# harvard_mem_arbiter_flat

`config.mk`:
```
export PLATFORM = sky130hd
export DESIGN_NAME = harvard_mem_arbiter_flat
export DESIGN_NICKNAME = d
export VERILOG_FILES = /design/src/rtl/harvard_mem_arbiter_if.sv /design/src/rtl/harvard_mem_arbiter.sv /design/src/flat_wrapper.sv
export SDC_FILE = /design/constraint.sdc
export NUM_CORES = 1
export LEC_CHECK = 0
export ABC_AREA = 1
export CAP_MARGIN = 15
export CORE_AREA = 2 2 108 110
export DETAILED_ROUTE_END_ITERATION = 10
export DIE_AREA = 0 0 110 112
export PLACE_DENSITY = 0.67
export SYNTH_ARGS = -nofsm -noshare
export SYNTH_HDL_FRONTEND = slang
export SYNTH_SLANG_ARGS = --single-unit
export TNS_END_PERCENT = 20
```
`constraint.sdc`:
```
create_clock -name clk -period 1.9 [get_ports clk]
set_input_delay 0.38 -clock clk [delete_from_list [all_inputs] [get_ports clk]]
set_output_delay 0.38 -clock clk [all_outputs]
set_load 0.01 [all_outputs]
```
`src/rtl/harvard_mem_arbiter_if.sv`:
```
// Bus bundle between the Harvard CPU ports, the arbiter and the unified memory.
// master: arbiter view (serves the CPU ports, drives the memory bus).
// slave:  environment view (CPU requesters plus memory model).
interface harvard_mem_arbiter_if;
  // instruction-fetch port
  logic        i_read;
  logic [31:0] i_address;
  logic [31:0] i_readdata;
  logic        i_waitrequest;
  // data port
  logic        d_read;
  logic        d_write;
  logic [31:0] d_address;
  logic [31:0] d_writedata;
  logic [3:0]  d_byteenable;
  logic [31:0] d_readdata;
  logic        d_waitrequest;
  // shared memory bus
  logic [31:0] m_address;
  logic        m_read;
  logic        m_write;
  logic [31:0] m_writedata;
  logic [3:0]  m_byteenable;
  logic [31:0] m_readdata;
  logic        m_waitrequest;

  modport master (
    input  i_read, i_address,
    output i_readdata, i_waitrequest,
    input  d_read, d_write, d_address, d_writedata, d_byteenable,
    output d_readdata, d_waitrequest,
    output m_address, m_read, m_write, m_writedata, m_byteenable,
    input  m_readdata, m_waitrequest
  );

  modport slave (
    output i_read, i_address,
    input  i_readdata, i_waitrequest,
    output d_read, d_write, d_address, d_writedata, d_byteenable,
    input  d_readdata, d_waitrequest,
    input  m_address, m_read, m_write, m_writedata, m_byteenable,
    output m_readdata, m_waitrequest
  );
endinterface

```
`src/rtl/harvard_mem_arbiter.sv`:
```
// Shares one Avalon-style memory bus between the instruction-fetch and data
// ports of a Harvard core. Data wins ties from IDLE; after a completion the
// other port is granted directly so neither starves. A sticky watchdog flags
// transactions whose waitrequest stays high for TIMEOUT cycles.
module harvard_mem_arbiter #(
  parameter int unsigned TIMEOUT = 1024
) (
  input  logic                  clk,
  input  logic                  reset,
  harvard_mem_arbiter_if.master bus,
  output logic [1:0]            grant,
  output logic                  timeout_err
);

  localparam int unsigned   CW     = $clog2(TIMEOUT + 1);
  localparam logic [CW-1:0] WD_MAX = CW'(TIMEOUT);
  localparam logic [CW-1:0] WD_ONE = CW'(1);

  typedef enum logic [1:0] {
    IDLE  = 2'b00,
    INSTR = 2'b01,
    DATA  = 2'b10
  } state_t;

  state_t        r_state;
  state_t        w_next;
  logic [CW-1:0] r_wdog;
  logic [CW-1:0] w_wdog_next;
  logic          r_timeout_err;

  logic w_d_req;
  logic w_busy;
  logic w_i_done;
  logic w_d_done;
  logic w_done;

  assign w_d_req  = bus.d_read | bus.d_write;
  assign w_busy   = (r_state == INSTR) | (r_state == DATA);
  assign w_i_done = (r_state == INSTR) & ~bus.m_waitrequest;
  assign w_d_done = (r_state == DATA) & ~bus.m_waitrequest;
  assign w_done   = w_busy & ~bus.m_waitrequest;

  // Next owner: data priority from IDLE, alternation on completion, abort on dropped request
  always_comb begin
    w_next = r_state;
    case (r_state)
      IDLE: begin
        if (w_d_req)         w_next = DATA;
        else if (bus.i_read) w_next = INSTR;
      end
      INSTR: begin
        if (!bus.i_read)             w_next = IDLE;
        else if (!bus.m_waitrequest) w_next = w_d_req ? DATA : IDLE;
      end
      DATA: begin
        if (!w_d_req)                w_next = IDLE;
        else if (!bus.m_waitrequest) w_next = bus.i_read ? INSTR : IDLE;
      end
      default: w_next = IDLE;
    endcase
  end

  // Watchdog next value: clear on owner change or completion, saturate at TIMEOUT
  always_comb begin
    w_wdog_next = r_wdog;
    if ((w_next != r_state) || w_done)
      w_wdog_next = '0;
    else if (w_busy && bus.m_waitrequest && (r_wdog != WD_MAX))
      w_wdog_next = r_wdog + WD_ONE;
  end

  // State register, watchdog counter and sticky timeout flag
  always_ff @(posedge clk or negedge reset) begin
    if (!reset) begin
      r_state       <= IDLE;
      r_wdog        <= '0;
      r_timeout_err <= 1'b0;
    end else begin
      r_state <= w_next;
      r_wdog  <= w_wdog_next;
      // flag rises on the same edge the counter reaches TIMEOUT
      if (w_wdog_next == WD_MAX)
        r_timeout_err <= 1'b1;
    end
  end

  // Memory bus mux: driven from the granted port, all zero when idle
  always_comb begin
    bus.m_address    = '0;
    bus.m_read       = 1'b0;
    bus.m_write      = 1'b0;
    bus.m_writedata  = '0;
    bus.m_byteenable = '0;
    case (r_state)
      INSTR: begin
        bus.m_address    = bus.i_address;
        bus.m_read       = 1'b1;
        bus.m_byteenable = '1;
      end
      DATA: begin
        bus.m_address    = bus.d_address;
        bus.m_read       = bus.d_read & ~bus.d_write;
        bus.m_write      = bus.d_write;
        bus.m_writedata  = bus.d_writedata;
        bus.m_byteenable = bus.d_byteenable;
      end
      default: ;
    endcase
  end

  assign bus.i_waitrequest = bus.i_read & ~w_i_done;
  assign bus.d_waitrequest = w_d_req & ~w_d_done;
  assign bus.i_readdata    = bus.m_readdata;
  assign bus.d_readdata    = bus.m_readdata;
  assign grant             = r_state;
  assign timeout_err       = r_timeout_err;

endmodule
```
`src/flat_wrapper.sv`:
```
// flat-port wrapper written by rule: the top's interface ports become plain ports
module harvard_mem_arbiter_flat 
#(
  parameter int unsigned TIMEOUT = 1024
)
  (clk, reset, grant, timeout_err, bus_i_read, bus_i_address, bus_i_readdata, bus_i_waitrequest, bus_d_read, bus_d_write, bus_d_address, bus_d_writedata, bus_d_byteenable, bus_d_readdata, bus_d_waitrequest, bus_m_address, bus_m_read, bus_m_write, bus_m_writedata, bus_m_byteenable, bus_m_readdata, bus_m_waitrequest);
  harvard_mem_arbiter_if bus_i ();
  input  logic clk;
  input  logic reset;
  output logic [1:0] grant;
  output logic timeout_err;
  input wire logic [$bits(bus_i.i_read)-1:0] bus_i_read;
  input wire logic [$bits(bus_i.i_address)-1:0] bus_i_address;
  output wire logic [$bits(bus_i.i_readdata)-1:0] bus_i_readdata;
  output wire logic [$bits(bus_i.i_waitrequest)-1:0] bus_i_waitrequest;
  input wire logic [$bits(bus_i.d_read)-1:0] bus_d_read;
  input wire logic [$bits(bus_i.d_write)-1:0] bus_d_write;
  input wire logic [$bits(bus_i.d_address)-1:0] bus_d_address;
  input wire logic [$bits(bus_i.d_writedata)-1:0] bus_d_writedata;
  input wire logic [$bits(bus_i.d_byteenable)-1:0] bus_d_byteenable;
  output wire logic [$bits(bus_i.d_readdata)-1:0] bus_d_readdata;
  output wire logic [$bits(bus_i.d_waitrequest)-1:0] bus_d_waitrequest;
  output wire logic [$bits(bus_i.m_address)-1:0] bus_m_address;
  output wire logic [$bits(bus_i.m_read)-1:0] bus_m_read;
  output wire logic [$bits(bus_i.m_write)-1:0] bus_m_write;
  output wire logic [$bits(bus_i.m_writedata)-1:0] bus_m_writedata;
  output wire logic [$bits(bus_i.m_byteenable)-1:0] bus_m_byteenable;
  input wire logic [$bits(bus_i.m_readdata)-1:0] bus_m_readdata;
  input wire logic [$bits(bus_i.m_waitrequest)-1:0] bus_m_waitrequest;
  assign bus_i.i_read = bus_i_read;
  assign bus_i.i_address = bus_i_address;
  assign bus_i_readdata = bus_i.i_readdata;
  assign bus_i_waitrequest = bus_i.i_waitrequest;
  assign bus_i.d_read = bus_d_read;
  assign bus_i.d_write = bus_d_write;
  assign bus_i.d_address = bus_d_address;
  assign bus_i.d_writedata = bus_d_writedata;
  assign bus_i.d_byteenable = bus_d_byteenable;
  assign bus_d_readdata = bus_i.d_readdata;
  assign bus_d_waitrequest = bus_i.d_waitrequest;
  assign bus_m_address = bus_i.m_address;
  assign bus_m_read = bus_i.m_read;
  assign bus_m_write = bus_i.m_write;
  assign bus_m_writedata = bus_i.m_writedata;
  assign bus_m_byteenable = bus_i.m_byteenable;
  assign bus_i.m_readdata = bus_m_readdata;
  assign bus_i.m_waitrequest = bus_m_waitrequest;
  harvard_mem_arbiter #(.TIMEOUT(TIMEOUT)) u_core (.clk(clk), .reset(reset), .bus(bus_i), .grant(grant), .timeout_err(timeout_err));
endmodule
```
**harvard_mem_arbiter_flat: metal 1**

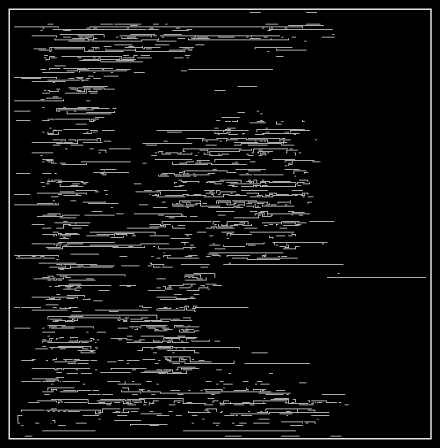
share of all routed wire	37%
nets with wire on the layer	629
longest straight run	55.7 um
wire length on this layer	3,920 um
total routed wirelength: 10.66 mm
total vias in the final route: 3,117
met1 Use GR: 17.61%

**harvard_mem_arbiter_flat: metal 3**

Bar = 20 um.
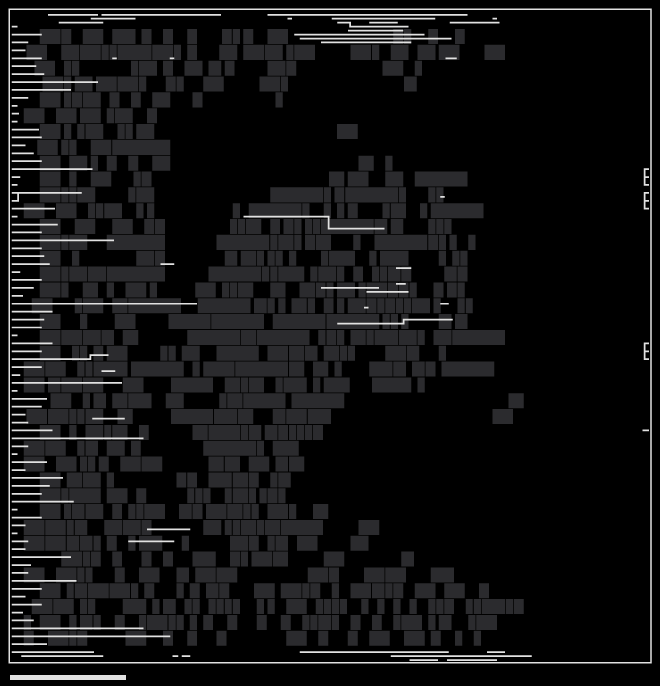
share of all routed wire	8.1%
longest straight run	34.0 um
met3 usage: 6.089%

==> results.toml <==
# synthesis and place-and-route metrics
[power]
p_total_mw = 5.569
power_frac_seq_pct = 6.6
p_comb_share_pct = 85.2
p_clk_share_pct = 8.1
power_leader = "combinational cells"
p_comb_mw = 4.75
vdd_drop_max_uv = 635.3
powerDensity_mw_per_mm2 = 1225

[clocking]
hold_buffers = 0
clk_pin_slew_worst_paths_ns = 0.05
cts_htree_levels = 1
cts-root-buf = "clkbuf_16"
clockBufferDepth = 2

[setup_path]
cp_max_fo = 5
worst-r2r-setup-slack_ns = -0.11
end_kind = "primary output"
reg2reg_to = "u_core.r_wdog[2]"
crit_end = "bus_m_address[16]"

[timing]
layout_setup_ws_ns = -0.1494
finalHoldViolCount = 0
finalSetupViolCount = 79
grt_setup_unrepaired = "true"
finalCritPeriodShare_pct = 107.9

[synthesis]
fp_nets = 577
ys_top_cells_by_count = "nand2_1 (153), inv_1 (68), buf_4 (64), a21oi_1 (43)"
synthTopCellsByArea = "nand2_1 (24%), buf_4 (20%), dfrtp_1 (14%)"
xor_share_pct = 1.446
synthAdderAreaFrac_pct = 3.098
flop_cell = "dfrtp_1"
ys_cells = 433
ys_seq_share_pct = 14.46
edf_count = 0
top_logic_kind = "simple AND/OR/NAND/NOR gates"
yosys-stat-area_mm2 = 0.002424
ys_seq_elements = 14

[hold_path]
hp-class = "primary input to asynchronous set/reset pin"

[final_layout]
top_register = "u_core.r_wdog"
fin_nets = 735
syn2layout_area_growth_pct = 87.56
design_area_mm2 = 0.004546
regArea_um2 = 350.3

[global_route]
grt_max_degree = 22
grt_pass1_vias = 3138
grt.total_usage_pct = 16.48
gr-max-usage-layer = "met2"

[run_status]
status = "finished, violations left"
failed_checks = "setup timing"

[routing]
drc = 0
first_pass_iters = 4
drt-initial-drc-count = 128

[floorplanning]
ios = 277
rows = 39

[place]
place_area_mm2 = 0.004141

[flow_run]
log.warning_count = 32
**harvard_mem_arbiter_flat: signal wires on met2**

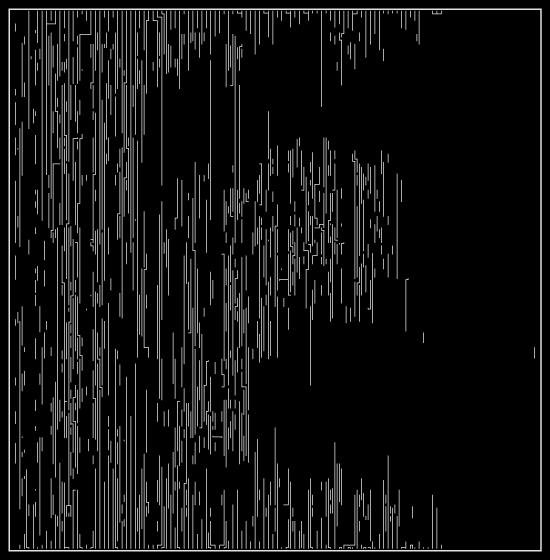
share of all routed wire	52%
longest straight run	50.0 um
met2 usage: 29.08%

timing repair:
action                                 CTS  global route
setup buffers                            6            10
pin swaps                                5            16
setup endpoints to repair               83            84
endpoints found under the hold margin    0             0
gates cloned                             4             2
resized                                350            57
stage by stage:
step / hold WS [ns] / setup WS (ns) / setup TNS (ns) / cells / util, %
after floorplan: 0.08441 / 0.03779 / 0 / 433 / -
after global placement: 0.4705 / -0.3747 / -13.84 / 709 / 37.06
after detailed placement: 0.4694 / -0.3835 / -16.42 / 709 / 37.06
after CTS: 0.4576 / -0.08587 / -2.381 / 723 / 38.38
after global routing: 0.4658 / -0.2087 / -9.206 / 733 / 40.68
final: 0.4456 / -0.1494 / -4.452 / 733 / 40.68
area by class of cell:
cell class	count	area share [%]
Timing Repair Buffer	233	46.13
Inverter	71	6.028
Clock buffer	4	1.954
Tap cell	143	3.936
Multi-Input combinational cell	268	34.24
Sequential cell	14	7.707
worst max-delay path, cell delays in order (launching register included):
cell	delay (ns)
dfrtp_1	0.37
buf_4	0.12
buf_4	0.11
ha_4	0.18
buf_8	0.13
buf_4	0.11
nand2_1	0.05
a21oi_1	0.18
buf_2	0.17

# scan_chain_lanes

**scan_chain_lanes: routing congestion map**

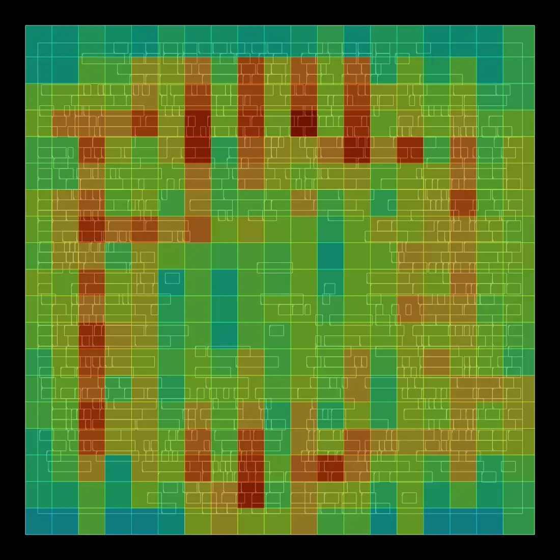
## src/rtl/scan_chain_lanes.sv

```systemverilog
// scan_chain_lanes: N-bit scan register split into L parallel lanes with capture, shadow update and frame counter.
module scan_chain_lanes #(
   parameter int N = 64,
   parameter int L = 4,
   localparam int M = N / L,
   localparam int CW = $clog2(M + 1)
) (
   input  logic          scan_clk,
   input  logic          scan_rst,
   input  logic          scan_en,
   input  logic [L-1:0]  scan_in,
   output logic [L-1:0]  scan_out,
   input  logic          capture_en,
   input  logic [N-1:0]  cap_din,
   input  logic          update_en,
   input  logic [N-1:0]  rst_din,
   output logic [N-1:0]  dout,
   output logic [CW-1:0] shift_count,
   output logic          frame_done
);
   logic [N-1:0] sr;
   logic [N-1:0] shifted;
   for (genvar g = 0; g < L; g++) begin : g_lane
      // A one-bit lane has nothing to move; it just takes the serial input.
      if (M == 1) begin : g_one
         assign shifted[g*M] = scan_in[g];
      end else begin : g_many
         assign shifted[g*M +: M] = {sr[g*M +: M-1], scan_in[g]};
      end
      assign scan_out[g] = sr[g*M + M - 1];
   end
   assign frame_done = shift_count == CW'(M);
   always_ff @(posedge scan_clk) begin
      if (scan_rst) begin
         sr          <= rst_din;
         dout        <= rst_din;
         shift_count <= '0;
      end else begin
         if (update_en) dout <= sr;
         if (capture_en) begin
            sr          <= cap_din;
            shift_count <= '0;
         end else if (scan_en) begin
            sr          <= shifted;
            shift_count <= frame_done ? shift_count : shift_count + 1'b1;
         end
      end
   end
endmodule

```

## config.mk

```make
export PLATFORM = sky130hd
export DESIGN_NAME = scan_chain_lanes
export DESIGN_NICKNAME = d
export VERILOG_FILES = /design/src/rtl/scan_chain_lanes.sv
export SDC_FILE = /design/constraint.sdc
export NUM_CORES = 1
export LEC_CHECK = 0
export CELL_PAD_IN_SITES_DETAIL_PLACEMENT = 0
export CELL_PAD_IN_SITES_GLOBAL_PLACEMENT = 1
export CORE_MARGIN = 3
export CORE_UTILIZATION = 38
export DETAILED_ROUTE_END_ITERATION = 7
export PLACE_DENSITY = 0.95
export SYNTH_ARGS = -nofsm -noshare
export SYNTH_HDL_FRONTEND = slang
export SYNTH_SLANG_ARGS = --single-unit
```

## constraint.sdc

```tcl
create_clock -name scan_clk -period 4.88 [get_ports scan_clk]
set_input_delay 0.732 -clock scan_clk [delete_from_list [all_inputs] [get_ports scan_clk]]
set_output_delay 0.732 -clock scan_clk [all_outputs]
set_load 0.02 [all_outputs]
```

==> results.toml <==
# synthesis and place-and-route metrics
[power]
swShare_pct = 23.12
power_frac_seq_pct = 44.9
p_leak_nw = 3.557
p_comb_share_pct = 15.9
switchingPower_mw = 0.7468
p_int_mw = 2.483
p_clk_share_pct = 39.3
powerDensity_mw_per_mm2 = 365.2
vdd_drop_max_uv = 213.8

[hold_path]
holdPathEnd = "shift_count[2]"
hp-class = "flop to flop"

[final_layout]
syn2layout_area_growth_pct = 45.72
combGateArea_mm2 = 0.001682
fin_nets = 848
final_cell_mix = "clkdlybuf4s50_1 (208), o21ai_1 (128), edfxtp_1 (128)"
n_antenna_cell = 0

[floorplanning]
chipHeight_um = 132.4
floorplan.core_util_pct = 39.34
die_w_um = 132.4

[setup_path]
worst-r2r-setup-slack_ns = 3.21
worst-r2r-cell-count = 5
crit_chain = "inv_1 -> ha_1 -> nor4bb_1 -> clkdlybuf4s50_1"
reg2reg_to = "shift_count[2]"
slowest_stage = "clkdlybuf4s50_1"
end_kind = "primary output"

[global_route]
grt-ovfl-total = 0
grt_max_degree = 108
grt.total_usage_pct = 17.20
grt_util_met2_pct = 27.51

[place]
port_buffers = 210

[routing]
first_pass_iters = 5
drt-initial-drc-count = 321
met1_length_mm = 6.209
top_layer = "met4"

[timing]
grt_setup_unrepaired = "false"
finalCritPeriodShare_pct = 64.88

[clocking]
tritoncts = "yes"
cts_htree_levels = 4
clock_sinks = 133
hold_buffers = 0

[synthesis]
xor_share_pct = 0.2886
ys_seq_share_pct = 64.98
largest_area_cell = "edfxtp_1"
fp_nets = 652
ys_top_cells_by_count = "edfxtp_1 (128), o21ai_1 (128), nand2_1 (69), inv_1 (67), mux2i_1 (64)"
ys_types = 21
ys_seq_elements = 133
synthMuxAreaShare_pct = 10.55
flop_cell = "edfxtp_1"

[flow_run]
log.warning_count = 29

[run_status]
status = "complete, no violations"
## Picture notes: 'routing congestion map' of scan_chain_lanes
met3 usage: 6.603%
met1 Use GR: 21.62%

==> through the flow <==
stage | util (%) | worst slack (ns) | instances
4_1_cts | 57.33 | 1.693 | 933
2_1_floorplan | - | 1.941 | 513
5_1_grt | 57.33 | 1.509 | 933
3_5_place_dp | 53.52 | 2.138 | 901
6_report | 57.33 | 1.714 | 933
3_3_place_gp | 53.52 | 2.252 | 901
==> tightest hold or removal path: stages, from the launching register on <==
cell and delay [ns]:
dfxtp_1 0.36, nand2_1 0.07, a21boi_1 0.06
==> layout make-up <==
type / count / area share [%]
Sequential cell: 133 / 44.59
Timing Repair Buffer: 212 / 23.92
Multi-Input combinational cell: 278 / 19.01
Clock buffer: 29 / 5.885
Tap cell: 211 / 2.985
Inverter: 67 / 2.843
Clock inverter: 3 / 0.7639
==> worst max path at each step <==
stage	startpoint	to	cells past startpoint
global route	shift_count[0]	frame_done	4
finish	shift_count[0]	frame_done	4
CTS	shift_count[0]	frame_done	4
global placement	shift_count[0]	frame_done	4
floorplan	capture_en	sr[0]	4
detailed placement	shift_count[0]	frame_done	4
==> state kept, by name, indices dropped and copies added (netlist names) <==
register,cells
dout,64
sr,64
shift_count,5

# if_stage

**if_stage: metal 1**

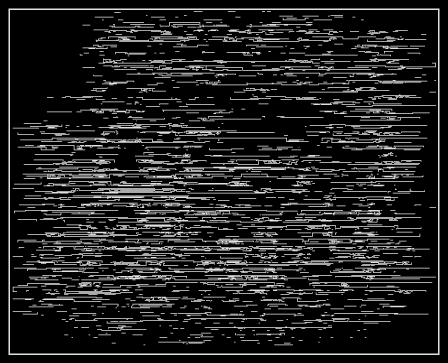
**if_stage: signal wires on met2**

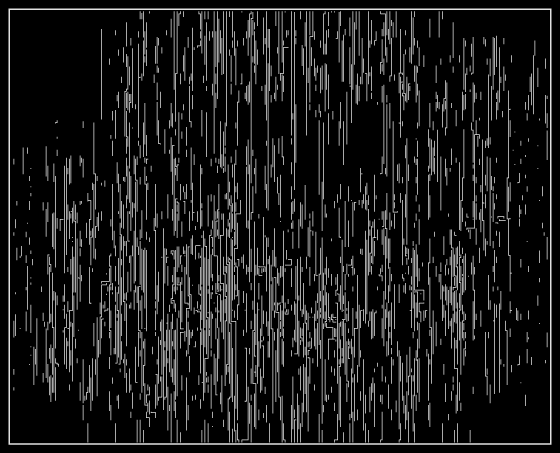
**if_stage: metal 3**

Bar = 50 um.
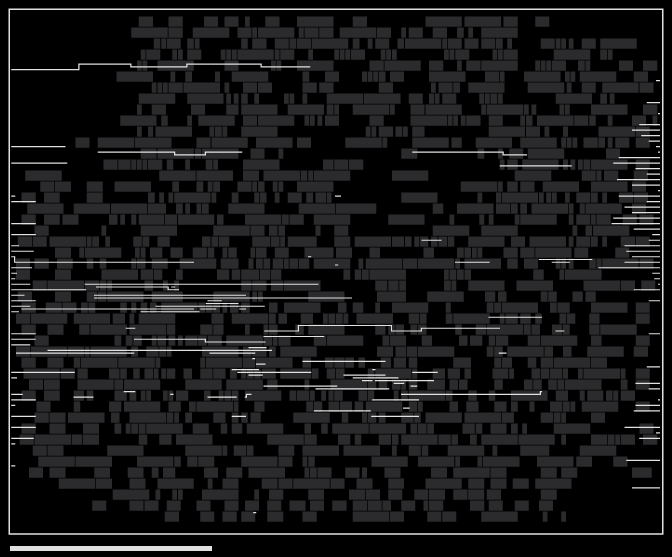
===== src/rtl/if_stage.sv =====
// if_stage: instruction fetch with variable-latency imem handshake, one-entry freeze buffer and branch squash
module if_stage #(
   parameter logic [31:0] RESET_PC = 32'h0000_0000
) (
   input  logic        clk,
   input  logic        rst,
   input  logic        freeze,
   input  logic        branch_taken,
   input  logic [31:0] branch_addr,
   output logic        imem_req,
   output logic [31:0] imem_addr,
   input  logic [31:0] imem_rdata,
   input  logic        imem_ack,
   output logic        if_valid,
   output logic [31:0] if_instruction,
   output logic [31:0] if_pc
);
   typedef enum logic [1:0] {IDLE, RUN, SQUASH, STALL} state_e;
   state_e      state_q, state_d;
   logic [31:0] pc_q, pc_d, sq_addr_q, sq_addr_d;
   logic [31:0] buf_instr_q, buf_instr_d, buf_pc_q, buf_pc_d;
   logic [31:0] out_instr_q, out_instr_d, out_pc_q, out_pc_d;
   logic        out_valid_q, out_valid_d;
   logic [31:0] pc_inc, br_tgt;
   assign pc_inc         = pc_q + 32'd4;
   assign br_tgt         = branch_addr & 32'hFFFF_FFFC;
   assign imem_req       = (state_q == RUN) || (state_q == SQUASH);
   assign imem_addr      = (state_q == SQUASH) ? sq_addr_q : pc_q;
   assign if_valid       = out_valid_q;
   assign if_instruction = out_instr_q;
   assign if_pc          = out_pc_q;
   // next state: branch beats ack capture, ack capture beats freeze hold; buffer is full exactly in STALL
   always_comb begin
      state_d     = state_q;
      pc_d        = pc_q;
      sq_addr_d   = sq_addr_q;
      buf_instr_d = buf_instr_q;
      buf_pc_d    = buf_pc_q;
      out_valid_d = out_valid_q;
      out_instr_d = out_instr_q;
      out_pc_d    = out_pc_q;
      if (state_q == IDLE) begin
         state_d = RUN;
         pc_d    = branch_taken ? br_tgt : pc_q;
      end else if (branch_taken) begin
         pc_d        = br_tgt;
         out_valid_d = 1'b0;
         state_d     = ((state_q == RUN && !imem_ack) || state_q == SQUASH) ? SQUASH : RUN;
         sq_addr_d   = (state_q == RUN && !imem_ack) ? pc_q : sq_addr_q;
      end else if (state_q == RUN) begin
         if (imem_ack && freeze) begin
            buf_instr_d = imem_rdata;
            buf_pc_d    = pc_inc;
            pc_d        = pc_inc;
            state_d     = STALL;
         end else if (imem_ack) begin
            out_instr_d = imem_rdata;
            out_pc_d    = pc_inc;
            out_valid_d = 1'b1;
            pc_d        = pc_inc;
         end else if (!freeze) begin
            out_valid_d = 1'b0;
         end
      end else if (state_q == STALL) begin
         if (!freeze) begin
            out_instr_d = buf_instr_q;
            out_pc_d    = buf_pc_q;
            out_valid_d = 1'b1;
            state_d     = RUN;
         end
      end else begin
         state_d = imem_ack ? RUN : SQUASH;
      end
   end
   // state and datapath registers; reset abandons any outstanding access
   always_ff @(posedge clk or negedge rst) begin
      if (!rst) begin
         state_q     <= IDLE;
         pc_q        <= RESET_PC;
         sq_addr_q   <= 32'd0;
         buf_instr_q <= 32'd0;
         buf_pc_q    <= 32'd0;
         out_valid_q <= 1'b0;
         out_instr_q <= 32'd0;
         out_pc_q    <= 32'd0;
      end else begin
         state_q     <= state_d;
         pc_q        <= pc_d;
         sq_addr_q   <= sq_addr_d;
         buf_instr_q <= buf_instr_d;
         buf_pc_q    <= buf_pc_d;
         out_valid_q <= out_valid_d;
         out_instr_q <= out_instr_d;
         out_pc_q    <= out_pc_d;
      end
   end
endmodule


===== config.mk =====
export PLATFORM = sky130hd
export DESIGN_NAME = if_stage
export DESIGN_NICKNAME = d
export VERILOG_FILES = /design/src/rtl/if_stage.sv
export SDC_FILE = /design/constraint.sdc
export NUM_CORES = 1
export LEC_CHECK = 0
export CAP_MARGIN = 40
export CORE_ASPECT_RATIO = 0.8
export CORE_MARGIN = 1
export CORE_UTILIZATION = 45
export DETAILED_ROUTE_END_ITERATION = 16
export PLACE_DENSITY = 0.67
export SYNTH_ARGS = -nofsm -noshare
export SYNTH_HDL_FRONTEND = slang
export SYNTH_SLANG_ARGS = --single-unit
export TNS_END_PERCENT = 5

===== constraint.sdc =====
create_clock -name clk -period 4.7 [get_ports clk]
set_input_delay 0.47 -clock clk [delete_from_list [all_inputs] [get_ports clk]]
set_output_delay 0.47 -clock clk [all_outputs]
set_load 0.02 [all_outputs]

==> results.toml <==
# synthesis and place-and-route metrics
[timing]
clock_skew_ns = 0.008794
slew_viol_final = 0
finalHoldViolCount = 0
hold_ws_ns = 0.003627
tns_ns = 0
finalCritPeriodShare_pct = 76.33
worst_pin_slew_ns = 0.9504

[synthesis]
ys_sh_aoi_pct = 12.75
yosys-stat-area_mm2 = 0.009120
simple_gate_share_pct = 16.76
edf_count = 0
top_cell = "nand2_1"
synthCells = 931
top_logic_kind = "simple AND/OR/NAND/NOR gates"
async_flop_share_pct = 100.0
synthAdderAreaFrac_pct = 0.6860

[clocking]
cts_made_buffers = 17
hold_buffers = 0
cts_resized = 0

[setup_path]
crit_chain = "inv_1 -> ha_1 -> buf_4 -> mux2_2 -> clkdlybuf4s50_1"
worstPathRequired_ns = 4.23
reg2reg_from = "state_q[1]"
worst-r2r-cell-count = 8
crit_type = "flop to primary output"
cp_slowest_stage_delay_ns = 0.75

[place]
place_hpwl_mm = 15.13

[final_layout]
syn2layout_area_growth_pct = 25.37
utilization_pct = 57.58
instances_no_fill = 1325

[routing]
via_per_inst = 5.394
ant_nets = 0
wl_met3_mm = 1.370
met1_length_mm = 10.76
route.met2.wl_mm = 10.28

[power]
vdd_drop_max_uv = 328.7
p_total_mw = 7.027
power_leader = "combinational cells"

[floorplanning]
ios = 167
core_region_area_mm2 = 0.01986

[run_status]
status = "complete, no violations"
About 'metal 1' of if_stage:
longest straight run	48.3 um
main direction	horizontal
share of all routed wire	48%
met1 Use GR: 31.89%
total routed wirelength: 22.60 mm
total vias in the final route: 7,147

About 'signal wires on met2' of if_stage:
share of all routed wire	45%
main direction	vertical
wire length on this layer	10,300 um
nets with wire on the layer	924
longest straight run	55.4 um
met2 usage: 35.34%

About 'metal 3' of if_stage:
nets with wire on the layer	118
wire length on this layer	1,370 um
share of all routed wire	6.1%
longest straight run	63.5 um
main direction	horizontal
met3 usage: 5.314%

[cell usage in the layout (no fill, tap or decap), drive strengths merged, types with 8 or more instances in the layout]
master | Yosys | layout
nand2 | 204 | 204
dfrtp | 187 | 187
clkdlybuf4s50 | 0 | 159
o21ai | 112 | 112
mux2 | 56 | 56
mux2i | 34 | 34
a21oi | 29 | 29
nor2 | 25 | 25
xnor2 | 22 | 22
and3 | 20 | 20
clkbuf | 42 | 18
a21o | 17 | 17
inv | 9 | 16
nand3 | 15 | 15
nand4 | 15 | 15
xor2 | 14 | 14
buf | 35 | 12
a31oi | 11 | 11
nor4 | 10 | 10
nor3 | 9 | 9
or3 | 8 | 8
[flip-flops by register name, summed over array words and instances (netlist names)]
register        flops
buf_instr_q        32
buf_pc_q           30
if_instruction     32
if_pc              30
if_valid            1
pc_q               30
sq_addr_q          30
state_q             2
[cell type report]
class,instances,area (um2)
Tap cell,264,330.3
Sequential cell,187,4679
Clock inverter,15,133.9
Fill cell,1713,8423
Inverter,9,33.78
Clock buffer,17,425.4
Timing Repair Buffer,172,1753
Multi-Input combinational cell,661,4078

# midi_note_receiver

**midi_note_receiver: metal 1**

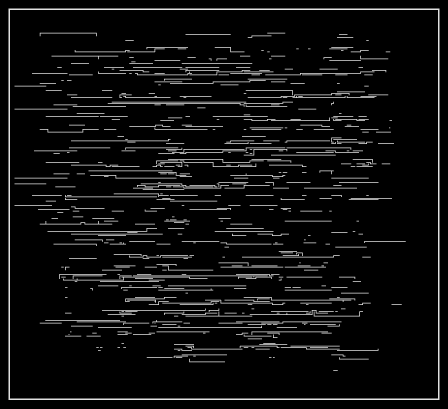
**midi_note_receiver: signal wires on met2**

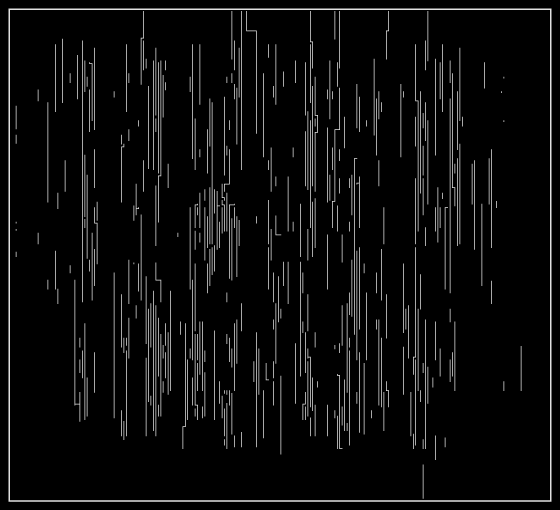
$ cat src/rtl/midi_pkg.sv
// MIDI shared definitions: status nibbles, parser and UART state encodings.
// Used by both the receive and transmit sides of the MIDI link.
package midi_pkg;

  localparam logic [3:0] NOTE_OFF     = 4'h8;
  localparam logic [3:0] NOTE_ON      = 4'h9;
  localparam logic [7:0] REALTIME_MIN = 8'hF8;

  typedef enum logic [1:0] {
    WAIT_STATUS,
    WAIT_NOTE,
    WAIT_VEL
  } parser_state_t;

  typedef enum logic [2:0] {
    RX_IDLE,
    RX_START,
    RX_DATA,
    RX_STOP,
    RX_WAIT_HIGH
  } uart_state_t;

  function automatic logic is_note_status(input logic [7:0] b);
    return (b[7:4] == NOTE_OFF) || (b[7:4] == NOTE_ON);
  endfunction

endpackage

$ cat src/rtl/midi_uart_in.sv
// MIDI serial receiver: 8N1 frames, LSB first, sampled at bit centres.
// Pulses byte_valid on a good stop bit, framing_error on a low one.
module midi_uart_in
  import midi_pkg::*;
#(
  parameter int CLK_FREQ = 12_000_000,
  parameter int BAUD     = 31_250
) (
  input  logic       clk,
  input  logic       reset,
  input  logic       rx,
  output logic [7:0] data,
  output logic       byte_valid,
  output logic       framing_error
);

  localparam int CPB = CLK_FREQ / BAUD;
  localparam int CW  = $clog2(CPB);
  localparam logic [CW-1:0] CNT_LAST = CW'(CPB - 1);
  localparam logic [CW-1:0] CNT_HALF = CW'(CPB / 2 - 1);

  uart_state_t   state_q, state_d;
  logic [CW-1:0] cnt_q, cnt_d;
  logic [2:0]    bit_q, bit_d;
  logic [7:0]    shift_q, shift_d;
  logic          bv_d, fe_d;
  logic [2:0]    sync_q;
  logic          rx_s, fall;

  // sync_q[2] is the previous synchronised sample, for edge detection
  assign rx_s = sync_q[1];
  assign fall = sync_q[2] & ~sync_q[1];
  assign data = shift_q;

  always_ff @(posedge clk or posedge reset) begin
    if (reset) begin
      sync_q        <= 3'b111;
      state_q       <= RX_IDLE;
      cnt_q         <= '0;
      bit_q         <= '0;
      shift_q       <= '0;
      byte_valid    <= 1'b0;
      framing_error <= 1'b0;
    end else begin
      sync_q        <= {sync_q[1:0], rx};
      state_q       <= state_d;
      cnt_q         <= cnt_d;
      bit_q         <= bit_d;
      shift_q       <= shift_d;
      byte_valid    <= bv_d;
      framing_error <= fe_d;
    end
  end

  always_comb begin
    state_d = state_q;
    cnt_d   = cnt_q + 1'b1;
    bit_d   = bit_q;
    shift_d = shift_q;
    bv_d    = 1'b0;
    fe_d    = 1'b0;
    unique case (state_q)
      RX_IDLE: begin
        cnt_d = '0;
        if (fall) state_d = RX_START;
      end
      RX_START: begin
        if (cnt_q == CNT_HALF) begin
          cnt_d   = '0;
          bit_d   = '0;
          state_d = rx_s ? RX_IDLE : RX_DATA;
        end
      end
      RX_DATA: begin
        if (cnt_q == CNT_LAST) begin
          cnt_d   = '0;
          shift_d = {rx_s, shift_q[7:1]};
          bit_d   = bit_q + 1'b1;
          if (bit_q == 3'd7) state_d = RX_STOP;
        end
      end
      RX_STOP: begin
        if (cnt_q == CNT_LAST) begin
          cnt_d = '0;
          if (rx_s) begin
            bv_d    = 1'b1;
            state_d = RX_IDLE;
          end else begin
            fe_d    = 1'b1;
            state_d = RX_WAIT_HIGH;
          end
        end
      end
      RX_WAIT_HIGH: begin
        cnt_d = '0;
        if (rx_s) state_d = RX_IDLE;
      end
      default: begin
        cnt_d   = '0;
        state_d = RX_IDLE;
      end
    endcase
  end

endmodule

$ cat src/rtl/midi_note_receiver.sv
// MIDI-in front end: UART receive plus Note On/Off parser with
// running status; one event pulse per complete note message.
module midi_note_receiver
  import midi_pkg::*;
#(
  parameter int CLK_FREQ = 12_000_000,
  parameter int BAUD     = 31_250
) (
  input  logic       clk,
  input  logic       reset,
  input  logic       rx,
  output logic       event_valid,
  output logic       event_on,
  output logic [3:0] channel,
  output logic [6:0] note,
  output logic [6:0] velocity,
  output logic       rx_error
);

  logic [7:0]    rx_byte;
  logic          byte_valid;
  logic          framing_error;

  parser_state_t state_q, state_d;
  logic [7:0]    status_q, status_d;
  logic [6:0]    note_q, note_d;
  logic          ev_d, on_d;
  logic [3:0]    ch_d;
  logic [6:0]    nt_d, vel_d;
  logic          is_rt, is_note, is_other, is_data;

  midi_uart_in #(
    .CLK_FREQ(CLK_FREQ),
    .BAUD    (BAUD)
  ) u_uart (
    .clk          (clk),
    .reset        (reset),
    .rx           (rx),
    .data         (rx_byte),
    .byte_valid   (byte_valid),
    .framing_error(framing_error)
  );

  assign rx_error = framing_error;

  assign is_rt    = rx_byte >= REALTIME_MIN;
  assign is_note  = is_note_status(rx_byte);
  assign is_other = rx_byte[7] & ~is_rt & ~is_note;
  assign is_data  = ~rx_byte[7];

  always_ff @(posedge clk or posedge reset) begin
    if (reset) begin
      state_q     <= WAIT_STATUS;
      status_q    <= '0;
      note_q      <= '0;
      event_valid <= 1'b0;
      event_on    <= 1'b0;
      channel     <= '0;
      note        <= '0;
      velocity    <= '0;
    end else begin
      state_q     <= state_d;
      status_q    <= status_d;
      note_q      <= note_d;
      event_valid <= ev_d;
      event_on    <= on_d;
      channel     <= ch_d;
      note        <= nt_d;
      velocity    <= vel_d;
    end
  end

  always_comb begin
    state_d  = state_q;
    status_d = status_q;
    note_d   = note_q;
    ev_d     = 1'b0;
    on_d     = event_on;
    ch_d     = channel;
    nt_d     = note;
    vel_d    = velocity;
    if (byte_valid) begin
      unique case (1'b1)
        is_rt: ;
        is_note: begin
          status_d = rx_byte;
          state_d  = WAIT_NOTE;
        end
        is_other: begin
          status_d = '0;
          state_d  = WAIT_STATUS;
        end
        is_data: begin
          unique case (state_q)
            WAIT_NOTE: begin
              note_d  = rx_byte[6:0];
              state_d = WAIT_VEL;
            end
            WAIT_VEL: begin
              // Note On with velocity 0 is a Note Off
              ev_d    = 1'b1;
              on_d    = (status_q[7:4] == NOTE_ON) &&
                        (rx_byte[6:0] != 7'd0);
              ch_d    = status_q[3:0];
              nt_d    = note_q;
              vel_d   = rx_byte[6:0];
              state_d = WAIT_NOTE;
            end
            default: ;
          endcase
        end
        default: ;
      endcase
    end
  end

endmodule

$ cat config.mk
export PLATFORM = sky130hd
export DESIGN_NAME = midi_note_receiver
export DESIGN_NICKNAME = d
export VERILOG_FILES = /design/src/rtl/midi_pkg.sv /design/src/rtl/midi_uart_in.sv /design/src/rtl/midi_note_receiver.sv
export SDC_FILE = /design/constraint.sdc
export NUM_CORES = 1
export LEC_CHECK = 0
export CAP_MARGIN = 20
export CELL_PAD_IN_SITES_DETAIL_PLACEMENT = 2
export CELL_PAD_IN_SITES_GLOBAL_PLACEMENT = 2
export CORE_ASPECT_RATIO = 0.9
export CORE_MARGIN = 4
export CORE_UTILIZATION = 35
export DETAILED_ROUTE_END_ITERATION = 10
export GPL_TIMING_DRIVEN = 1
export PLACE_DENSITY_LB_ADDON = 0.1
export SETUP_SLACK_MARGIN = 0.05
export SYNTH_ARGS = -nofsm -noshare
export SYNTH_HDL_FRONTEND = slang
export SYNTH_SLANG_ARGS = --single-unit
$ cat constraint.sdc
create_clock -name clk -period 2.19 [get_ports clk]
set_input_delay 0.438 -clock clk [delete_from_list [all_inputs] [get_ports clk]]
set_output_delay 0.438 -clock clk [all_outputs]
set_load 0.01 [all_outputs]
==> results.toml <==
# synthesis and place-and-route metrics
[clocking]
cts_resized = 0
cts_htree_levels = 3
tritoncts = "yes"
clk_pin_slew_worst_paths_ns = 0.07
post_cts_buffers = 0
clockBufferDepth = 2

[hold_path]
holdPathEnd = "u_uart.sync_q[1]"
holdPathStages = 0

[power]
power_frac_seq_pct = 52.8
swShare_pct = 25.17
p_int_mw = 1.898
vdd_drop_max_uv = 289.5
p_comb_mw = 0.211
powerClk_mw = 0.987
p_clk_share_pct = 38.9
powerDensity_mw_per_mm2 = 769.7
pg_seq_mw = 1.34

[global_route]
grt.total_usage_pct = 14.51
grt_pass1_vias = 1955
grt-ovfl-total = 0
gr-max-usage-layer = "met2"
antenna_found_initial = 0
groute.layer.met3.usage_pct = 3.650
grt_first_pass_wirelength_mm = 10.43

[floorplanning]
dieArea_mm2 = 0.009322
die_w_um = 101.3
tapCellCount = 96
ios = 24

[routing]
wire_per_inst_um = 17.99
first_pass_iters = 4
top_layer = "met4"
met1_length_mm = 2.936
route.met2.wl_mm = 2.983
drt-initial-drc-count = 33

[timing]
tns_ns = 0
fmax_mhz = 571.1
finalHoldViolCount = 0
slew_viol_final = 0
max-slew-margin-rel_pct = 71.79
finalSetupViolCount = 0
finalCritPeriodShare_pct = 79.96

[synthesis]
yosys.area.top_type_share_pct = 56.54
ys_seq_elements = 65
edf_count = 0
ys_seq_share_pct = 59.42
async_flop_share_pct = 100.0
syn_avg_cell_area_um2 = 13.13
flop_cell = "dfrtp_1"
ys_cells = 209
ys_types = 49
yosysWarnings = 0

[setup_path]
worst-r2r-setup-slack_ns = 0.44
cp.arrival_ns = 1.96
end_kind = "flop"
cp_num_buf_inv = 0
cp_slowest_stage_delay_ns = 0.42
cp_max_fo = 15
crit_end = "u_uart.data[0]"

[final_layout]
signal_buffers = 28
final_cell_mix = "dfrtp_1 (62), mux2_2 (30), clkdlybuf4s50_1 (23)"
largest_class = "flip-flops and latches"
fin_nets = 246
combGateArea_mm2 = 0.001037
top_register = "u_uart.cnt_q"
nClkBuffers = 10
regArea_mm2 = 0.001630
comb_cells = 127

[place]
port_buffers = 23
dp_slack_ns = 0.4224

[run_status]
status = "complete, no violations"
Notes on 'metal 1' of midi_note_receiver above:
wire length on this layer	2,940 um
share of all routed wire	48%
met1 Use GR: 20.14%
total vias in the final route: 1,723
total routed wirelength: 6.116 mm

Notes on 'signal wires on met2' of midi_note_receiver above:
longest straight run	49.0 um
nets with wire on the layer	233
met2 usage: 22.49%

==> per-stage QoR <==
step | hold WS, ns | instance area (um2) | utilization, % | power, mW | instances
final | 0.3633 | 3296 | 43.47 | 2.537 | 340
after global placement | 0.3486 | 3102 | 40.91 | 1.534 | 325
after detailed placement | 0.3493 | 3102 | 40.91 | 1.573 | 325
after CTS | 0.3642 | 3296 | 43.47 | 2.585 | 340
after floorplan | 0.3452 | 2744 | - | 1.490 | 209
after global routing | 0.3651 | 3296 | 43.47 | 2.675 | 340
==> cell families after synthesis <==
kind of cell             after synthesis  share of synthesized area [%]
flip-flops                            65                          59.42
AND/OR/NAND/NOR                       55                          12.13
multiplexers                          33                          13.59
AND-OR/OR-AND                         30                          8.482
buffers and inverters                 17                          3.100
XOR/XNOR                               6                          1.915
adder cells (fa/ha/maj)                3                          1.368
==> Yosys cell counts, drive strengths merged, types with 2 or more instances <==
master,number
mux2i,2
a22o,5
buf,8
nor2,15
nand3,7
nor3,4
inv,9
dfrtp,62
nor4bb,2
o21ai,7
dfstp,3
ha,3
nand2,8
xor2,2
xnor2,4
a21o,2
mux2,31
o22ai,3
a21oi,5
nand4,3
and2,3

# operand_scoreboard_flat

**operand_scoreboard_flat: metal 1**

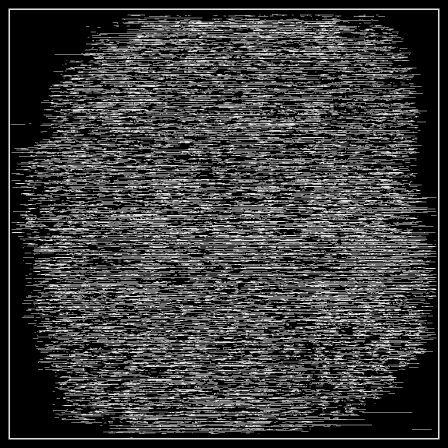
**operand_scoreboard_flat: signal wires on met2**

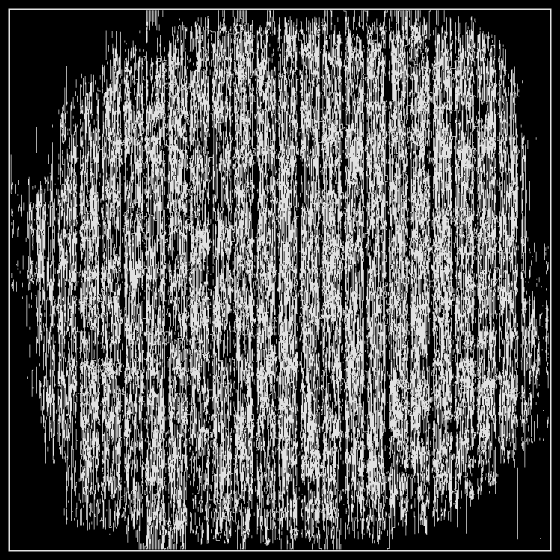
File: src/rtl/operand_scoreboard_if.sv
// Bundle between the read-operands stage / back-end pipeline and the operand scoreboard.
// master drives addresses, issue and forwarding; slave answers operands and issue_block.
interface operand_scoreboard_if;
    logic        flush;

    logic [4:0]  r1_addr;
    logic        r1_valid;
    logic [31:0] r1_data;
    logic [4:0]  r2_addr;
    logic        r2_valid;
    logic [31:0] r2_data;

    logic        issue_valid;
    logic [4:0]  issue_dest;
    logic        issue_block;

    logic        ex_fwd_valid;
    logic [4:0]  ex_fwd_dest;
    logic        ex_fwd_ready;
    logic [31:0] ex_fwd_data;

    logic        mem_fwd_valid;
    logic [4:0]  mem_fwd_dest;
    logic        mem_fwd_ready;
    logic [31:0] mem_fwd_data;

    logic        wb_valid;
    logic [4:0]  wb_dest;
    logic [31:0] wb_data;

    modport master (
        output flush,
        output r1_addr, r2_addr,
        output issue_valid, issue_dest,
        output ex_fwd_valid, ex_fwd_dest, ex_fwd_ready, ex_fwd_data,
        output mem_fwd_valid, mem_fwd_dest, mem_fwd_ready, mem_fwd_data,
        output wb_valid, wb_dest, wb_data,
        input  r1_valid, r1_data, r2_valid, r2_data,
        input  issue_block
    );

    modport slave (
        input  flush,
        input  r1_addr, r2_addr,
        input  issue_valid, issue_dest,
        input  ex_fwd_valid, ex_fwd_dest, ex_fwd_ready, ex_fwd_data,
        input  mem_fwd_valid, mem_fwd_dest, mem_fwd_ready, mem_fwd_data,
        input  wb_valid, wb_dest, wb_data,
        output r1_valid, r1_data, r2_valid, r2_data,
        output issue_block
    );
endinterface

File: src/rtl/operand_scoreboard.sv
// 32x32 register file with per-register pending-write counters and EX/MEM/WB forwarding.
// Two combinational read ports resolve youngest producer first.
module operand_scoreboard #(
    parameter int unsigned CNT_W = 2
) (
    input logic                 clk,
    input logic                 resetn,
    operand_scoreboard_if.slave bus
);

    localparam logic [CNT_W-1:0] CntMax = {CNT_W{1'b1}};

    logic [CNT_W-1:0] cnt_q [32];
    logic [CNT_W-1:0] cnt_d [32];
    logic [31:0]      rf_q  [32];
    logic [31:0]      rf_d  [32];

    logic [31:0] issue_hit;
    logic [31:0] wb_hit;

    logic [4:0]  rd_addr  [2];
    logic        rd_valid [2];
    logic [31:0] rd_data  [2];

    // One-hot decode of the registers touched by issue and writeback this cycle.
    always_comb begin
        issue_hit = '0;
        wb_hit    = '0;
        if (bus.issue_valid && bus.issue_dest != 5'd0) begin
            issue_hit[bus.issue_dest] = 1'b1;
        end
        if (bus.wb_valid && bus.wb_dest != 5'd0) begin
            wb_hit[bus.wb_dest] = 1'b1;
        end
    end

    always_comb begin
        for (int i = 0; i < 32; i++) begin
            cnt_d[i] = cnt_q[i];
            if (i == 0 || bus.flush) begin
                cnt_d[i] = '0;
            end else if (issue_hit[i] && !wb_hit[i]) begin
                if (cnt_q[i] != CntMax) begin
                    cnt_d[i] = cnt_q[i] + CNT_W'(1);
                end
            end else if (wb_hit[i] && !issue_hit[i]) begin
                if (cnt_q[i] != '0) begin
                    cnt_d[i] = cnt_q[i] - CNT_W'(1);
                end
            end
        end
    end

    // Writeback commits even under flush; x0 stays hardwired to zero.
    always_comb begin
        rf_d = rf_q;
        if (bus.wb_valid && bus.wb_dest != 5'd0) begin
            rf_d[bus.wb_dest] = bus.wb_data;
        end
        rf_d[0] = '0;
    end

    always_ff @(posedge clk or negedge resetn) begin
        if (!resetn) begin
            for (int i = 0; i < 32; i++) begin
                cnt_q[i] <= '0;
                rf_q[i]  <= '0;
            end
        end else begin
            cnt_q <= cnt_d;
            rf_q  <= rf_d;
        end
    end

    assign rd_addr[0] = bus.r1_addr;
    assign rd_addr[1] = bus.r2_addr;

    always_comb begin
        for (int p = 0; p < 2; p++) begin
            rd_valid[p] = 1'b0;
            rd_data[p]  = '0;
            if (rd_addr[p] == 5'd0) begin
                rd_valid[p] = 1'b1;
                rd_data[p]  = '0;
            end else if (bus.ex_fwd_valid && bus.ex_fwd_dest == rd_addr[p]) begin
                rd_valid[p] = bus.ex_fwd_ready;
                rd_data[p]  = bus.ex_fwd_data;
            end else if (bus.mem_fwd_valid && bus.mem_fwd_dest == rd_addr[p]) begin
                rd_valid[p] = bus.mem_fwd_ready;
                rd_data[p]  = bus.mem_fwd_data;
            end else if (bus.wb_valid && bus.wb_dest == rd_addr[p]) begin
                rd_valid[p] = 1'b1;
                rd_data[p]  = bus.wb_data;
            end else if (cnt_q[rd_addr[p]] == '0) begin
                rd_valid[p] = 1'b1;
                rd_data[p]  = rf_q[rd_addr[p]];
            end
        end
    end

    assign bus.r1_valid = rd_valid[0];
    assign bus.r1_data  = rd_data[0];
    assign bus.r2_valid = rd_valid[1];
    assign bus.r2_data  = rd_data[1];

    // Conservative: a same-cycle writeback does not release a saturated counter early.
    assign bus.issue_block = (bus.issue_dest != 5'd0) && (cnt_q[bus.issue_dest] == CntMax);

    a_no_issue_when_blocked : assert property (
        @(posedge clk) disable iff (!resetn)
        !(bus.issue_valid && bus.issue_block)
    );

    a_no_decrement_of_zero : assert property (
        @(posedge clk) disable iff (!resetn)
        !(!bus.flush && bus.wb_valid && bus.wb_dest != 5'd0
          && !issue_hit[bus.wb_dest] && cnt_q[bus.wb_dest] == '0)
    );

endmodule
File: src/flat_wrapper.sv
// flat-port wrapper written by rule: the top's interface ports become plain ports
module operand_scoreboard_flat 
#(
    parameter int unsigned CNT_W = 2
)
  (clk, resetn, bus_flush, bus_r1_addr, bus_r2_addr, bus_issue_valid, bus_issue_dest, bus_ex_fwd_valid, bus_ex_fwd_dest, bus_ex_fwd_ready, bus_ex_fwd_data, bus_mem_fwd_valid, bus_mem_fwd_dest, bus_mem_fwd_ready, bus_mem_fwd_data, bus_wb_valid, bus_wb_dest, bus_wb_data, bus_r1_valid, bus_r1_data, bus_r2_valid, bus_r2_data, bus_issue_block);
  operand_scoreboard_if bus_i ();
  input logic clk;
  input logic resetn;
  input wire logic [$bits(bus_i.flush)-1:0] bus_flush;
  input wire logic [$bits(bus_i.r1_addr)-1:0] bus_r1_addr;
  input wire logic [$bits(bus_i.r2_addr)-1:0] bus_r2_addr;
  input wire logic [$bits(bus_i.issue_valid)-1:0] bus_issue_valid;
  input wire logic [$bits(bus_i.issue_dest)-1:0] bus_issue_dest;
  input wire logic [$bits(bus_i.ex_fwd_valid)-1:0] bus_ex_fwd_valid;
  input wire logic [$bits(bus_i.ex_fwd_dest)-1:0] bus_ex_fwd_dest;
  input wire logic [$bits(bus_i.ex_fwd_ready)-1:0] bus_ex_fwd_ready;
  input wire logic [$bits(bus_i.ex_fwd_data)-1:0] bus_ex_fwd_data;
  input wire logic [$bits(bus_i.mem_fwd_valid)-1:0] bus_mem_fwd_valid;
  input wire logic [$bits(bus_i.mem_fwd_dest)-1:0] bus_mem_fwd_dest;
  input wire logic [$bits(bus_i.mem_fwd_ready)-1:0] bus_mem_fwd_ready;
  input wire logic [$bits(bus_i.mem_fwd_data)-1:0] bus_mem_fwd_data;
  input wire logic [$bits(bus_i.wb_valid)-1:0] bus_wb_valid;
  input wire logic [$bits(bus_i.wb_dest)-1:0] bus_wb_dest;
  input wire logic [$bits(bus_i.wb_data)-1:0] bus_wb_data;
  output wire logic [$bits(bus_i.r1_valid)-1:0] bus_r1_valid;
  output wire logic [$bits(bus_i.r1_data)-1:0] bus_r1_data;
  output wire logic [$bits(bus_i.r2_valid)-1:0] bus_r2_valid;
  output wire logic [$bits(bus_i.r2_data)-1:0] bus_r2_data;
  output wire logic [$bits(bus_i.issue_block)-1:0] bus_issue_block;
  assign bus_i.flush = bus_flush;
  assign bus_i.r1_addr = bus_r1_addr;
  assign bus_i.r2_addr = bus_r2_addr;
  assign bus_i.issue_valid = bus_issue_valid;
  assign bus_i.issue_dest = bus_issue_dest;
  assign bus_i.ex_fwd_valid = bus_ex_fwd_valid;
  assign bus_i.ex_fwd_dest = bus_ex_fwd_dest;
  assign bus_i.ex_fwd_ready = bus_ex_fwd_ready;
  assign bus_i.ex_fwd_data = bus_ex_fwd_data;
  assign bus_i.mem_fwd_valid = bus_mem_fwd_valid;
  assign bus_i.mem_fwd_dest = bus_mem_fwd_dest;
  assign bus_i.mem_fwd_ready = bus_mem_fwd_ready;
  assign bus_i.mem_fwd_data = bus_mem_fwd_data;
  assign bus_i.wb_valid = bus_wb_valid;
  assign bus_i.wb_dest = bus_wb_dest;
  assign bus_i.wb_data = bus_wb_data;
  assign bus_r1_valid = bus_i.r1_valid;
  assign bus_r1_data = bus_i.r1_data;
  assign bus_r2_valid = bus_i.r2_valid;
  assign bus_r2_data = bus_i.r2_data;
  assign bus_issue_block = bus_i.issue_block;
  operand_scoreboard #(.CNT_W(CNT_W)) u_core (.clk(clk), .resetn(resetn), .bus(bus_i));
endmodule
File: config.mk
export PLATFORM = sky130hd
export DESIGN_NAME = operand_scoreboard_flat
export DESIGN_NICKNAME = d
export VERILOG_FILES = /design/src/rtl/operand_scoreboard_if.sv /design/src/rtl/operand_scoreboard.sv /design/src/flat_wrapper.sv
export SDC_FILE = /design/constraint.sdc
export NUM_CORES = 2
export LEC_CHECK = 0
export CORE_UTILIZATION = 55
export DETAILED_ROUTE_END_ITERATION = 8
export PLACE_DENSITY_LB_ADDON = 0.2
export SLEW_MARGIN = 5
export SYNTH_ARGS = -nofsm -noshare
export SYNTH_HDL_FRONTEND = slang
export SYNTH_SLANG_ARGS = --single-unit
export TNS_END_PERCENT = 5
File: constraint.sdc
create_clock -name clk -period 6.2 [get_ports clk]
set_clock_uncertainty 0.15 [all_clocks]
set_input_delay 1.86 -clock clk [delete_from_list [all_inputs] [get_ports clk]]
set_output_delay 1.86 -clock clk [all_outputs]
set_load 0.05 [all_outputs]
==> results.toml <==
# synthesis and place-and-route metrics
[synthesis]
ys_types = 64
yosysWarnings = 0
synthAdderAreaFrac_pct = 0
top_logic_kind = "multiplexers"

[final_layout]
signal_buffers = 683

[run_status]
failed_checks = "setup timing"
status = "finished, violations left"

[floorplanning]
core_region_area_mm2 = 0.1075

[timing]
slew_viol_final = 0
tns_ns = -3.305
finalSetupViolCount = 43
fmax_mhz = 157.3
layout_setup_ws_ns = -0.1577

[clocking]
clk_pin_slew_worst_paths_ns = 0.06

[global_route]
grt-ovfl-total = 0

[power]
p_comb_share_pct = 24.5

[flow_run]
log.warning_count = 46

[place]
place.gp.congestion = 0.9539
About 'metal 1' of operand_scoreboard_flat:
nets with wire on the layer	5,456
share of all routed wire	35%
wire length on this layer	82.1 mm
longest straight run	78.7 um
main direction	horizontal
total vias in the final route: 51.35k
total routed wirelength: 234.5 mm
met1 Use GR: 54.69%

About 'signal wires on met2' of operand_scoreboard_flat:
wire length on this layer	98.7 mm
main direction	vertical
longest straight run	111 um
met2 usage: 59.40%

-- sequential cells by signal, indices dropped and copies added, names as in the netlist --
| name | flops |
|---|---|
| u_core.rf_q | 992 |
| u_core.cnt_q | 62 |
-- logic make-up (layout without fill, tap and decap cells) --
kind of cell / count (synthesis) / count (layout)
other: 0 / 9
buffers and inverters: 509 / 899
XOR/XNOR: 30 / 30
AND/OR/NAND/NOR: 1914 / 1914
AND-OR/OR-AND: 651 / 651
flip-flops: 1054 / 1054
multiplexers: 1247 / 1247
-- cell usage in the layout (no fill, tap or decap), types with 36 or more instances in the layout --
master	instances
clkbuf_16	122
a22oi_1	38
clkdlybuf4s50_1	108
buf_12	177
nand2_1	1444
a21oi_1	99
nand3_1	49
buf_4	333
dfrtp_1	1054
mux2_2	638
o22ai_1	36
mux2i_1	166
mux4_2	440
o21ai_0	101
nor2_1	181
-- worst register-to-register path: stages, from the launching register on --
cell and delay, ns:
dfrtp_1 0.46, or3_1 0.40, a31oi_1 0.19, nor2_1 0.06

# triangle_render_flat

[src/rtl/triangle_render_if.sv]
// Vertex-in / pixel-out bus between the triangle stimulus generator and the rasterizer.
interface triangle_render_if;
    localparam int unsigned CW = 3;

    logic          nt;
    logic [CW-1:0] xi;
    logic [CW-1:0] yi;
    logic          busy;
    logic          po;
    logic [CW-1:0] xo;
    logic [CW-1:0] yo;

    modport master (output nt, xi, yi, input busy, po, xo, yo);
    modport slave  (input nt, xi, yi, output busy, po, xo, yo);
endinterface

[src/rtl/triangle_render.sv]
// Triangle rasterizer: collects three vertices, scans their bounding box one point per
// cycle and strobes po for every point on or inside the triangle (edge-function sign test).
module triangle_render (
    input  logic              clk,
    input  logic              reset,
    triangle_render_if.slave  bus
);
    localparam int unsigned CW = 3;
    localparam int unsigned DW = 4;
    localparam int unsigned PW = 7;
    localparam int unsigned EW = 8;

    typedef enum logic [2:0] {S_IDLE, S_GET2, S_GET3, S_SCAN, S_DONE} state_t;

    state_t        state_q, state_d;
    logic [CW-1:0] x1_q, y1_q, x2_q, y2_q, x3_q, y3_q;
    logic [CW-1:0] x1_d, y1_d, x2_d, y2_d, x3_d, y3_d;
    logic [CW-1:0] xmin_q, xmax_q, ymax_q, xmin_d, xmax_d, ymax_d;
    logic [CW-1:0] cx_q, cy_q, cx_d, cy_d;
    logic          busy_q, po_q, busy_d, po_d;
    logic [CW-1:0] xo_q, yo_q, xo_d, yo_d;

    logic [CW-1:0] bb_xmin, bb_xmax, bb_ymin, bb_ymax;
    logic signed [EW-1:0] e12, e23, e31;
    logic          inside_c;

    // Signed edge function (bx-ax)(py-ay) - (by-ay)(px-ax); ranges fit without overflow
    function automatic logic signed [EW-1:0] edge_fn(
        input logic [CW-1:0] ax, input logic [CW-1:0] ay,
        input logic [CW-1:0] bx, input logic [CW-1:0] by,
        input logic [CW-1:0] px, input logic [CW-1:0] py);
        logic signed [DW-1:0] dx_ab, dy_ab, dx_ap, dy_ap;
        logic signed [PW-1:0] p0, p1;
        dx_ab = $signed({1'b0, bx}) - $signed({1'b0, ax});
        dy_ab = $signed({1'b0, by}) - $signed({1'b0, ay});
        dx_ap = $signed({1'b0, px}) - $signed({1'b0, ax});
        dy_ap = $signed({1'b0, py}) - $signed({1'b0, ay});
        p0 = PW'(dx_ab) * PW'(dy_ap);
        p1 = PW'(dy_ab) * PW'(dx_ap);
        return EW'(p0) - EW'(p1);
    endfunction

    function automatic logic [CW-1:0] min3(input logic [CW-1:0] a, input logic [CW-1:0] b,
                                           input logic [CW-1:0] c);
        logic [CW-1:0] m;
        m = (a < b) ? a : b;
        return (c < m) ? c : m;
    endfunction

    function automatic logic [CW-1:0] max3(input logic [CW-1:0] a, input logic [CW-1:0] b,
                                           input logic [CW-1:0] c);
        logic [CW-1:0] m;
        m = (a > b) ? a : b;
        return (c > m) ? c : m;
    endfunction

    // Bounding box uses the live third vertex so the scan can start right after GET3
    assign bb_xmin = min3(x1_q, x2_q, bus.xi);
    assign bb_xmax = max3(x1_q, x2_q, bus.xi);
    assign bb_ymin = min3(y1_q, y2_q, bus.yi);
    assign bb_ymax = max3(y1_q, y2_q, bus.yi);

    assign e12 = edge_fn(x1_q, y1_q, x2_q, y2_q, cx_q, cy_q);
    assign e23 = edge_fn(x2_q, y2_q, x3_q, y3_q, cx_q, cy_q);
    assign e31 = edge_fn(x3_q, y3_q, x1_q, y1_q, cx_q, cy_q);

    // Same sign on all three edges covers both windings; zero counts as either sign
    assign inside_c = (!e12[EW-1] && !e23[EW-1] && !e31[EW-1]) ||
                      ((e12[EW-1] || e12 == '0) && (e23[EW-1] || e23 == '0) &&
                       (e31[EW-1] || e31 == '0));

    always_comb begin
        state_d = state_q;
        x1_d = x1_q; y1_d = y1_q;
        x2_d = x2_q; y2_d = y2_q;
        x3_d = x3_q; y3_d = y3_q;
        xmin_d = xmin_q; xmax_d = xmax_q; ymax_d = ymax_q;
        cx_d = cx_q; cy_d = cy_q;
        busy_d = busy_q; po_d = po_q;
        xo_d = xo_q; yo_d = yo_q;

        case (state_q)
            S_IDLE: begin
                if (bus.nt) begin
                    x1_d    = bus.xi;
                    y1_d    = bus.yi;
                    busy_d  = 1'b1;
                    state_d = S_GET2;
                end
            end
            S_GET2: begin
                x2_d    = bus.xi;
                y2_d    = bus.yi;
                state_d = S_GET3;
            end
            S_GET3: begin
                x3_d    = bus.xi;
                y3_d    = bus.yi;
                xmin_d  = bb_xmin;
                xmax_d  = bb_xmax;
                ymax_d  = bb_ymax;
                cx_d    = bb_xmin;
                cy_d    = bb_ymin;
                state_d = S_SCAN;
            end
            S_SCAN: begin
                po_d = inside_c;
                xo_d = cx_q;
                yo_d = cy_q;
                if (cx_q == xmax_q) begin
                    if (cy_q == ymax_q) begin
                        state_d = S_DONE;
                    end else begin
                        cx_d = xmin_q;
                        cy_d = cy_q + CW'(1);
                    end
                end else begin
                    cx_d = cx_q + CW'(1);
                end
            end
            S_DONE: begin
                po_d    = 1'b0;
                busy_d  = 1'b0;
                state_d = S_IDLE;
            end
            default: state_d = S_IDLE;
        endcase
    end

    always_ff @(posedge clk or negedge reset) begin
        if (!reset) begin
            state_q <= S_IDLE;
            x1_q <= '0; y1_q <= '0;
            x2_q <= '0; y2_q <= '0;
            x3_q <= '0; y3_q <= '0;
            xmin_q <= '0; xmax_q <= '0; ymax_q <= '0;
            cx_q <= '0; cy_q <= '0;
            busy_q <= 1'b0; po_q <= 1'b0;
            xo_q <= '0; yo_q <= '0;
        end else begin
            state_q <= state_d;
            x1_q <= x1_d; y1_q <= y1_d;
            x2_q <= x2_d; y2_q <= y2_d;
            x3_q <= x3_d; y3_q <= y3_d;
            xmin_q <= xmin_d; xmax_q <= xmax_d; ymax_q <= ymax_d;
            cx_q <= cx_d; cy_q <= cy_d;
            busy_q <= busy_d; po_q <= po_d;
            xo_q <= xo_d; yo_q <= yo_d;
        end
    end

    assign bus.busy = busy_q;
    assign bus.po   = po_q;
    assign bus.xo   = xo_q;
    assign bus.yo   = yo_q;
endmodule
[src/flat_wrapper.sv]
// flat-port wrapper written by rule: the top's interface ports become plain ports
module triangle_render_flat 
  (clk, reset, bus_nt, bus_xi, bus_yi, bus_busy, bus_po, bus_xo, bus_yo);
  triangle_render_if bus_i ();
  input  logic clk;
  input  logic reset;
  input wire logic [$bits(bus_i.nt)-1:0] bus_nt;
  input wire logic [$bits(bus_i.xi)-1:0] bus_xi;
  input wire logic [$bits(bus_i.yi)-1:0] bus_yi;
  output wire logic [$bits(bus_i.busy)-1:0] bus_busy;
  output wire logic [$bits(bus_i.po)-1:0] bus_po;
  output wire logic [$bits(bus_i.xo)-1:0] bus_xo;
  output wire logic [$bits(bus_i.yo)-1:0] bus_yo;
  assign bus_i.nt = bus_nt;
  assign bus_i.xi = bus_xi;
  assign bus_i.yi = bus_yi;
  assign bus_busy = bus_i.busy;
  assign bus_po = bus_i.po;
  assign bus_xo = bus_i.xo;
  assign bus_yo = bus_i.yo;
  triangle_render u_core (.clk(clk), .reset(reset), .bus(bus_i));
endmodule
[config.mk]
export PLATFORM = sky130hd
export DESIGN_NAME = triangle_render_flat
export DESIGN_NICKNAME = d
export VERILOG_FILES = /design/src/rtl/triangle_render_if.sv /design/src/rtl/triangle_render.sv /design/src/flat_wrapper.sv
export SDC_FILE = /design/constraint.sdc
export NUM_CORES = 1
export LEC_CHECK = 0
export ABC_CLOCK_PERIOD_IN_PS = 10350
export CORE_MARGIN = 4
export CORE_UTILIZATION = 56
export CTS_BUF_LIST = sky130_fd_sc_hd__clkbuf_4 sky130_fd_sc_hd__clkbuf_8 sky130_fd_sc_hd__clkbuf_16
export DETAILED_ROUTE_END_ITERATION = 10
export PLACE_DENSITY = 0.73
export SLEW_MARGIN = 20
export SYNTH_ARGS = -nofsm -noshare
export SYNTH_HDL_FRONTEND = slang
export SYNTH_SLANG_ARGS = --single-unit
[constraint.sdc]
create_clock -name clk -period 10.35 [get_ports clk]
set_clock_uncertainty 0.05 [all_clocks]
set_input_delay 2.07 -clock clk [delete_from_list [all_inputs] [get_ports clk]]
set_output_delay 2.07 -clock clk [all_outputs]
set_load 0.1 [all_outputs]
**triangle_render_flat: routing congestion map**

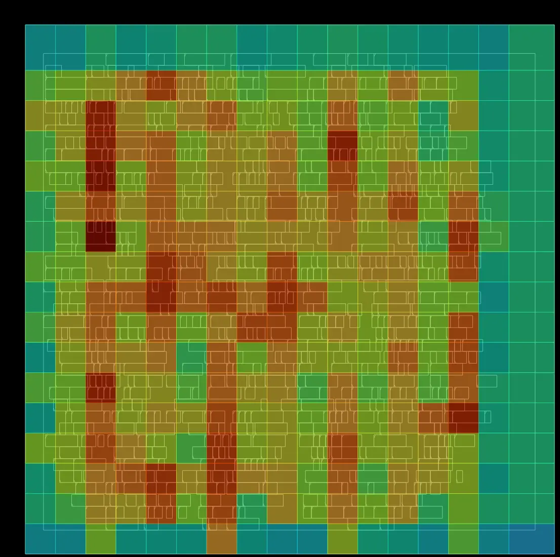
Routed WL per cell: 15.07 um
met2 usage: 38.60%
met3 usage: 2.245%
met1 Use GR: 29.57%
GR peak layer: met2

**triangle_render_flat: metal 3**

Bar = 20 um.
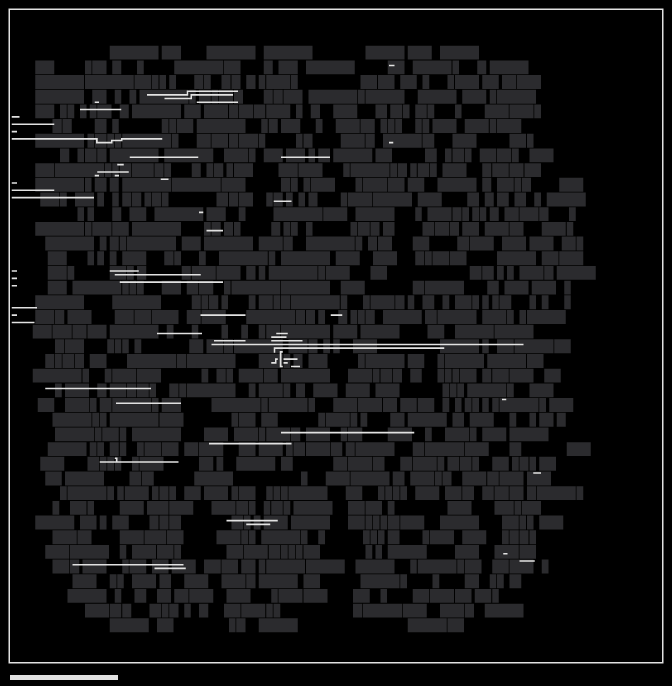
wire length on this layer	454 um
main direction	horizontal
share of all routed wire	3.0%
nets with wire on the layer	48
total vias in the final route: 5,400
total routed wirelength: 15.07 mm

==> results.toml <==
# synthesis and place-and-route metrics
[synthesis]
syn_avg_cell_area_um2 = 8.751
ys_seq_elements = 44
top_cell = "ha_1"
synthTopCellsByArea = "ha_1 (22%), fa_1 (18%), dfrtp_1 (15%)"
ys_top_cells_by_count = "ha_1 (127), inv_1 (117), nand2_1 (80), nor2_1 (73), fa_1 (65)"
syn_area_mm2 = 0.007123
async_flop_share_pct = 100.0
yosysWarnings = 0

[final_layout]
fin_nets = 1032
nClkBuffers = 8
sh_comb_area_pct = 72.84
comb_cells = 645
seq-cell-share_pct = 14.44
syn2layout_area_growth_pct = 7.026
area_share_nonclk_buffers_pct = 2.134
largest_class = "logic gates"
n_antenna_cell = 0
regArea_mm2 = 0.001101

[run_status]
status = "complete, no violations"

[timing]
finalHoldViolCount = 0
worst_pin_slew_ns = 0.9754
max-slew-margin-rel_pct = 34.77
fmax_mhz = 158.4
tns_ns = 0
hold_ws_ns = 0.4332
slew_viol_final = 0
grt_setup_unrepaired = "false"

[floorplanning]
core_region_area_mm2 = 0.01221
chipHeight_um = 120.8
die_w_um = 120.8
dieArea_mm2 = 0.01459

[setup_path]
crit_type = "flop to flop"
worst-r2r-setup-slack_ns = 4.04
cp_num_buf_inv = 3
crit_chain = "inv_1 -> ha_1 -> inv_1 -> fa_1 -> xnor2_1 -> nand2b_1 -> fa_1 -> fa_1 -> inv_1 -> fa_1 -> ha_1 -> a21o_1 -> a21oi_1 -> xnor2_1 -> xnor2_1 -> xnor2_1 -> ha_1 -> nand2b_1 -> o22a_1 -> nand4_1 -> a2111oi_1 -> o22a_1 -> o211a_1"
cp-start-kind = "flop"
cp.arrival_ns = 6.48
end_kind = "flop"
reg2reg_to = "u_core.bus.po"

[routing]
ant_nets = 0

[place]
port_buffers = 16
place_area_mm2 = 0.007470
placedCellCount = 992

[global_route]
grt.total_usage_pct = 21.91

[clocking]
tritoncts = "yes"
clock_sinks = 44
post_cts_buffers = 0
clockBufferDepth = 2

[hold_path]
holdPathEnd = "u_core.xmin_q[1]"
hold_start = "u_core.xmin_q[1]"
**triangle_render_flat: metal 1**

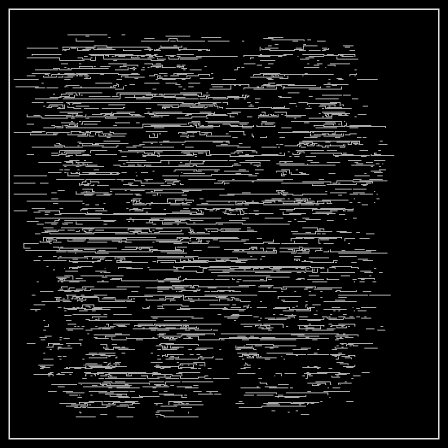
main direction	horizontal
longest straight run	36.3 um

-- routing by layer --
layer	vias up	wire length [um]	GRT usage (%)
met2	98	7441	38.60
met5	-	0	0
li1	2701	-	-
met3	19	453	2.245
met1	2582	6976	29.57
met4	0	194	3.966
-- cells in the final DEF (no fill, tap or decap), types with 5 or more instances in the layout --
master and n:
o21ai_1 8, nand2b_1 14, a21o_1 22, clkdlybuf4s50_1 15, nor3_1 5, dfrtp_1 44
fa_1 65, xor2_1 15, nor2b_1 23, and2_1 11, o21ai_0 45, ha_1 127
mux2i_1 15, nor2_1 73, nand2_1 80, a31oi_1 6, a21oi_1 35, inv_1 117
xnor2_1 56, clkbuf_16 5
-- worst min-delay path: cells and delay by family (launching register included) --
kind	cells	cell delay (ns)
flip-flops	1	0.34
AND/OR/NAND/NOR	2	0.11

# apb_req_arbiter

**apb_req_arbiter: metal 1**

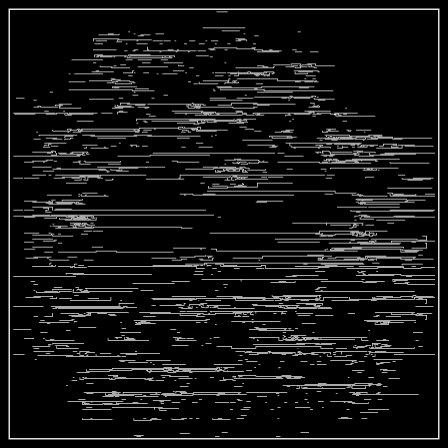
**apb_req_arbiter: signal wires on met2**

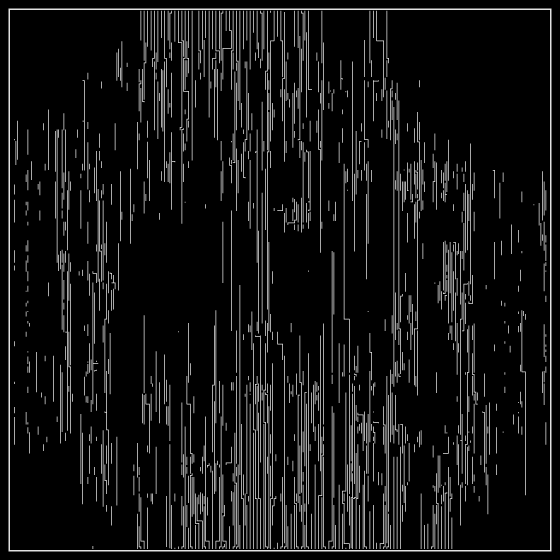
**apb_req_arbiter: metal 3**

Bar = 50 um.
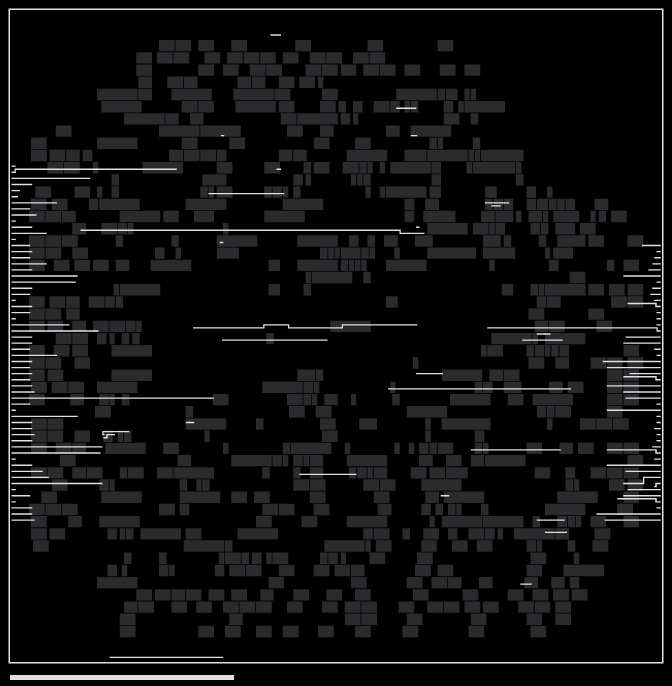
--- src/rtl/apb_req_arbiter.sv ---
// Round-robin arbiter sharing one apb_master command port among NREQ requesters.
// Runs one APB transfer at a time and returns read data or a timeout error to the winner.
module apb_req_arbiter #(
  parameter int NREQ    = 4,
  parameter int AW      = 32,
  parameter int DW      = 8,
  parameter int TIMEOUT = 16
) (
  input  logic               pclk,
  input  logic               preset,
  input  logic [NREQ-1:0]    req_valid,
  input  logic [NREQ-1:0]    req_wr,
  input  logic [NREQ*AW-1:0] req_addr,
  input  logic [NREQ*DW-1:0] req_wdata,
  output logic [NREQ-1:0]    req_ready,
  output logic [NREQ-1:0]    rsp_valid,
  output logic [DW-1:0]      rsp_rdata,
  output logic               rsp_err,
  output logic [AW-1:0]      m_addr,
  output logic [DW-1:0]      m_wdata,
  output logic               m_wr,
  output logic               m_newd,
  input  logic               m_penable,
  input  logic               m_pready,
  input  logic [DW-1:0]      m_dataout
);

  localparam int GW = (NREQ > 1) ? $clog2(NREQ) : 1;
  localparam int CW = $clog2(TIMEOUT);

  typedef enum logic [1:0] {
    IDLE   = 2'd0,
    ACCESS = 2'd1,
    RESP   = 2'd2
  } state_t;

  state_t          state_q;
  state_t          state_d;
  logic [GW-1:0]   last_gnt;
  logic [GW-1:0]   gnt_p1;
  logic [CW-1:0]   cnt_q;
  logic [DW-1:0]   rdata_p2;
  logic            err_p2;
  logic            win_found;
  logic [GW-1:0]   win_idx;
  logic            done;
  logic            expired;

  assign done    = m_penable && m_pready;
  assign expired = (cnt_q == CW'(TIMEOUT - 1));

  // Round-robin search: first valid requester after the last one served.
  always_comb begin
    win_found = 1'b0;
    win_idx   = '0;
    for (int k = 1; k <= NREQ; k++) begin
      if (!win_found && req_valid[(int'(last_gnt) + k) % NREQ]) begin
        win_found = 1'b1;
        win_idx   = GW'((int'(last_gnt) + k) % NREQ);
      end
    end
  end

  always_comb begin
    state_d = state_q;
    case (state_q)
      IDLE:    if (win_found) state_d = ACCESS;
      ACCESS:  if (done || expired) state_d = RESP;
      RESP:    state_d = IDLE;
      default: state_d = IDLE;
    endcase
  end

  always_ff @(posedge pclk or posedge preset) begin
    if (preset) state_q <= IDLE;
    else        state_q <= state_d;
  end

  // Outputs with combinational timing; reset also masks the accept pulse.
  always_comb begin
    req_ready = '0;
    rsp_valid = '0;
    if (state_q == IDLE && win_found && !preset)
      req_ready = {{(NREQ-1){1'b0}}, 1'b1} << win_idx;
    if (state_q == RESP)
      rsp_valid = {{(NREQ-1){1'b0}}, 1'b1} << gnt_p1;
  end

  // newd drops in the completion cycle so the master never chains a second transfer.
  assign m_newd    = (state_q == ACCESS) && !done;
  assign rsp_rdata = rdata_p2;
  assign rsp_err   = err_p2;

  // Stage p1: command capture at accept; stage p2: response capture at end of access.
  always_ff @(posedge pclk or posedge preset) begin
    if (preset) begin
      last_gnt <= GW'(NREQ - 1);
      gnt_p1   <= '0;
      cnt_q    <= '0;
      m_addr   <= '0;
      m_wdata  <= '0;
      m_wr     <= 1'b0;
      rdata_p2 <= '0;
      err_p2   <= 1'b0;
    end else begin
      case (state_q)
        IDLE: begin
          if (win_found) begin
            gnt_p1  <= win_idx;
            m_addr  <= req_addr[int'(win_idx)*AW +: AW];
            m_wdata <= req_wdata[int'(win_idx)*DW +: DW];
            m_wr    <= req_wr[win_idx];
            cnt_q   <= '0;
          end
        end
        ACCESS: begin
          cnt_q <= cnt_q + CW'(1);
          if (done) begin
            rdata_p2 <= m_wr ? '0 : m_dataout;
            err_p2   <= 1'b0;
          end else if (expired) begin
            rdata_p2 <= '0;
            err_p2   <= 1'b1;
          end
        end
        RESP: begin
          last_gnt <= gnt_p1;
          rdata_p2 <= '0;
          err_p2   <= 1'b0;
        end
        default: ;
      endcase
    end
  end

endmodule

--- config.mk ---
export PLATFORM = sky130hd
export DESIGN_NAME = apb_req_arbiter
export DESIGN_NICKNAME = d
export VERILOG_FILES = /design/src/rtl/apb_req_arbiter.sv
export SDC_FILE = /design/constraint.sdc
export NUM_CORES = 1
export LEC_CHECK = 0
export CAP_MARGIN = 15
export CELL_PAD_IN_SITES_DETAIL_PLACEMENT = 0
export CELL_PAD_IN_SITES_GLOBAL_PLACEMENT = 2
export CORE_MARGIN = 4
export CORE_UTILIZATION = 19
export DETAILED_ROUTE_END_ITERATION = 10
export GPL_TIMING_DRIVEN = 0
export PLACE_DENSITY_LB_ADDON = 0.25
export SYNTH_ARGS = -nofsm -noshare
export SYNTH_HDL_FRONTEND = slang
export SYNTH_SLANG_ARGS = --single-unit
--- constraint.sdc ---
create_clock -name pclk -period 3.3 [get_ports pclk]
set_input_delay 0.66 -clock pclk [delete_from_list [all_inputs] [get_ports pclk]]
set_output_delay 0.66 -clock pclk [all_outputs]
set_load 0.005 [all_outputs]
==> results.toml <==
# synthesis and place-and-route metrics
[timing]
max-slew-margin-rel_pct = 34.45
worst_pin_slew_ns = 0.9758
layout_setup_ws_ns = 0.09089
clock_skew_ns = 0.005507
fin_crit_ns = 3.209
slew_viol_final = 0

[power]
p_comb_mw = 2.92
power_leader = "combinational cells"
p_clk_share_pct = 20.0
p_int_mw = 3.291

[routing]
drc = 0
first_pass_iters = 4
drt-initial-drc-count = 143

[final_layout]
nClkBuffers = 12
fin_nets = 812
area_share_nonclk_buffers_pct = 38.24
comb_cells = 288
top_register = "m_addr"
num-nonclk-inverters = 6
drive_above_1_share_pct = 7.547
utilization_pct = 36.34
final_cell_mix = "clkdlybuf4s50_1 (234), dfrtp_1 (58), o21ai_0 (52)"
regArea_mm2 = 0.001504
seq-cell-share_pct = 22.65

[setup_path]
critPathLaunch = "req_valid[0]"
crit_family = "buffers and inverters"
cp-start-kind = "primary input"
slowest_stage = "clkdlybuf4s50_1"
crit_type = "primary input to primary output"
reg2reg_to = "m_addr[8]"
worstPathRequired_ns = 2.64
end_kind = "primary output"
cp.arrival_ns = 2.55

[flow_run]
maxCapViolations = 0
log.warning_count = 26

[synthesis]
ys_cells = 383
synthCells = 383
fp_nets = 564
syn_avg_cell_area_um2 = 9.353
ys_seq_share_pct = 41.98
yosysWarnings = 0
syn_area_mm2 = 0.003582
top_logic_kind = "AND-OR/OR-AND gates"

[global_route]
grt-ovfl-total = 0
grt_first_pass_wirelength_mm = 25.79
grt.total_usage_pct = 15.71

[floorplanning]
rows = 49
ios = 239
chipHeight_um = 145.3

[hold_path]
holdPathStages = 2
holdPathEnd = "rsp_err"

[place]
place_hpwl_mm = 12.77
port_buffers = 237
dp_slack_ns = -0.7799

[clocking]
clk_pin_slew_worst_paths_ns = 0.05
cts-root-buf = "clkbuf_16"
cts_made_buffers = 9

[run_status]
status = "complete, no violations"
## Picture notes: 'metal 1' of apb_req_arbiter
nets with wire on the layer	731
main direction	horizontal
longest straight run	55.2 um
share of all routed wire	42%
total routed wirelength: 16.87 mm
met1 Use GR: 19.69%

## Picture notes: 'signal wires on met2' of apb_req_arbiter
longest straight run	75.1 um
wire length on this layer	8,450 um
main direction	vertical
share of all routed wire	50%
met2 usage: 27.02%
total vias in the final route: 4,092

## Picture notes: 'metal 3' of apb_req_arbiter
main direction	horizontal
longest straight run	71.1 um
met3 usage: 3.305%

-- cell usage after synthesis (all sizes together) --
library cell	number	area share, %
a211oi	2	0.56
o211a	1	0.28
inv	6	0.63
o22ai	43	7.9
nor4	2	0.35
nor3	4	0.87
a22oi	1	0.21
nor3b	1	0.21
nor2	51	5.4
o21ai	52	7.3
buf	16	2.9
and3	3	0.52
nand4	1	0.17
o221ai	1	0.24
dfrtp	58	41
nor2b	3	0.52
a22o	8	2.0
a211o	1	0.24
clkbuf	13	1.4
a221oi	41	10
nand2b	6	1.0
xor2	1	0.24
o221a	1	0.31
ha	1	0.35
mux2i	41	11
nand2	16	1.7
dfstp	2	1.5
nand3	1	0.14
or2	1	0.17
a21oi	5	0.80
-- per-layer routing --
| layer | track usage [%] | share of wire (%) | vias to the layer above |
|---|---|---|---|
| li1 | - | - | 1981 |
| met1 | 19.69 | 42 | 1947 |
| met2 | 27.02 | 50 | 149 |
| met3 | 3.305 | 6.1 | 15 |
| met4 | 5.081 | 1.4 | 0 |
| met5 | 0 | 0 | - |
-- timing repair --
action | CTS | global route
pin swaps | 2 | 0
resized | 11 | 5
setup buffers | 2 | 0
gates cloned | 0 | 0
endpoints found under the setup margin | 4 | 2
hold buffers | 0 | 0

# seg_scan_driver

--- src/rtl/seg_scan_driver.sv ---
// seg_scan_driver: multiplexed seven-segment scanner for up to DIGITS digits.
// The value and dp inputs are double-buffered through load so a frame never
// shows a mix of old and new data. Leading-zero blanking is selectable live.
// Build option: define SEG_HEX_EN to show A-F glyphs for nibbles 10-15;
// without it those nibbles show blank segments.
module seg_scan_driver #(
  parameter int DIGITS = 4,
  parameter int SCAN_W = 6,
  parameter int CAT_W  = 8
) (
  input  logic                  clk,
  input  logic                  rst_n,
  input  logic                  load,
  input  logic [4*DIGITS-1:0]   value,
  input  logic [DIGITS-1:0]     dp,
  input  logic [DIGITS-1:0]     digit_en,
  input  logic                  lz_blank,
  output logic [CAT_W-1:0]      LED_CAT_out,
  output logic [7:0]            LED_NUM,
  output logic                  frame_done
);

  localparam int IDX_W = (DIGITS > 1) ? $clog2(DIGITS) : 1;
  localparam logic [SCAN_W-1:0] CNT_MAX = '1;

  logic [SCAN_W-1:0]   r_cnt;
  logic [IDX_W-1:0]    r_idx;
  logic [4*DIGITS-1:0] r_val_q;
  logic [DIGITS-1:0]   r_dp_q;
  logic [DIGITS-1:0]   r_cat;
  logic [7:0]          r_num;
  logic                r_frame_done;

  logic [3:0]          w_nib [DIGITS];
  logic [DIGITS-1:0]   w_blank;
  logic [IDX_W-1:0]    w_idx_next;
  logic                w_any_en;
  logic [6:0]          w_glyph;
  logic [7:0]          w_num_next;
  logic [DIGITS-1:0]   w_cat_next;
  logic                w_slot_start;
  logic                w_guard;

  // Segment pattern {g,f,e,d,c,b,a} for one nibble.
  function automatic logic [6:0] glyph(input logic [3:0] nib);
    case (nib)
      4'h0: glyph = 7'h3F;
      4'h1: glyph = 7'h06;
      4'h2: glyph = 7'h5B;
      4'h3: glyph = 7'h4F;
      4'h4: glyph = 7'h66;
      4'h5: glyph = 7'h6D;
      4'h6: glyph = 7'h7D;
      4'h7: glyph = 7'h27;
      4'h8: glyph = 7'h7F;
      4'h9: glyph = 7'h67;
`ifdef SEG_HEX_EN
      4'hA: glyph = 7'h77;
      4'hB: glyph = 7'h7C;
      4'hC: glyph = 7'h39;
      4'hD: glyph = 7'h5E;
      4'hE: glyph = 7'h79;
      4'hF: glyph = 7'h71;
`endif
      default: glyph = 7'h00;
    endcase
  endfunction

  assign w_slot_start = (r_cnt == '0);
  assign w_guard      = (r_cnt == CNT_MAX);

  // Split the shadow value into per-digit nibbles.
  always_comb begin
    for (int k = 0; k < DIGITS; k++) begin
      w_nib[k] = r_val_q[4*k +: 4];
    end
  end

  // A digit is a leading zero when it and every higher nibble are zero; digit 0 always shows.
  always_comb begin
    logic w_hi_zero;
    w_hi_zero = 1'b1;
    w_blank   = '0;
    for (int k = DIGITS - 1; k >= 0; k--) begin
      w_hi_zero  = w_hi_zero & (w_nib[k] == 4'd0);
      w_blank[k] = lz_blank & w_hi_zero & (k != 0);
    end
  end

  // Priority search for the next enabled digit after r_idx, wrapping; the
  // reverse loop lets the nearest candidate overwrite farther ones.
  always_comb begin
    logic [IDX_W:0] w_cand;
    w_idx_next = r_idx;
    w_any_en   = 1'b0;
    w_cand     = '0;
    for (int i = DIGITS; i >= 1; i--) begin
      w_cand = {1'b0, r_idx} + (IDX_W+1)'(i);
      if (w_cand >= (IDX_W+1)'(DIGITS)) begin
        w_cand = w_cand - (IDX_W+1)'(DIGITS);
      end
      if (digit_en[w_cand[IDX_W-1:0]]) begin
        w_idx_next = w_cand[IDX_W-1:0];
        w_any_en   = 1'b1;
      end
    end
  end

  // Display data for the digit about to be selected.
  always_comb begin
    w_glyph    = w_blank[w_idx_next] ? 7'h00 : glyph(w_nib[w_idx_next]);
    w_num_next = {r_dp_q[w_idx_next], w_glyph};
    w_cat_next = ~(DIGITS'(1) << w_idx_next);
  end

  // Free-running slot counter.
  always_ff @(posedge clk or negedge rst_n) begin
    if (!rst_n) begin
      r_cnt <= '0;
    end else begin
      r_cnt <= r_cnt + SCAN_W'(1);
    end
  end

  // Shadow registers: the display only ever reads these.
  always_ff @(posedge clk or negedge rst_n) begin
    if (!rst_n) begin
      r_val_q <= '0;
      r_dp_q  <= '0;
    end else if (load) begin
      r_val_q <= value;
      r_dp_q  <= dp;
    end
  end

  // Slot sequencing: select and light a digit at slot start, blank segments on the guard cycle.
  always_ff @(posedge clk or negedge rst_n) begin
    if (!rst_n) begin
      r_idx        <= IDX_W'(DIGITS - 1);
      r_cat        <= '1;
      r_num        <= 8'h00;
      r_frame_done <= 1'b0;
    end else begin
      r_frame_done <= 1'b0;
      if (w_slot_start) begin
        if (w_any_en) begin
          r_idx        <= w_idx_next;
          r_cat        <= w_cat_next;
          r_num        <= w_num_next;
          r_frame_done <= (w_idx_next <= r_idx);
        end else begin
          r_cat <= '1;
          r_num <= 8'h00;
        end
      end else if (w_guard) begin
        r_num <= 8'h00;
      end
    end
  end

  // Unused select lines above DIGITS stay inactive (high).
  always_comb begin
    LED_CAT_out             = '1;
    LED_CAT_out[DIGITS-1:0] = r_cat;
  end

  assign LED_NUM    = r_num;
  assign frame_done = r_frame_done;

endmodule

--- config.mk ---
export PLATFORM = sky130hd
export DESIGN_NAME = seg_scan_driver
export DESIGN_NICKNAME = d
export VERILOG_FILES = /design/src/rtl/seg_scan_driver.sv
export SDC_FILE = /design/constraint.sdc
export NUM_CORES = 1
export LEC_CHECK = 0
export CORE_MARGIN = 1.5
export CORE_UTILIZATION = 30
export CTS_BUF_LIST = sky130_fd_sc_hd__clkbuf_8
export DETAILED_ROUTE_END_ITERATION = 16
export PLACE_DENSITY = 0.5
export RECOVER_POWER = 50
export SYNTH_ARGS = -nofsm -noshare
export SYNTH_HDL_FRONTEND = slang
export SYNTH_SLANG_ARGS = --single-unit
--- constraint.sdc ---
create_clock -name clk -period 3 [get_ports clk]
set_input_delay 0.9 -clock clk [delete_from_list [all_inputs] [get_ports clk]]
set_output_delay 0.9 -clock clk [all_outputs]
set_load 0.1 [all_outputs]
**seg_scan_driver: metal 1**

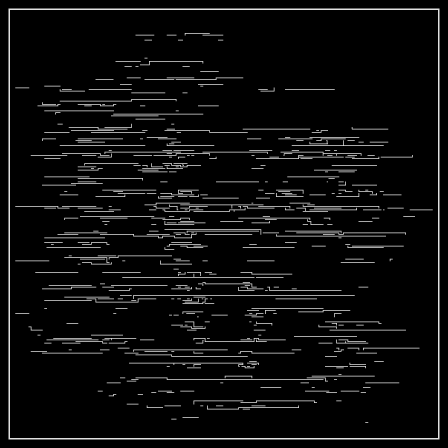
main direction	horizontal
wire length on this layer	2,300 um
longest straight run	45.5 um
share of all routed wire	50%
met1 Use GR: 18.05%
total routed wirelength: 4.587 mm
total vias in the final route: 1,618

**seg_scan_driver: signal wires on met2**

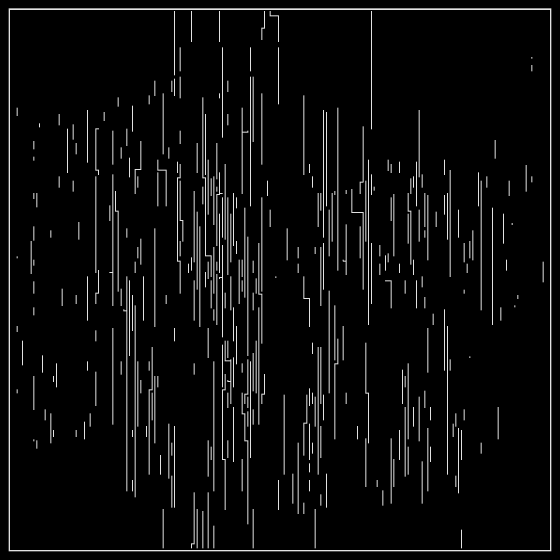
main direction	vertical
share of all routed wire	45%
met2 usage: 19.43%

==> results.toml <==
# synthesis and place-and-route metrics
[hold_path]
holdPathStages = 1
hold_start = "r_cnt[0]"

[power]
vdd_drop_max_uv = 231.8

[synthesis]
ys_sh_aoi_pct = 14.61
syn_avg_cell_area_um2 = 11.74
xor_share_pct = 1.605
synthTopCellsByArea = "dfrtp_1 (40%), mux2_2 (11%), dfstp_2 (7.2%)"
ys_seq_share_pct = 47.34
yosys.area.top_type_share_pct = 40.11

[global_route]
grt.total_usage_pct = 12.80
grt_first_pass_wirelength_mm = 7.693
grt_max_degree = 41

[run_status]
status = "complete, no violations"

[setup_path]
end_kind = "flop"
critPathLaunch = "digit_en[3]"
slowest_stage = "a221o_2"
crit_type = "primary input to flop"

[timing]
finalHoldViolCount = 0
finalCritPeriodShare_pct = 86.57
grt_setup_unrepaired = "false"
max-slew-margin-rel_pct = 39.30
clock_skew_ns = 0.007326

[routing]
drc = 0
met1_length_mm = 2.302
ant_nets = 0
route.met2.wl_mm = 2.070
wire_per_inst_um = 13.14

[final_layout]
largest_register_ffs = 16
drive_above_1_share_pct = 34.39
final_cell_mix = "buf_4 (38), dfrtp_1 (35), clkdlybuf4s50_1 (22)"
utilization_pct = 42.16
top_register = "r_val_q"
regArea_mm2 = 0.001033

[clocking]
insertion_delay_ns = 0.29
cts_resized = 0
clock_sinks = 41
cts_made_buffers = 5
cts-root-buf = "clkbuf_8"

[floorplanning]
die_w_um = 88.31
ios = 45
dieArea_mm2 = 0.007799
**seg_scan_driver: metal 3**

Bar = 20 um.
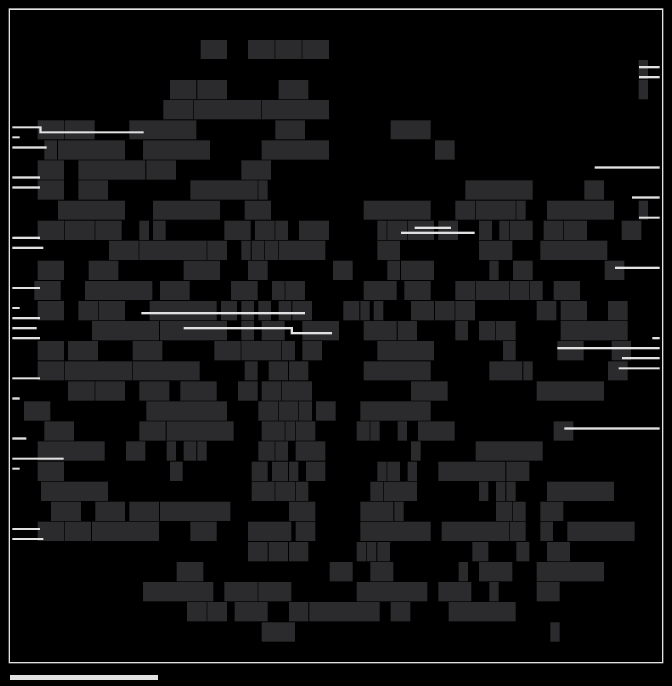
longest straight run	21.8 um
main direction	horizontal
share of all routed wire	4.2%
wire length on this layer	191 um
met3 usage: 3.078%

## final timing paths
check | end | slack [ns]
max | LED_NUM[3] | 0.40
min | r_cnt[0] | 0.49
max reg2reg | LED_NUM[3] | 0.55
min reg2reg | r_cnt[0] | 0.49
max in group asynchronous | r_idx[0] | 1.61
min in group asynchronous | r_val_q[5] | 0.74
## per-stage QoR
step	setup TNS [ns]	total power, mW	cells	worst slack [ns]	hold slack, ns
CTS	0	1.721	347	0.05056	0.4983
global route	0	1.795	349	0.2391	0.5290
detailed placement	-1.471	1.268	339	-0.2638	0.4825
global placement	-1.271	1.265	339	-0.2130	0.4692
finish	0	1.694	349	0.4028	0.4896
floorplan	0	1.085	189	0.1807	0.4566
## where the power goes
group,total [mW],internal [mW],switching [mW]
clock network,0.440,0.247,0.194
logic,0.606,0.229,0.377
registers,0.647,0.610,0.0371
total,1.69,1.09,0.608
## final cells by class
| type | instances | area share [%] |
|---|---|---|
| multi-input combinational | 128 | 35.84 |
| sequential | 41 | 35.50 |
| timing repair buffer | 66 | 19.38 |
| tap | 96 | 4.125 |
| clock buffer | 5 | 2.364 |
| clock inverter | 3 | 1.461 |
| inverter | 10 | 1.332 |

# fp_mul_sched

**fp_mul_sched: metal 1**

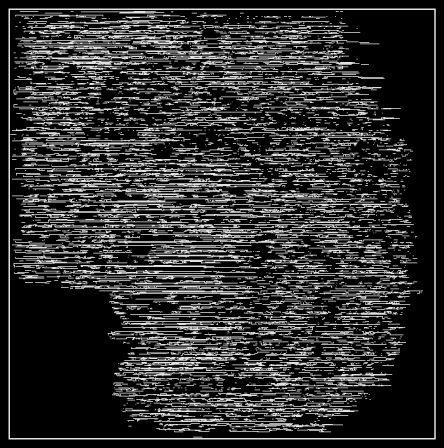
**src/rtl/fp_mul_pkg.sv**
```systemverilog
// Shared definitions for the two-requester FP multiplier scheduler.
// Contents:
//   FP_W          operand/result width (fixed by the MUL datapath)
//   ID_W          requester index width
//   ST_*          FSM state codes, wrapped by the state_t enum
package fp_mul_pkg;

  localparam int FP_W = 32;
  localparam int ID_W = 1;

  localparam logic [1:0] ST_IDLE = 2'd0;
  localparam logic [1:0] ST_EXEC = 2'd1;
  localparam logic [1:0] ST_RESP = 2'd2;

  typedef enum logic [1:0] {
    IDLE = ST_IDLE,
    EXEC = ST_EXEC,
    RESP = ST_RESP
  } state_t;

endpackage

```
**src/rtl/MUL.sv**
```systemverilog
// Combinational IEEE-754 single-precision multiplier shared by the scheduler.
// Round-to-nearest-even; subnormal inputs and underflowing results are
// flushed to signed zero; any NaN input yields the canonical quiet NaN.
// Ports:
//   in1, in2  operands
//   out       product
module MUL (
  input  logic [31:0] in1,
  input  logic [31:0] in2,
  output logic [31:0] out
);

  logic        sign;
  logic [7:0]  ea, eb, exp_out;
  logic [23:0] ma, mb, frac_r;
  logic [47:0] prod;
  logic [22:0] frac;
  logic        guard, sticky, round_up;
  logic [9:0]  exp_pre, exp_sum;
  logic        a_nan, b_nan, a_inf, b_inf, a_zero, b_zero;

  always_comb begin
    sign   = in1[31] ^ in2[31];
    ea     = in1[30:23];
    eb     = in2[30:23];
    ma     = {1'b1, in1[22:0]};
    mb     = {1'b1, in2[22:0]};
    a_zero = (ea == 8'd0);
    b_zero = (eb == 8'd0);
    a_inf  = (ea == 8'hFF) && (in1[22:0] == 23'd0);
    b_inf  = (eb == 8'hFF) && (in2[22:0] == 23'd0);
    a_nan  = (ea == 8'hFF) && (in1[22:0] != 23'd0);
    b_nan  = (eb == 8'hFF) && (in2[22:0] != 23'd0);

    prod    = {24'd0, ma} * {24'd0, mb};
    // Biased exponent sum before removing one bias; product in [1,4) needs
    // a one-bit normalisation when the top bit is set.
    exp_pre = {2'b00, ea} + {2'b00, eb} + {9'd0, prod[47]};
    if (prod[47]) begin
      frac   = prod[46:24];
      guard  = prod[23];
      sticky = |prod[22:0];
    end else begin
      frac   = prod[45:23];
      guard  = prod[22];
      sticky = |prod[21:0];
    end
    round_up = guard && (sticky || frac[0]);
    frac_r   = {1'b0, frac} + {23'd0, round_up};
    // A rounding carry leaves the fraction at zero and bumps the exponent.
    exp_sum  = exp_pre + {9'd0, frac_r[23]};
    exp_out  = 8'(exp_sum - 10'd127);

    out = {sign, 31'd0};
    if (a_nan || b_nan || (a_inf && b_zero) || (b_inf && a_zero)) begin
      out = 32'h7FC0_0000;
    end else if (a_inf || b_inf) begin
      out = {sign, 8'hFF, 23'd0};
    end else if (a_zero || b_zero) begin
      out = {sign, 31'd0};
    end else if (exp_sum >= 10'd382) begin
      out = {sign, 8'hFF, 23'd0};
    end else if (exp_sum <= 10'd127) begin
      out = {sign, 31'd0};
    end else begin
      out = {sign, exp_out, frac_r[22:0]};
    end
  end

endmodule

```
**src/rtl/fp_mul_sched_arb.sv**
```systemverilog
// Two-way round-robin grant used by the scheduler.
// Ports:
//   req     per-requester request
//   ptr     requester that wins when both request
//   enable  grants are only issued while enabled
//   gnt     one-hot grant, or zero
module rr_arb2 (
  input  logic [1:0] req,
  input  logic       ptr,
  input  logic       enable,
  output logic [1:0] gnt
);

  always_comb begin
    gnt = 2'b00;
    if (enable) begin
      unique case (req)
        2'b01:   gnt = 2'b01;
        2'b10:   gnt = 2'b10;
        2'b11:   gnt = ptr ? 2'b10 : 2'b01;
        default: gnt = 2'b00;
      endcase
    end
  end

endmodule

```
**src/rtl/fp_mul_sched.sv**
```systemverilog
// Shares one combinational MUL between two requesters with round-robin
// arbitration. Operands and result are registered around MUL so its path is
// isolated from requester and consumer logic. One operation is in flight at
// a time: IDLE (accept) -> EXEC (multiply) -> RESP (hold until consumed).
// Ports:
//   clk, rst_n                 clock, asynchronous active-low reset
//   req_valid / req_ready      per-requester request handshake
//   req_a0, req_b0             requester 0 operands
//   req_a1, req_b1             requester 1 operands
//   rsp_valid / rsp_ready      shared response handshake
//   rsp_id, rsp_data           owner and product of the response
//   busy                       an operation is in flight
module fp_mul_sched #(
  parameter int FP_W  = 32,
  parameter int N_REQ = 2
) (
  input  logic            clk,
  input  logic            rst_n,
  input  logic [1:0]      req_valid,
  output logic [1:0]      req_ready,
  input  logic [FP_W-1:0] req_a0,
  input  logic [FP_W-1:0] req_b0,
  input  logic [FP_W-1:0] req_a1,
  input  logic [FP_W-1:0] req_b1,
  output logic            rsp_valid,
  input  logic            rsp_ready,
  output logic            rsp_id,
  output logic [FP_W-1:0] rsp_data,
  output logic            busy
);
  import fp_mul_pkg::*;

  if (FP_W != fp_mul_pkg::FP_W || N_REQ != 2) begin : g_bad_param
    $error("fp_mul_sched supports only FP_W=32 and N_REQ=2");
  end

  state_t            state, next_state;
  logic              rr_ptr;
  logic [FP_W-1:0]   op_a, op_b, res, mul_out;
  logic [ID_W-1:0]   op_id;
  logic [1:0]        gnt;
  logic              accept;

  // Grants are suppressed during reset so req_ready reads 00 immediately.
  rr_arb2 u_arb (
    .req    (req_valid),
    .ptr    (rr_ptr),
    .enable ((state == IDLE) && rst_n),
    .gnt    (gnt)
  );

  assign req_ready = gnt;
  assign accept    = |gnt;

  MUL u_mul (
    .in1 (op_a),
    .in2 (op_b),
    .out (mul_out)
  );

  always_ff @(posedge clk or negedge rst_n) begin
    if (!rst_n) begin
      state  <= IDLE;
      rr_ptr <= 1'b0;
      op_a   <= '0;
      op_b   <= '0;
      op_id  <= '0;
      res    <= '0;
    end else begin
      state <= next_state;
      if (accept) begin
        op_a   <= gnt[1] ? req_a1 : req_a0;
        op_b   <= gnt[1] ? req_b1 : req_b0;
        op_id  <= gnt[1];
        rr_ptr <= ~gnt[1];
      end
      if (state == EXEC) begin
        res <= mul_out;
      end
    end
  end

  always_comb begin
    next_state = state;
    unique case (state)
      IDLE:    if (accept) next_state = EXEC;
      EXEC:    next_state = RESP;
      RESP:    if (rsp_ready) next_state = IDLE;
      default: next_state = IDLE;
    endcase
  end

  assign rsp_valid = (state == RESP);
  assign rsp_data  = res;
  assign rsp_id    = op_id;
  assign busy      = (state != IDLE);

endmodule

```
**config.mk**
```make
export PLATFORM = sky130hd
export DESIGN_NAME = fp_mul_sched
export DESIGN_NICKNAME = d
export VERILOG_FILES = /design/src/rtl/fp_mul_pkg.sv /design/src/rtl/MUL.sv /design/src/rtl/fp_mul_sched_arb.sv /design/src/rtl/fp_mul_sched.sv
export SDC_FILE = /design/constraint.sdc
export NUM_CORES = 2
export LEC_CHECK = 0
export ABC_AREA = 1
export CAP_MARGIN = 0
export CORE_AREA = 2 2 224 226
export CTS_BUF_LIST = sky130_fd_sc_hd__clkbuf_4 sky130_fd_sc_hd__clkbuf_8
export DETAILED_ROUTE_END_ITERATION = 8
export DIE_AREA = 0 0 226 228
export PLACE_DENSITY = 0.82
export SKIP_CTS_REPAIR_TIMING = 1
export SLEW_MARGIN = 40
export SYNTH_ARGS = -nofsm -noshare
export SYNTH_HDL_FRONTEND = slang
export SYNTH_SLANG_ARGS = --single-unit
```
**constraint.sdc**
```tcl
create_clock -name clk -period 14.5 [get_ports clk]
set_clock_uncertainty 0.05 [all_clocks]
set_input_delay 4.35 -clock clk [delete_from_list [all_inputs] [get_ports clk]]
set_output_delay 4.35 -clock clk [all_outputs]
set_load 0.05 [all_outputs]
```
==> results.toml <==
# synthesis and place-and-route metrics
[final_layout]
seq_cell_count = 100
drive_above_1_share_pct = 3.642
n_antenna_cell = 0
design_area_mm2 = 0.02923
largest_class = "logic gates"
signal_buffers = 201
fin_nets = 4586
comb_cells = 2364
area_share_nonclk_buffers_pct = 6.600
num-nonclk-inverters = 1108
combGateArea_mm2 = 0.01954

[place]
placedCellCount = 4445
place_hpwl_mm = 60.54
place.gp.congestion = 0.9978

[timing]
max-slew-margin-rel_pct = 47.78
tns_ns = 0
fmax_mhz = 91.19
finalHoldViolCount = 0
layout_setup_ws_ns = 3.534
finalSetupViolCount = 0

[floorplanning]
die_w_um = 226
ios = 170

[synthesis]
synthTopCellsByArea = "fa_1 (36%), inv_1 (15%), nand2_1 (15%)"
syn_avg_cell_area_um2 = 7.203
yosys.area.top_type_share_pct = 36.26
top_logic_kind = "adder cells"
simple_gate_share_pct = 22.14
yosysWarnings = 0
top_cell = "inv_1"
synthCells = 3710
yosys-stat-area_mm2 = 0.02672
largest_area_cell = "fa_1"
ys_seq_elements = 100

[flow_run]
log.warning_count = 28
maxCapViolations = 0

[run_status]
status = "complete, no violations"

[global_route]
gr-max-usage-layer = "met2"
groute.layer.met3.usage_pct = 4.894
grt_util_met2_pct = 50.82
antenna_found_initial = 0

[clocking]
cts-root-buf = "clkbuf_8"
clk_pin_slew_worst_paths_ns = 0.11
tritoncts = "yes"
clock_sinks = 100

[setup_path]
crit_type = "primary input to primary output"
end_kind = "primary output"
cp.arrival_ns = 6.57

[routing]
via_per_inst = 5.160

[hold_path]
holdPathStages = 2
hp-class = "flop to flop"
About 'metal 1' of fp_mul_sched:
main direction	horizontal
nets with wire on the layer	4,278
total routed wirelength: 73.02 mm
met1 Use GR: 39.24%
total vias in the final route: 23.02k

==> sequential cells by signal (all words and copies together), names as in the netlist <==
name / count
state: 2
rr_ptr: 1
op_a: 32
rsp_id: 1
op_b: 32
rsp_data: 32
==> worst paths after layout <==
check | from | to | slack [ns]
max in group asynchronous | rst_n | op_b[16] | 9.28
min | rsp_id | rsp_id | 0.44
min reg2reg | rsp_id | rsp_id | 0.44
max | rst_n | req_ready[1] | 3.53
max reg2reg | op_a[16] | rsp_data[9] | 3.96
min in group asynchronous | rst_n | rsp_data[29] | 3.89
==> logic make-up after synthesis <==
kind of cell	Yosys count
buffers and inverters	1246
flip-flops	100
AND/OR/NAND/NOR	1442
AND-OR/OR-AND	202
adder cells (fa/ha/maj)	669
XOR/XNOR	51
==> worst max-delay path, delay by kind of cell <==
family / cells / cell delay [ns]
simple gates: 2 / 0.31
buf+inv: 5 / 1.88
==> cell usage in the layout, fill, tap and decap left out, drive strengths merged, types with 36 or more instances in the layout <==
cell           instances
fa                   484
clkdlybuf4s50        168
inv                 1112
dfrtp                100
a21oi                 89
o21ai                 46
nand3                111
nor2                 179
nand2               1088
nand4                 36
ha                   185

# imem_loader

### src/rtl/imem_loader_pkg.sv
// Shared types and constants for the instruction-memory boot loader.
package imem_loader_pkg;

  localparam int DEPTH   = 256;
  localparam int MAX_LEN = DEPTH - 1;
  localparam int WORD_W  = 8;

  typedef enum logic [2:0] {
    S_IDLE  = 3'd0,
    S_DATA  = 3'd1,
    S_CHECK = 3'd2,
    S_RUN   = 3'd3,
    S_ERR   = 3'd4
  } loader_state_t;

  // A frame length is usable only if it is non-zero and fits the memory.
  function automatic logic len_ok(input logic [WORD_W-1:0] len);
    return (len != '0) && (int'(len) <= MAX_LEN);
  endfunction

endpackage

### src/rtl/imem_loader.sv
// Boot loader: receives LEN / bytes / CSUM, writes instruction memory from
// address 0 and releases the core from reset once the checksum verifies.
module imem_loader
  import imem_loader_pkg::*;
(
  input  logic              clk,
  input  logic              rst,
  input  logic              in_valid,
  input  logic [WORD_W-1:0] in_data,
  output logic              in_ready,
  input  logic              reload,
  output logic              mem_we,
  output logic [WORD_W-1:0] mem_addr,
  output logic [WORD_W-1:0] mem_wdata,
  output logic              cpu_rst,
  output logic              load_done,
  output logic              load_err,
  output loader_state_t     dbg_state
);

  // Handshake: a byte transfers on any cycle where in_valid && in_ready.
  // in_ready drops while reload is high, so reload never consumes a byte.

  loader_state_t     state, state_nx;
  logic [WORD_W-1:0] idx, acc, rem;
  logic [WORD_W-1:0] csum_total;
  logic              xfer, data_xfer;

  assign xfer       = in_valid && in_ready;
  assign data_xfer  = xfer && (state == S_DATA);
  assign csum_total = acc + in_data;

  // State register
  always_ff @(posedge clk) begin
    if (rst) state <= S_IDLE;
    else     state <= state_nx;
  end

  // Next-state logic
  always_comb begin
    state_nx = state;
    if (reload) begin
      state_nx = S_IDLE;
    end else begin
      case (state)
        S_IDLE:  if (xfer) state_nx = len_ok(in_data) ? S_DATA : S_ERR;
        S_DATA:  if (xfer && rem == WORD_W'(1)) state_nx = S_CHECK;
        S_CHECK: if (xfer) state_nx = (csum_total == '0) ? S_RUN : S_ERR;
        S_RUN:   state_nx = S_RUN;
        S_ERR:   state_nx = S_ERR;
        default: state_nx = S_IDLE;
      endcase
    end
  end

  // Outputs decoded from state
  always_comb begin
    in_ready  = (state inside {S_IDLE, S_DATA, S_CHECK}) && !reload;
    cpu_rst   = (state != S_RUN);
    load_done = (state == S_RUN);
    load_err  = (state == S_ERR);
    dbg_state = state;
  end

  // Byte counter, checksum accumulator and registered write port.
  // A write captured the cycle before reload still issues, since reload
  // only blocks new transfers.
  always_ff @(posedge clk) begin
    if (rst) begin
      idx       <= '0;
      acc       <= '0;
      rem       <= '0;
      mem_we    <= 1'b0;
      mem_addr  <= '0;
      mem_wdata <= '0;
    end else begin
      mem_we <= data_xfer;
      if (data_xfer) begin
        mem_addr  <= idx;
        mem_wdata <= in_data;
      end
      if (reload) begin
        idx <= '0;
        acc <= '0;
        rem <= '0;
      end else if (xfer && state == S_IDLE) begin
        idx <= '0;
        acc <= in_data;
        rem <= in_data;
      end else if (data_xfer) begin
        idx <= idx + WORD_W'(1);
        acc <= acc + in_data;
        rem <= rem - WORD_W'(1);
      end
    end
  end

endmodule

### config.mk
export PLATFORM = sky130hd
export DESIGN_NAME = imem_loader
export DESIGN_NICKNAME = d
export VERILOG_FILES = /design/src/rtl/imem_loader_pkg.sv /design/src/rtl/imem_loader.sv
export SDC_FILE = /design/constraint.sdc
export NUM_CORES = 1
export LEC_CHECK = 0
export CAP_MARGIN = 20
export CORE_MARGIN = 3
export CORE_UTILIZATION = 50
export CTS_BUF_LIST = sky130_fd_sc_hd__clkbuf_4 sky130_fd_sc_hd__clkbuf_8
export DETAILED_ROUTE_END_ITERATION = 10
export PLACE_DENSITY = 0.76
export SLEW_MARGIN = 20
export SYNTH_ARGS = -nofsm -noshare
export SYNTH_HDL_FRONTEND = slang
export SYNTH_SLANG_ARGS = --single-unit
### constraint.sdc
create_clock -name clk -period 5.6 [get_ports clk]
set_input_delay 1.12 -clock clk [delete_from_list [all_inputs] [get_ports clk]]
set_output_delay 1.12 -clock clk [all_outputs]
set_load 0.01 [all_outputs]
**imem_loader: signal wires on met2**

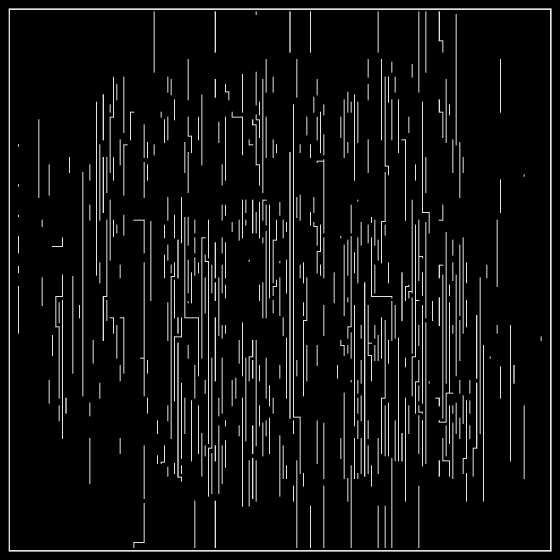
nets with wire on the layer	261
longest straight run	42.3 um
share of all routed wire	44%
wire length on this layer	2,330 um
total routed wirelength: 5.265 mm
total vias in the final route: 2,036

==> results.toml <==
# synthesis and place-and-route metrics
[final_layout]
layout_top_cell = "nand2_1"
utilization_pct = 65.46
nClkBuffers = 6
fillCellCount = 358
regArea_um2 = 880.8
final_cell_mix = "nand2_1 (52), dfxtp_1 (44), a21oi_1 (35), clkdlybuf4s50_1 (35), nor2_1 (27)"
sh_comb_area_pct = 47.73
area_share_nonclk_buffers_pct = 13.65
comb_cells = 214

[clocking]
clock_sinks = 44
post_cts_buffers = 0
clk_pin_slew_worst_paths_ns = 0.08
cts-root-buf = "clkbuf_8"
cts_htree_levels = 2
cts_resized = 0

[place]
port_buffers = 35

[timing]
worst_pin_slew_ns = 0.7309
fmax_mhz = 277.7
finalSetupViolCount = 0

[synthesis]
fp_nets = 302
ys_seq_share_pct = 39.02
yosys.area.top_type_share_pct = 39.02
top_cell = "nand2_1"
edf_count = 0
largest_area_cell = "dfxtp_1"
ys_top_cells_by_count = "nand2_1 (52), dfxtp_1 (44), a21oi_1 (35), nor2_1 (27), clkbuf_1 (14)"
synthCells = 279

[floorplanning]
floorplan.core_util_pct = 54.09
die_w_um = 73.19
ios = 36
chipHeight_um = 73.19
tapCellCount = 50

[power]
p_clk_share_pct = 33.5
pg_seq_mw = 0.322
vdd_drop_max_uv = 197.0
p_leak_nw = 0.9711

[setup_path]
worst-r2r-setup-slack_ns = 3.12
slowest_stage = "clkdlybuf4s50_1"
crit_end = "in_ready"
cp.arrival_ns = 2.48
worst-r2r-cell-count = 8

[routing]
drc = 0
drt-initial-drc-count = 103

[run_status]
status = "complete, no violations"

[global_route]
grt_pass1_vias = 1852

[hold_path]
holdPathEnd = "mem_addr[2]"
hp-class = "flop to flop"
**imem_loader: routing congestion map**

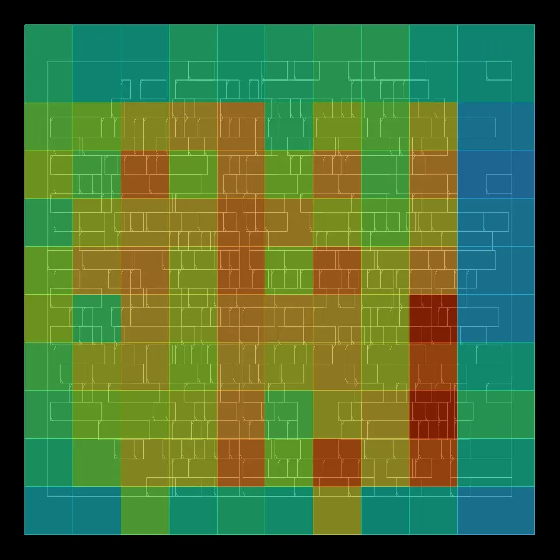
GR peak layer: met2
met1 Use GR: 29.32%

stage by stage:
stage	area (um2)	power [mW]	std cells	setup slack [ns]	hold WS, ns
2_1_floorplan	2257	0.3809	279	2.437	0.4356
3_3_place_gp	2639	0.4088	351	1.882	0.4440
3_5_place_dp	2639	0.4097	351	1.781	0.4453
4_1_cts	2731	0.6100	359	1.990	0.4569
5_1_grt	2731	0.6327	359	1.950	0.4757
6_report	2731	0.6069	359	1.999	0.4547
cell families (layout without fill, tap and decap cells):
kind of cell,count (synthesis),in the layout,share of synthesized area [%]
mux,6,6,2.661
simple gates,108,108,22.23
compound gates,76,76,21.01
buf+inv,21,51,3.603
xor+xnor,13,13,5.044
fa+ha+maj,11,11,6.430
flops,44,44,39.02
metal layers:
layer | part of all wire (%) | wire length [um] | global-route usage (%)
met5 | 0 | 0 | 0
met4 | 0.87 | 46 | 5.943
met3 | 4.4 | 234 | 4.545
met2 | 44 | 2334 | 31.48
met1 | 50 | 2649 | 29.32
worst register-to-register path, delay by kind of cell (launching register included):
kind / cells / cell delay (ns)
xor+xnor: 1 / 0.09
compound gates: 3 / 0.73
fa+ha+maj: 2 / 0.66
simple gates: 2 / 0.58
flops: 1 / 0.32

# hazard_scoreboard

$ cat src/rtl/hazard_scoreboard.sv
// hazard_scoreboard: ID-stage hazard detector tracking STAGES in-flight writers
// Ports:
//   clk, rst (sync, active-low)
//   id_valid/id_src1/id_src2/id_two_src/id_dest/id_wb_en/id_mem_read : ID-stage instruction
//   flush : kill the ID instruction; mem_busy : freeze the whole pipe
//   stall/bubble : IF/ID freeze and ID/EXE NOP insert
//   fwd_sel1/fwd_sel2 : 0 = register file, k = forward from entry k-1
//   stall_count : saturating stall-cycle counter
// Optional feature macro: HAZARD_FWD_EN (forwarding, load-use-only stalls)
module hazard_scoreboard #(
    parameter int REG_AW = 4,
    parameter int STAGES = 2,
    parameter int CNT_W  = 16
) (
    input  logic              clk,
    input  logic              rst,
    input  logic              id_valid,
    input  logic [REG_AW-1:0] id_src1,
    input  logic [REG_AW-1:0] id_src2,
    input  logic              id_two_src,
    input  logic [REG_AW-1:0] id_dest,
    input  logic              id_wb_en,
    input  logic              id_mem_read,
    input  logic              flush,
    input  logic              mem_busy,
    output logic              stall,
    output logic              bubble,
    output logic [2:0]        fwd_sel1,
    output logic [2:0]        fwd_sel2,
    output logic [CNT_W-1:0]  stall_count
);
    logic [STAGES-1:0]             valid_q, valid_d, wb_q, wb_d;
    logic [STAGES-1:0][REG_AW-1:0] dest_q, dest_d;
    // Only the EXE entry's load flag is ever consulted, so only it is kept
    logic                          mr0_q, mr0_d;
    logic [CNT_W-1:0]              cnt_q, cnt_d;
    logic [STAGES-1:0]             match1, match2;
    logic                          raw, load_use, haz;
    logic [2:0]                    f1, f2;

    always_comb begin
        match1 = '0;
        match2 = '0;
        for (int k = 0; k < STAGES; k++) begin
            match1[k] = valid_q[k] & wb_q[k] & (dest_q[k] == id_src1) & id_valid;
            match2[k] = valid_q[k] & wb_q[k] & (dest_q[k] == id_src2) & id_valid & id_two_src;
        end
        raw      = |{match1, match2};
        load_use = (match1[0] | match2[0]) & mr0_q;
        f1 = '0;
        f2 = '0;
`ifdef HAZARD_FWD_EN
        haz = load_use;
        // Scan oldest to youngest so the youngest match is the one left standing
        for (int k = STAGES - 1; k >= 0; k--) begin
            if (match1[k]) f1 = 3'(k + 1);
            if (match2[k]) f2 = 3'(k + 1);
        end
        if (haz) begin
            f1 = '0;
            f2 = '0;
        end
`else
        // load_use is a subset of raw; folding it in keeps the same function
        haz = raw | load_use;
`endif
        stall    = rst & (mem_busy | (haz & ~flush));
        bubble   = rst & haz & ~mem_busy & ~flush;
        fwd_sel1 = rst ? f1 : 3'd0;
        fwd_sel2 = rst ? f2 : 3'd0;
    end

    always_comb begin
        valid_d = valid_q;
        wb_d    = wb_q;
        dest_d  = dest_q;
        mr0_d   = mr0_q;
        if (!mem_busy) begin
            for (int k = STAGES - 1; k > 0; k--) begin
                valid_d[k] = valid_q[k-1];
                wb_d[k]    = wb_q[k-1];
                dest_d[k]  = dest_q[k-1];
            end
            valid_d[0] = id_valid & ~flush & ~stall;
            wb_d[0]    = id_wb_en;
            dest_d[0]  = id_dest;
            mr0_d      = id_mem_read;
        end
        cnt_d = (stall && cnt_q != '1) ? cnt_q + 1'b1 : cnt_q;
    end

    always_ff @(posedge clk) begin
        if (!rst) begin
            valid_q <= '0;
            wb_q    <= '0;
            dest_q  <= '0;
            mr0_q   <= 1'b0;
            cnt_q   <= '0;
        end else begin
            valid_q <= valid_d;
            wb_q    <= wb_d;
            dest_q  <= dest_d;
            mr0_q   <= mr0_d;
            cnt_q   <= cnt_d;
        end
    end

    assign stall_count = cnt_q;
endmodule

$ cat config.mk
export PLATFORM = sky130hd
export DESIGN_NAME = hazard_scoreboard
export DESIGN_NICKNAME = d
export VERILOG_FILES = /design/src/rtl/hazard_scoreboard.sv
export SDC_FILE = /design/constraint.sdc
export NUM_CORES = 1
export LEC_CHECK = 0
export ABC_AREA = 1
export CAP_MARGIN = 20
export CORE_UTILIZATION = 49
export DETAILED_ROUTE_END_ITERATION = 6
export MAX_ROUTING_LAYER = met4
export PLACE_DENSITY = 0.9
export SKIP_LAST_GASP = 1
export SLEW_MARGIN = 25
export SYNTH_ARGS = -nofsm -noshare
export SYNTH_HDL_FRONTEND = slang
export SYNTH_SLANG_ARGS = --single-unit
$ cat constraint.sdc
create_clock -name clk -period 2.5 [get_ports clk]
set_input_delay 0.25 -clock clk [delete_from_list [all_inputs] [get_ports clk]]
set_output_delay 0.25 -clock clk [all_outputs]
set_load 0.01 [all_outputs]
**hazard_scoreboard: metal 1**

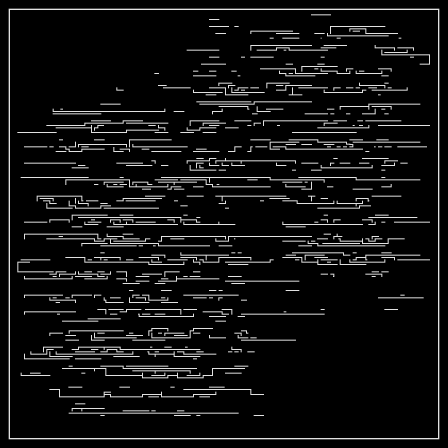
share of all routed wire	48%
longest straight run	24.4 um
nets with wire on the layer	274
wire length on this layer	1,750 um
total vias in the final route: 1,655
total routed wirelength: 3.648 mm

==> results.toml <==
# synthesis and place-and-route metrics
[clocking]
clock_sinks = 28
clk_pin_slew_worst_paths_ns = 0.14
cts-root-buf = "clkbuf_4"

[routing]
top_layer = "met4"
drt-initial-drc-count = 68
first_pass_iters = 4

[flow_run]
maxCapViolations = 0

[run_status]
status = "complete, no violations"

[hold_path]
hp-class = "flop to flop"

[power]
switchingPower_mw = 0.2092

[setup_path]
worst-r2r-setup-slack_ns = 0.37
cp_num_buf_inv = 3
cpMostUsedCell = "nand2_1"
critPathLaunch = "id_src2[3]"

[place]
dp_slack_ns = 0.2436

[final_layout]
drive_above_1_share_pct = 8.966
fin_nets = 313

[timing]
tns_ns = 0

[synthesis]
syn_avg_cell_area_um2 = 6.850
ys_seq_elements = 28

[floorplanning]
chipHeight_um = 61.71
dieArea_mm2 = 0.003808
**hazard_scoreboard: signal wires on met2**

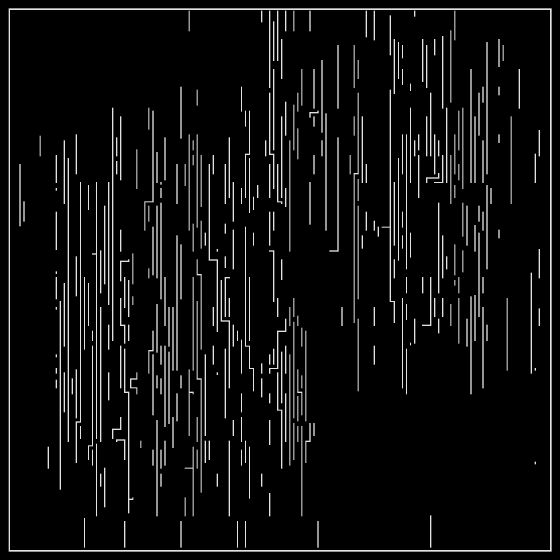
main direction	vertical
nets with wire on the layer	247
met2 usage: 35.64%

[per-stage QoR]
step | util, % | std cells | instance area, um2 | hold slack (ns) | power, mW
after floorplan | - | 260 | 1765 | 0.3884 | 0.5676
after global placement | 63.28 | 333 | 2128 | 0.4642 | 0.6125
after detailed placement | 63.28 | 333 | 2128 | 0.4748 | 0.6170
after CTS | 63.95 | 336 | 2151 | 0.4987 | 0.7956
after global routing | 63.95 | 336 | 2151 | 0.5240 | 0.8355
final | 63.95 | 336 | 2151 | 0.4979 | 0.7887
[how the worst min path moves through the flow]
stage / cells after the start / start / endpoint
finish: 2 / valid_q[1] / valid_q[1]
detailed placement: 2 / valid_q[1] / valid_q[1]
floorplan: 2 / rst / dest_q[3]
global route: 2 / dest_q[7] / dest_q[7]
global placement: 2 / wb_q[1] / wb_q[1]
CTS: 2 / valid_q[1] / valid_q[1]
[worst min-delay path, cell delays in order, from the launching register on]
cell and delay, ns:
dfxtp_1 0.34, nor2_1 0.09, nor2_1 0.05
[cell type report]
class,count,area (um2),share of cell area (%)
tap,46,57.56,2.676
multi-input combinational,190,1011,47.00
sequential,28,560.5,26.06
inverter,29,108.9,5.061
timing repair buffer,40,390.4,18.15
clock buffer,3,22.52,1.047


==> screenshots <==
Where the registers sit.
Bar = 20 um. Other sequential cells in the stronger grey, the rest of the logic in the fainter grey.
Plate I
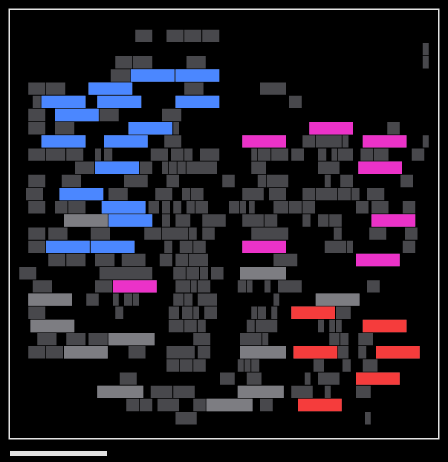
Plate II
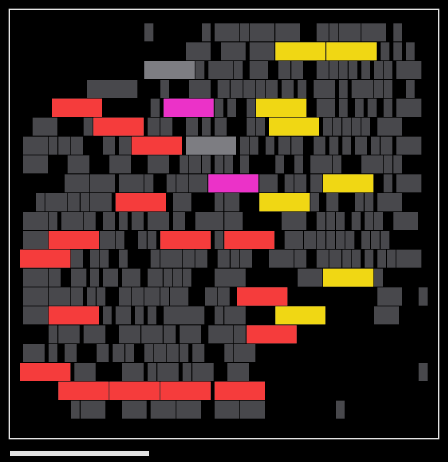
Plate III
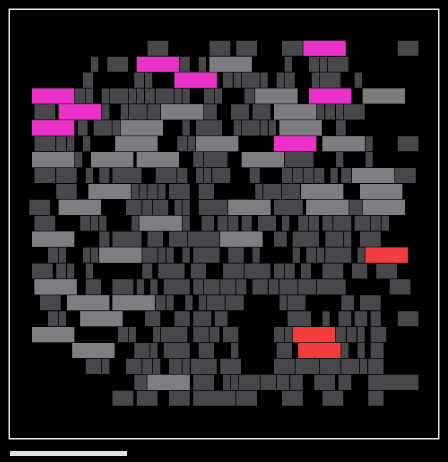
Plate IV
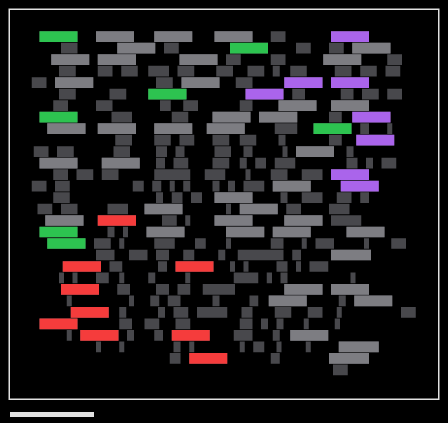
Plate III: imem_loader
Plate I: seg_scan_driver
Plate IV: midi_note_receiver
Plate II: hazard_scoreboard
Of these, largest die: Plate IV

Key to Plate II:
colour	netlist name	placed flops
yellow	`dest_q`	8
magenta	`wb_q`	2
red	`stall_count`	16
not coloured	2


==> screenshots <==
Metal 4.
image #1
Bar = 50 um.
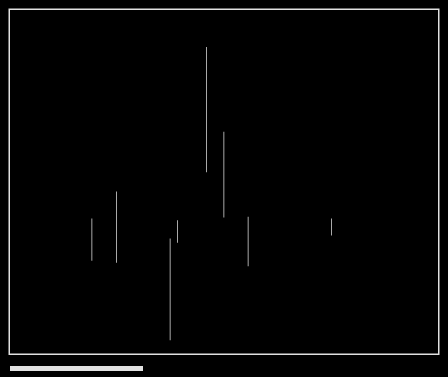
image #2
Bar = 20 um.
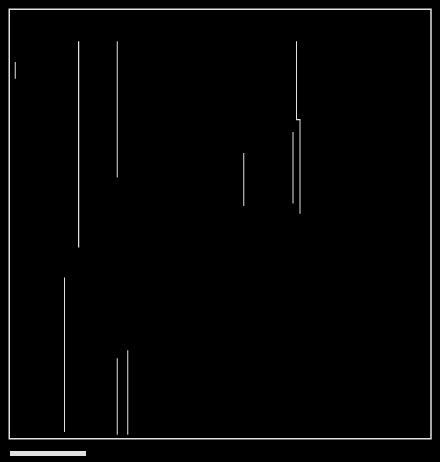
image #3
Bar = 100 um.
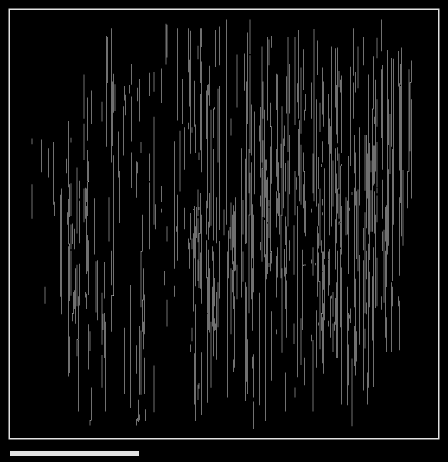
image #4
Bar = 50 um.
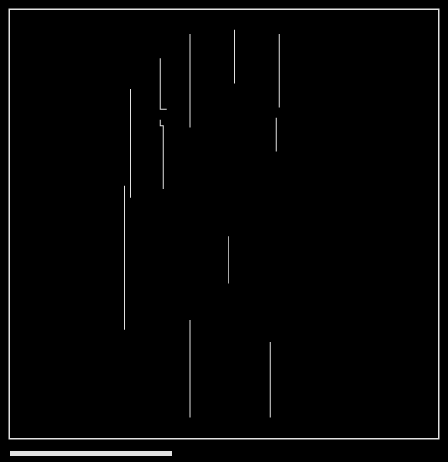
image #5
Bar = 50 um.
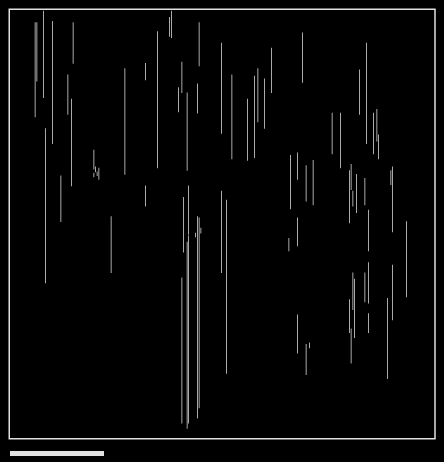
- smallest die: image #2
fp_mul_sched is image #5.
scan_chain_lanes is image #4.
operand_scoreboard_flat is image #3.
harvard_mem_arbiter_flat is image #2.
if_stage is image #1.

Key to image #3:
wire length on this layer	18,500 um
longest straight run	159 um
main direction	vertical
nets with wire on the layer	240

Power is estimated from default activity; no workload was simulated.
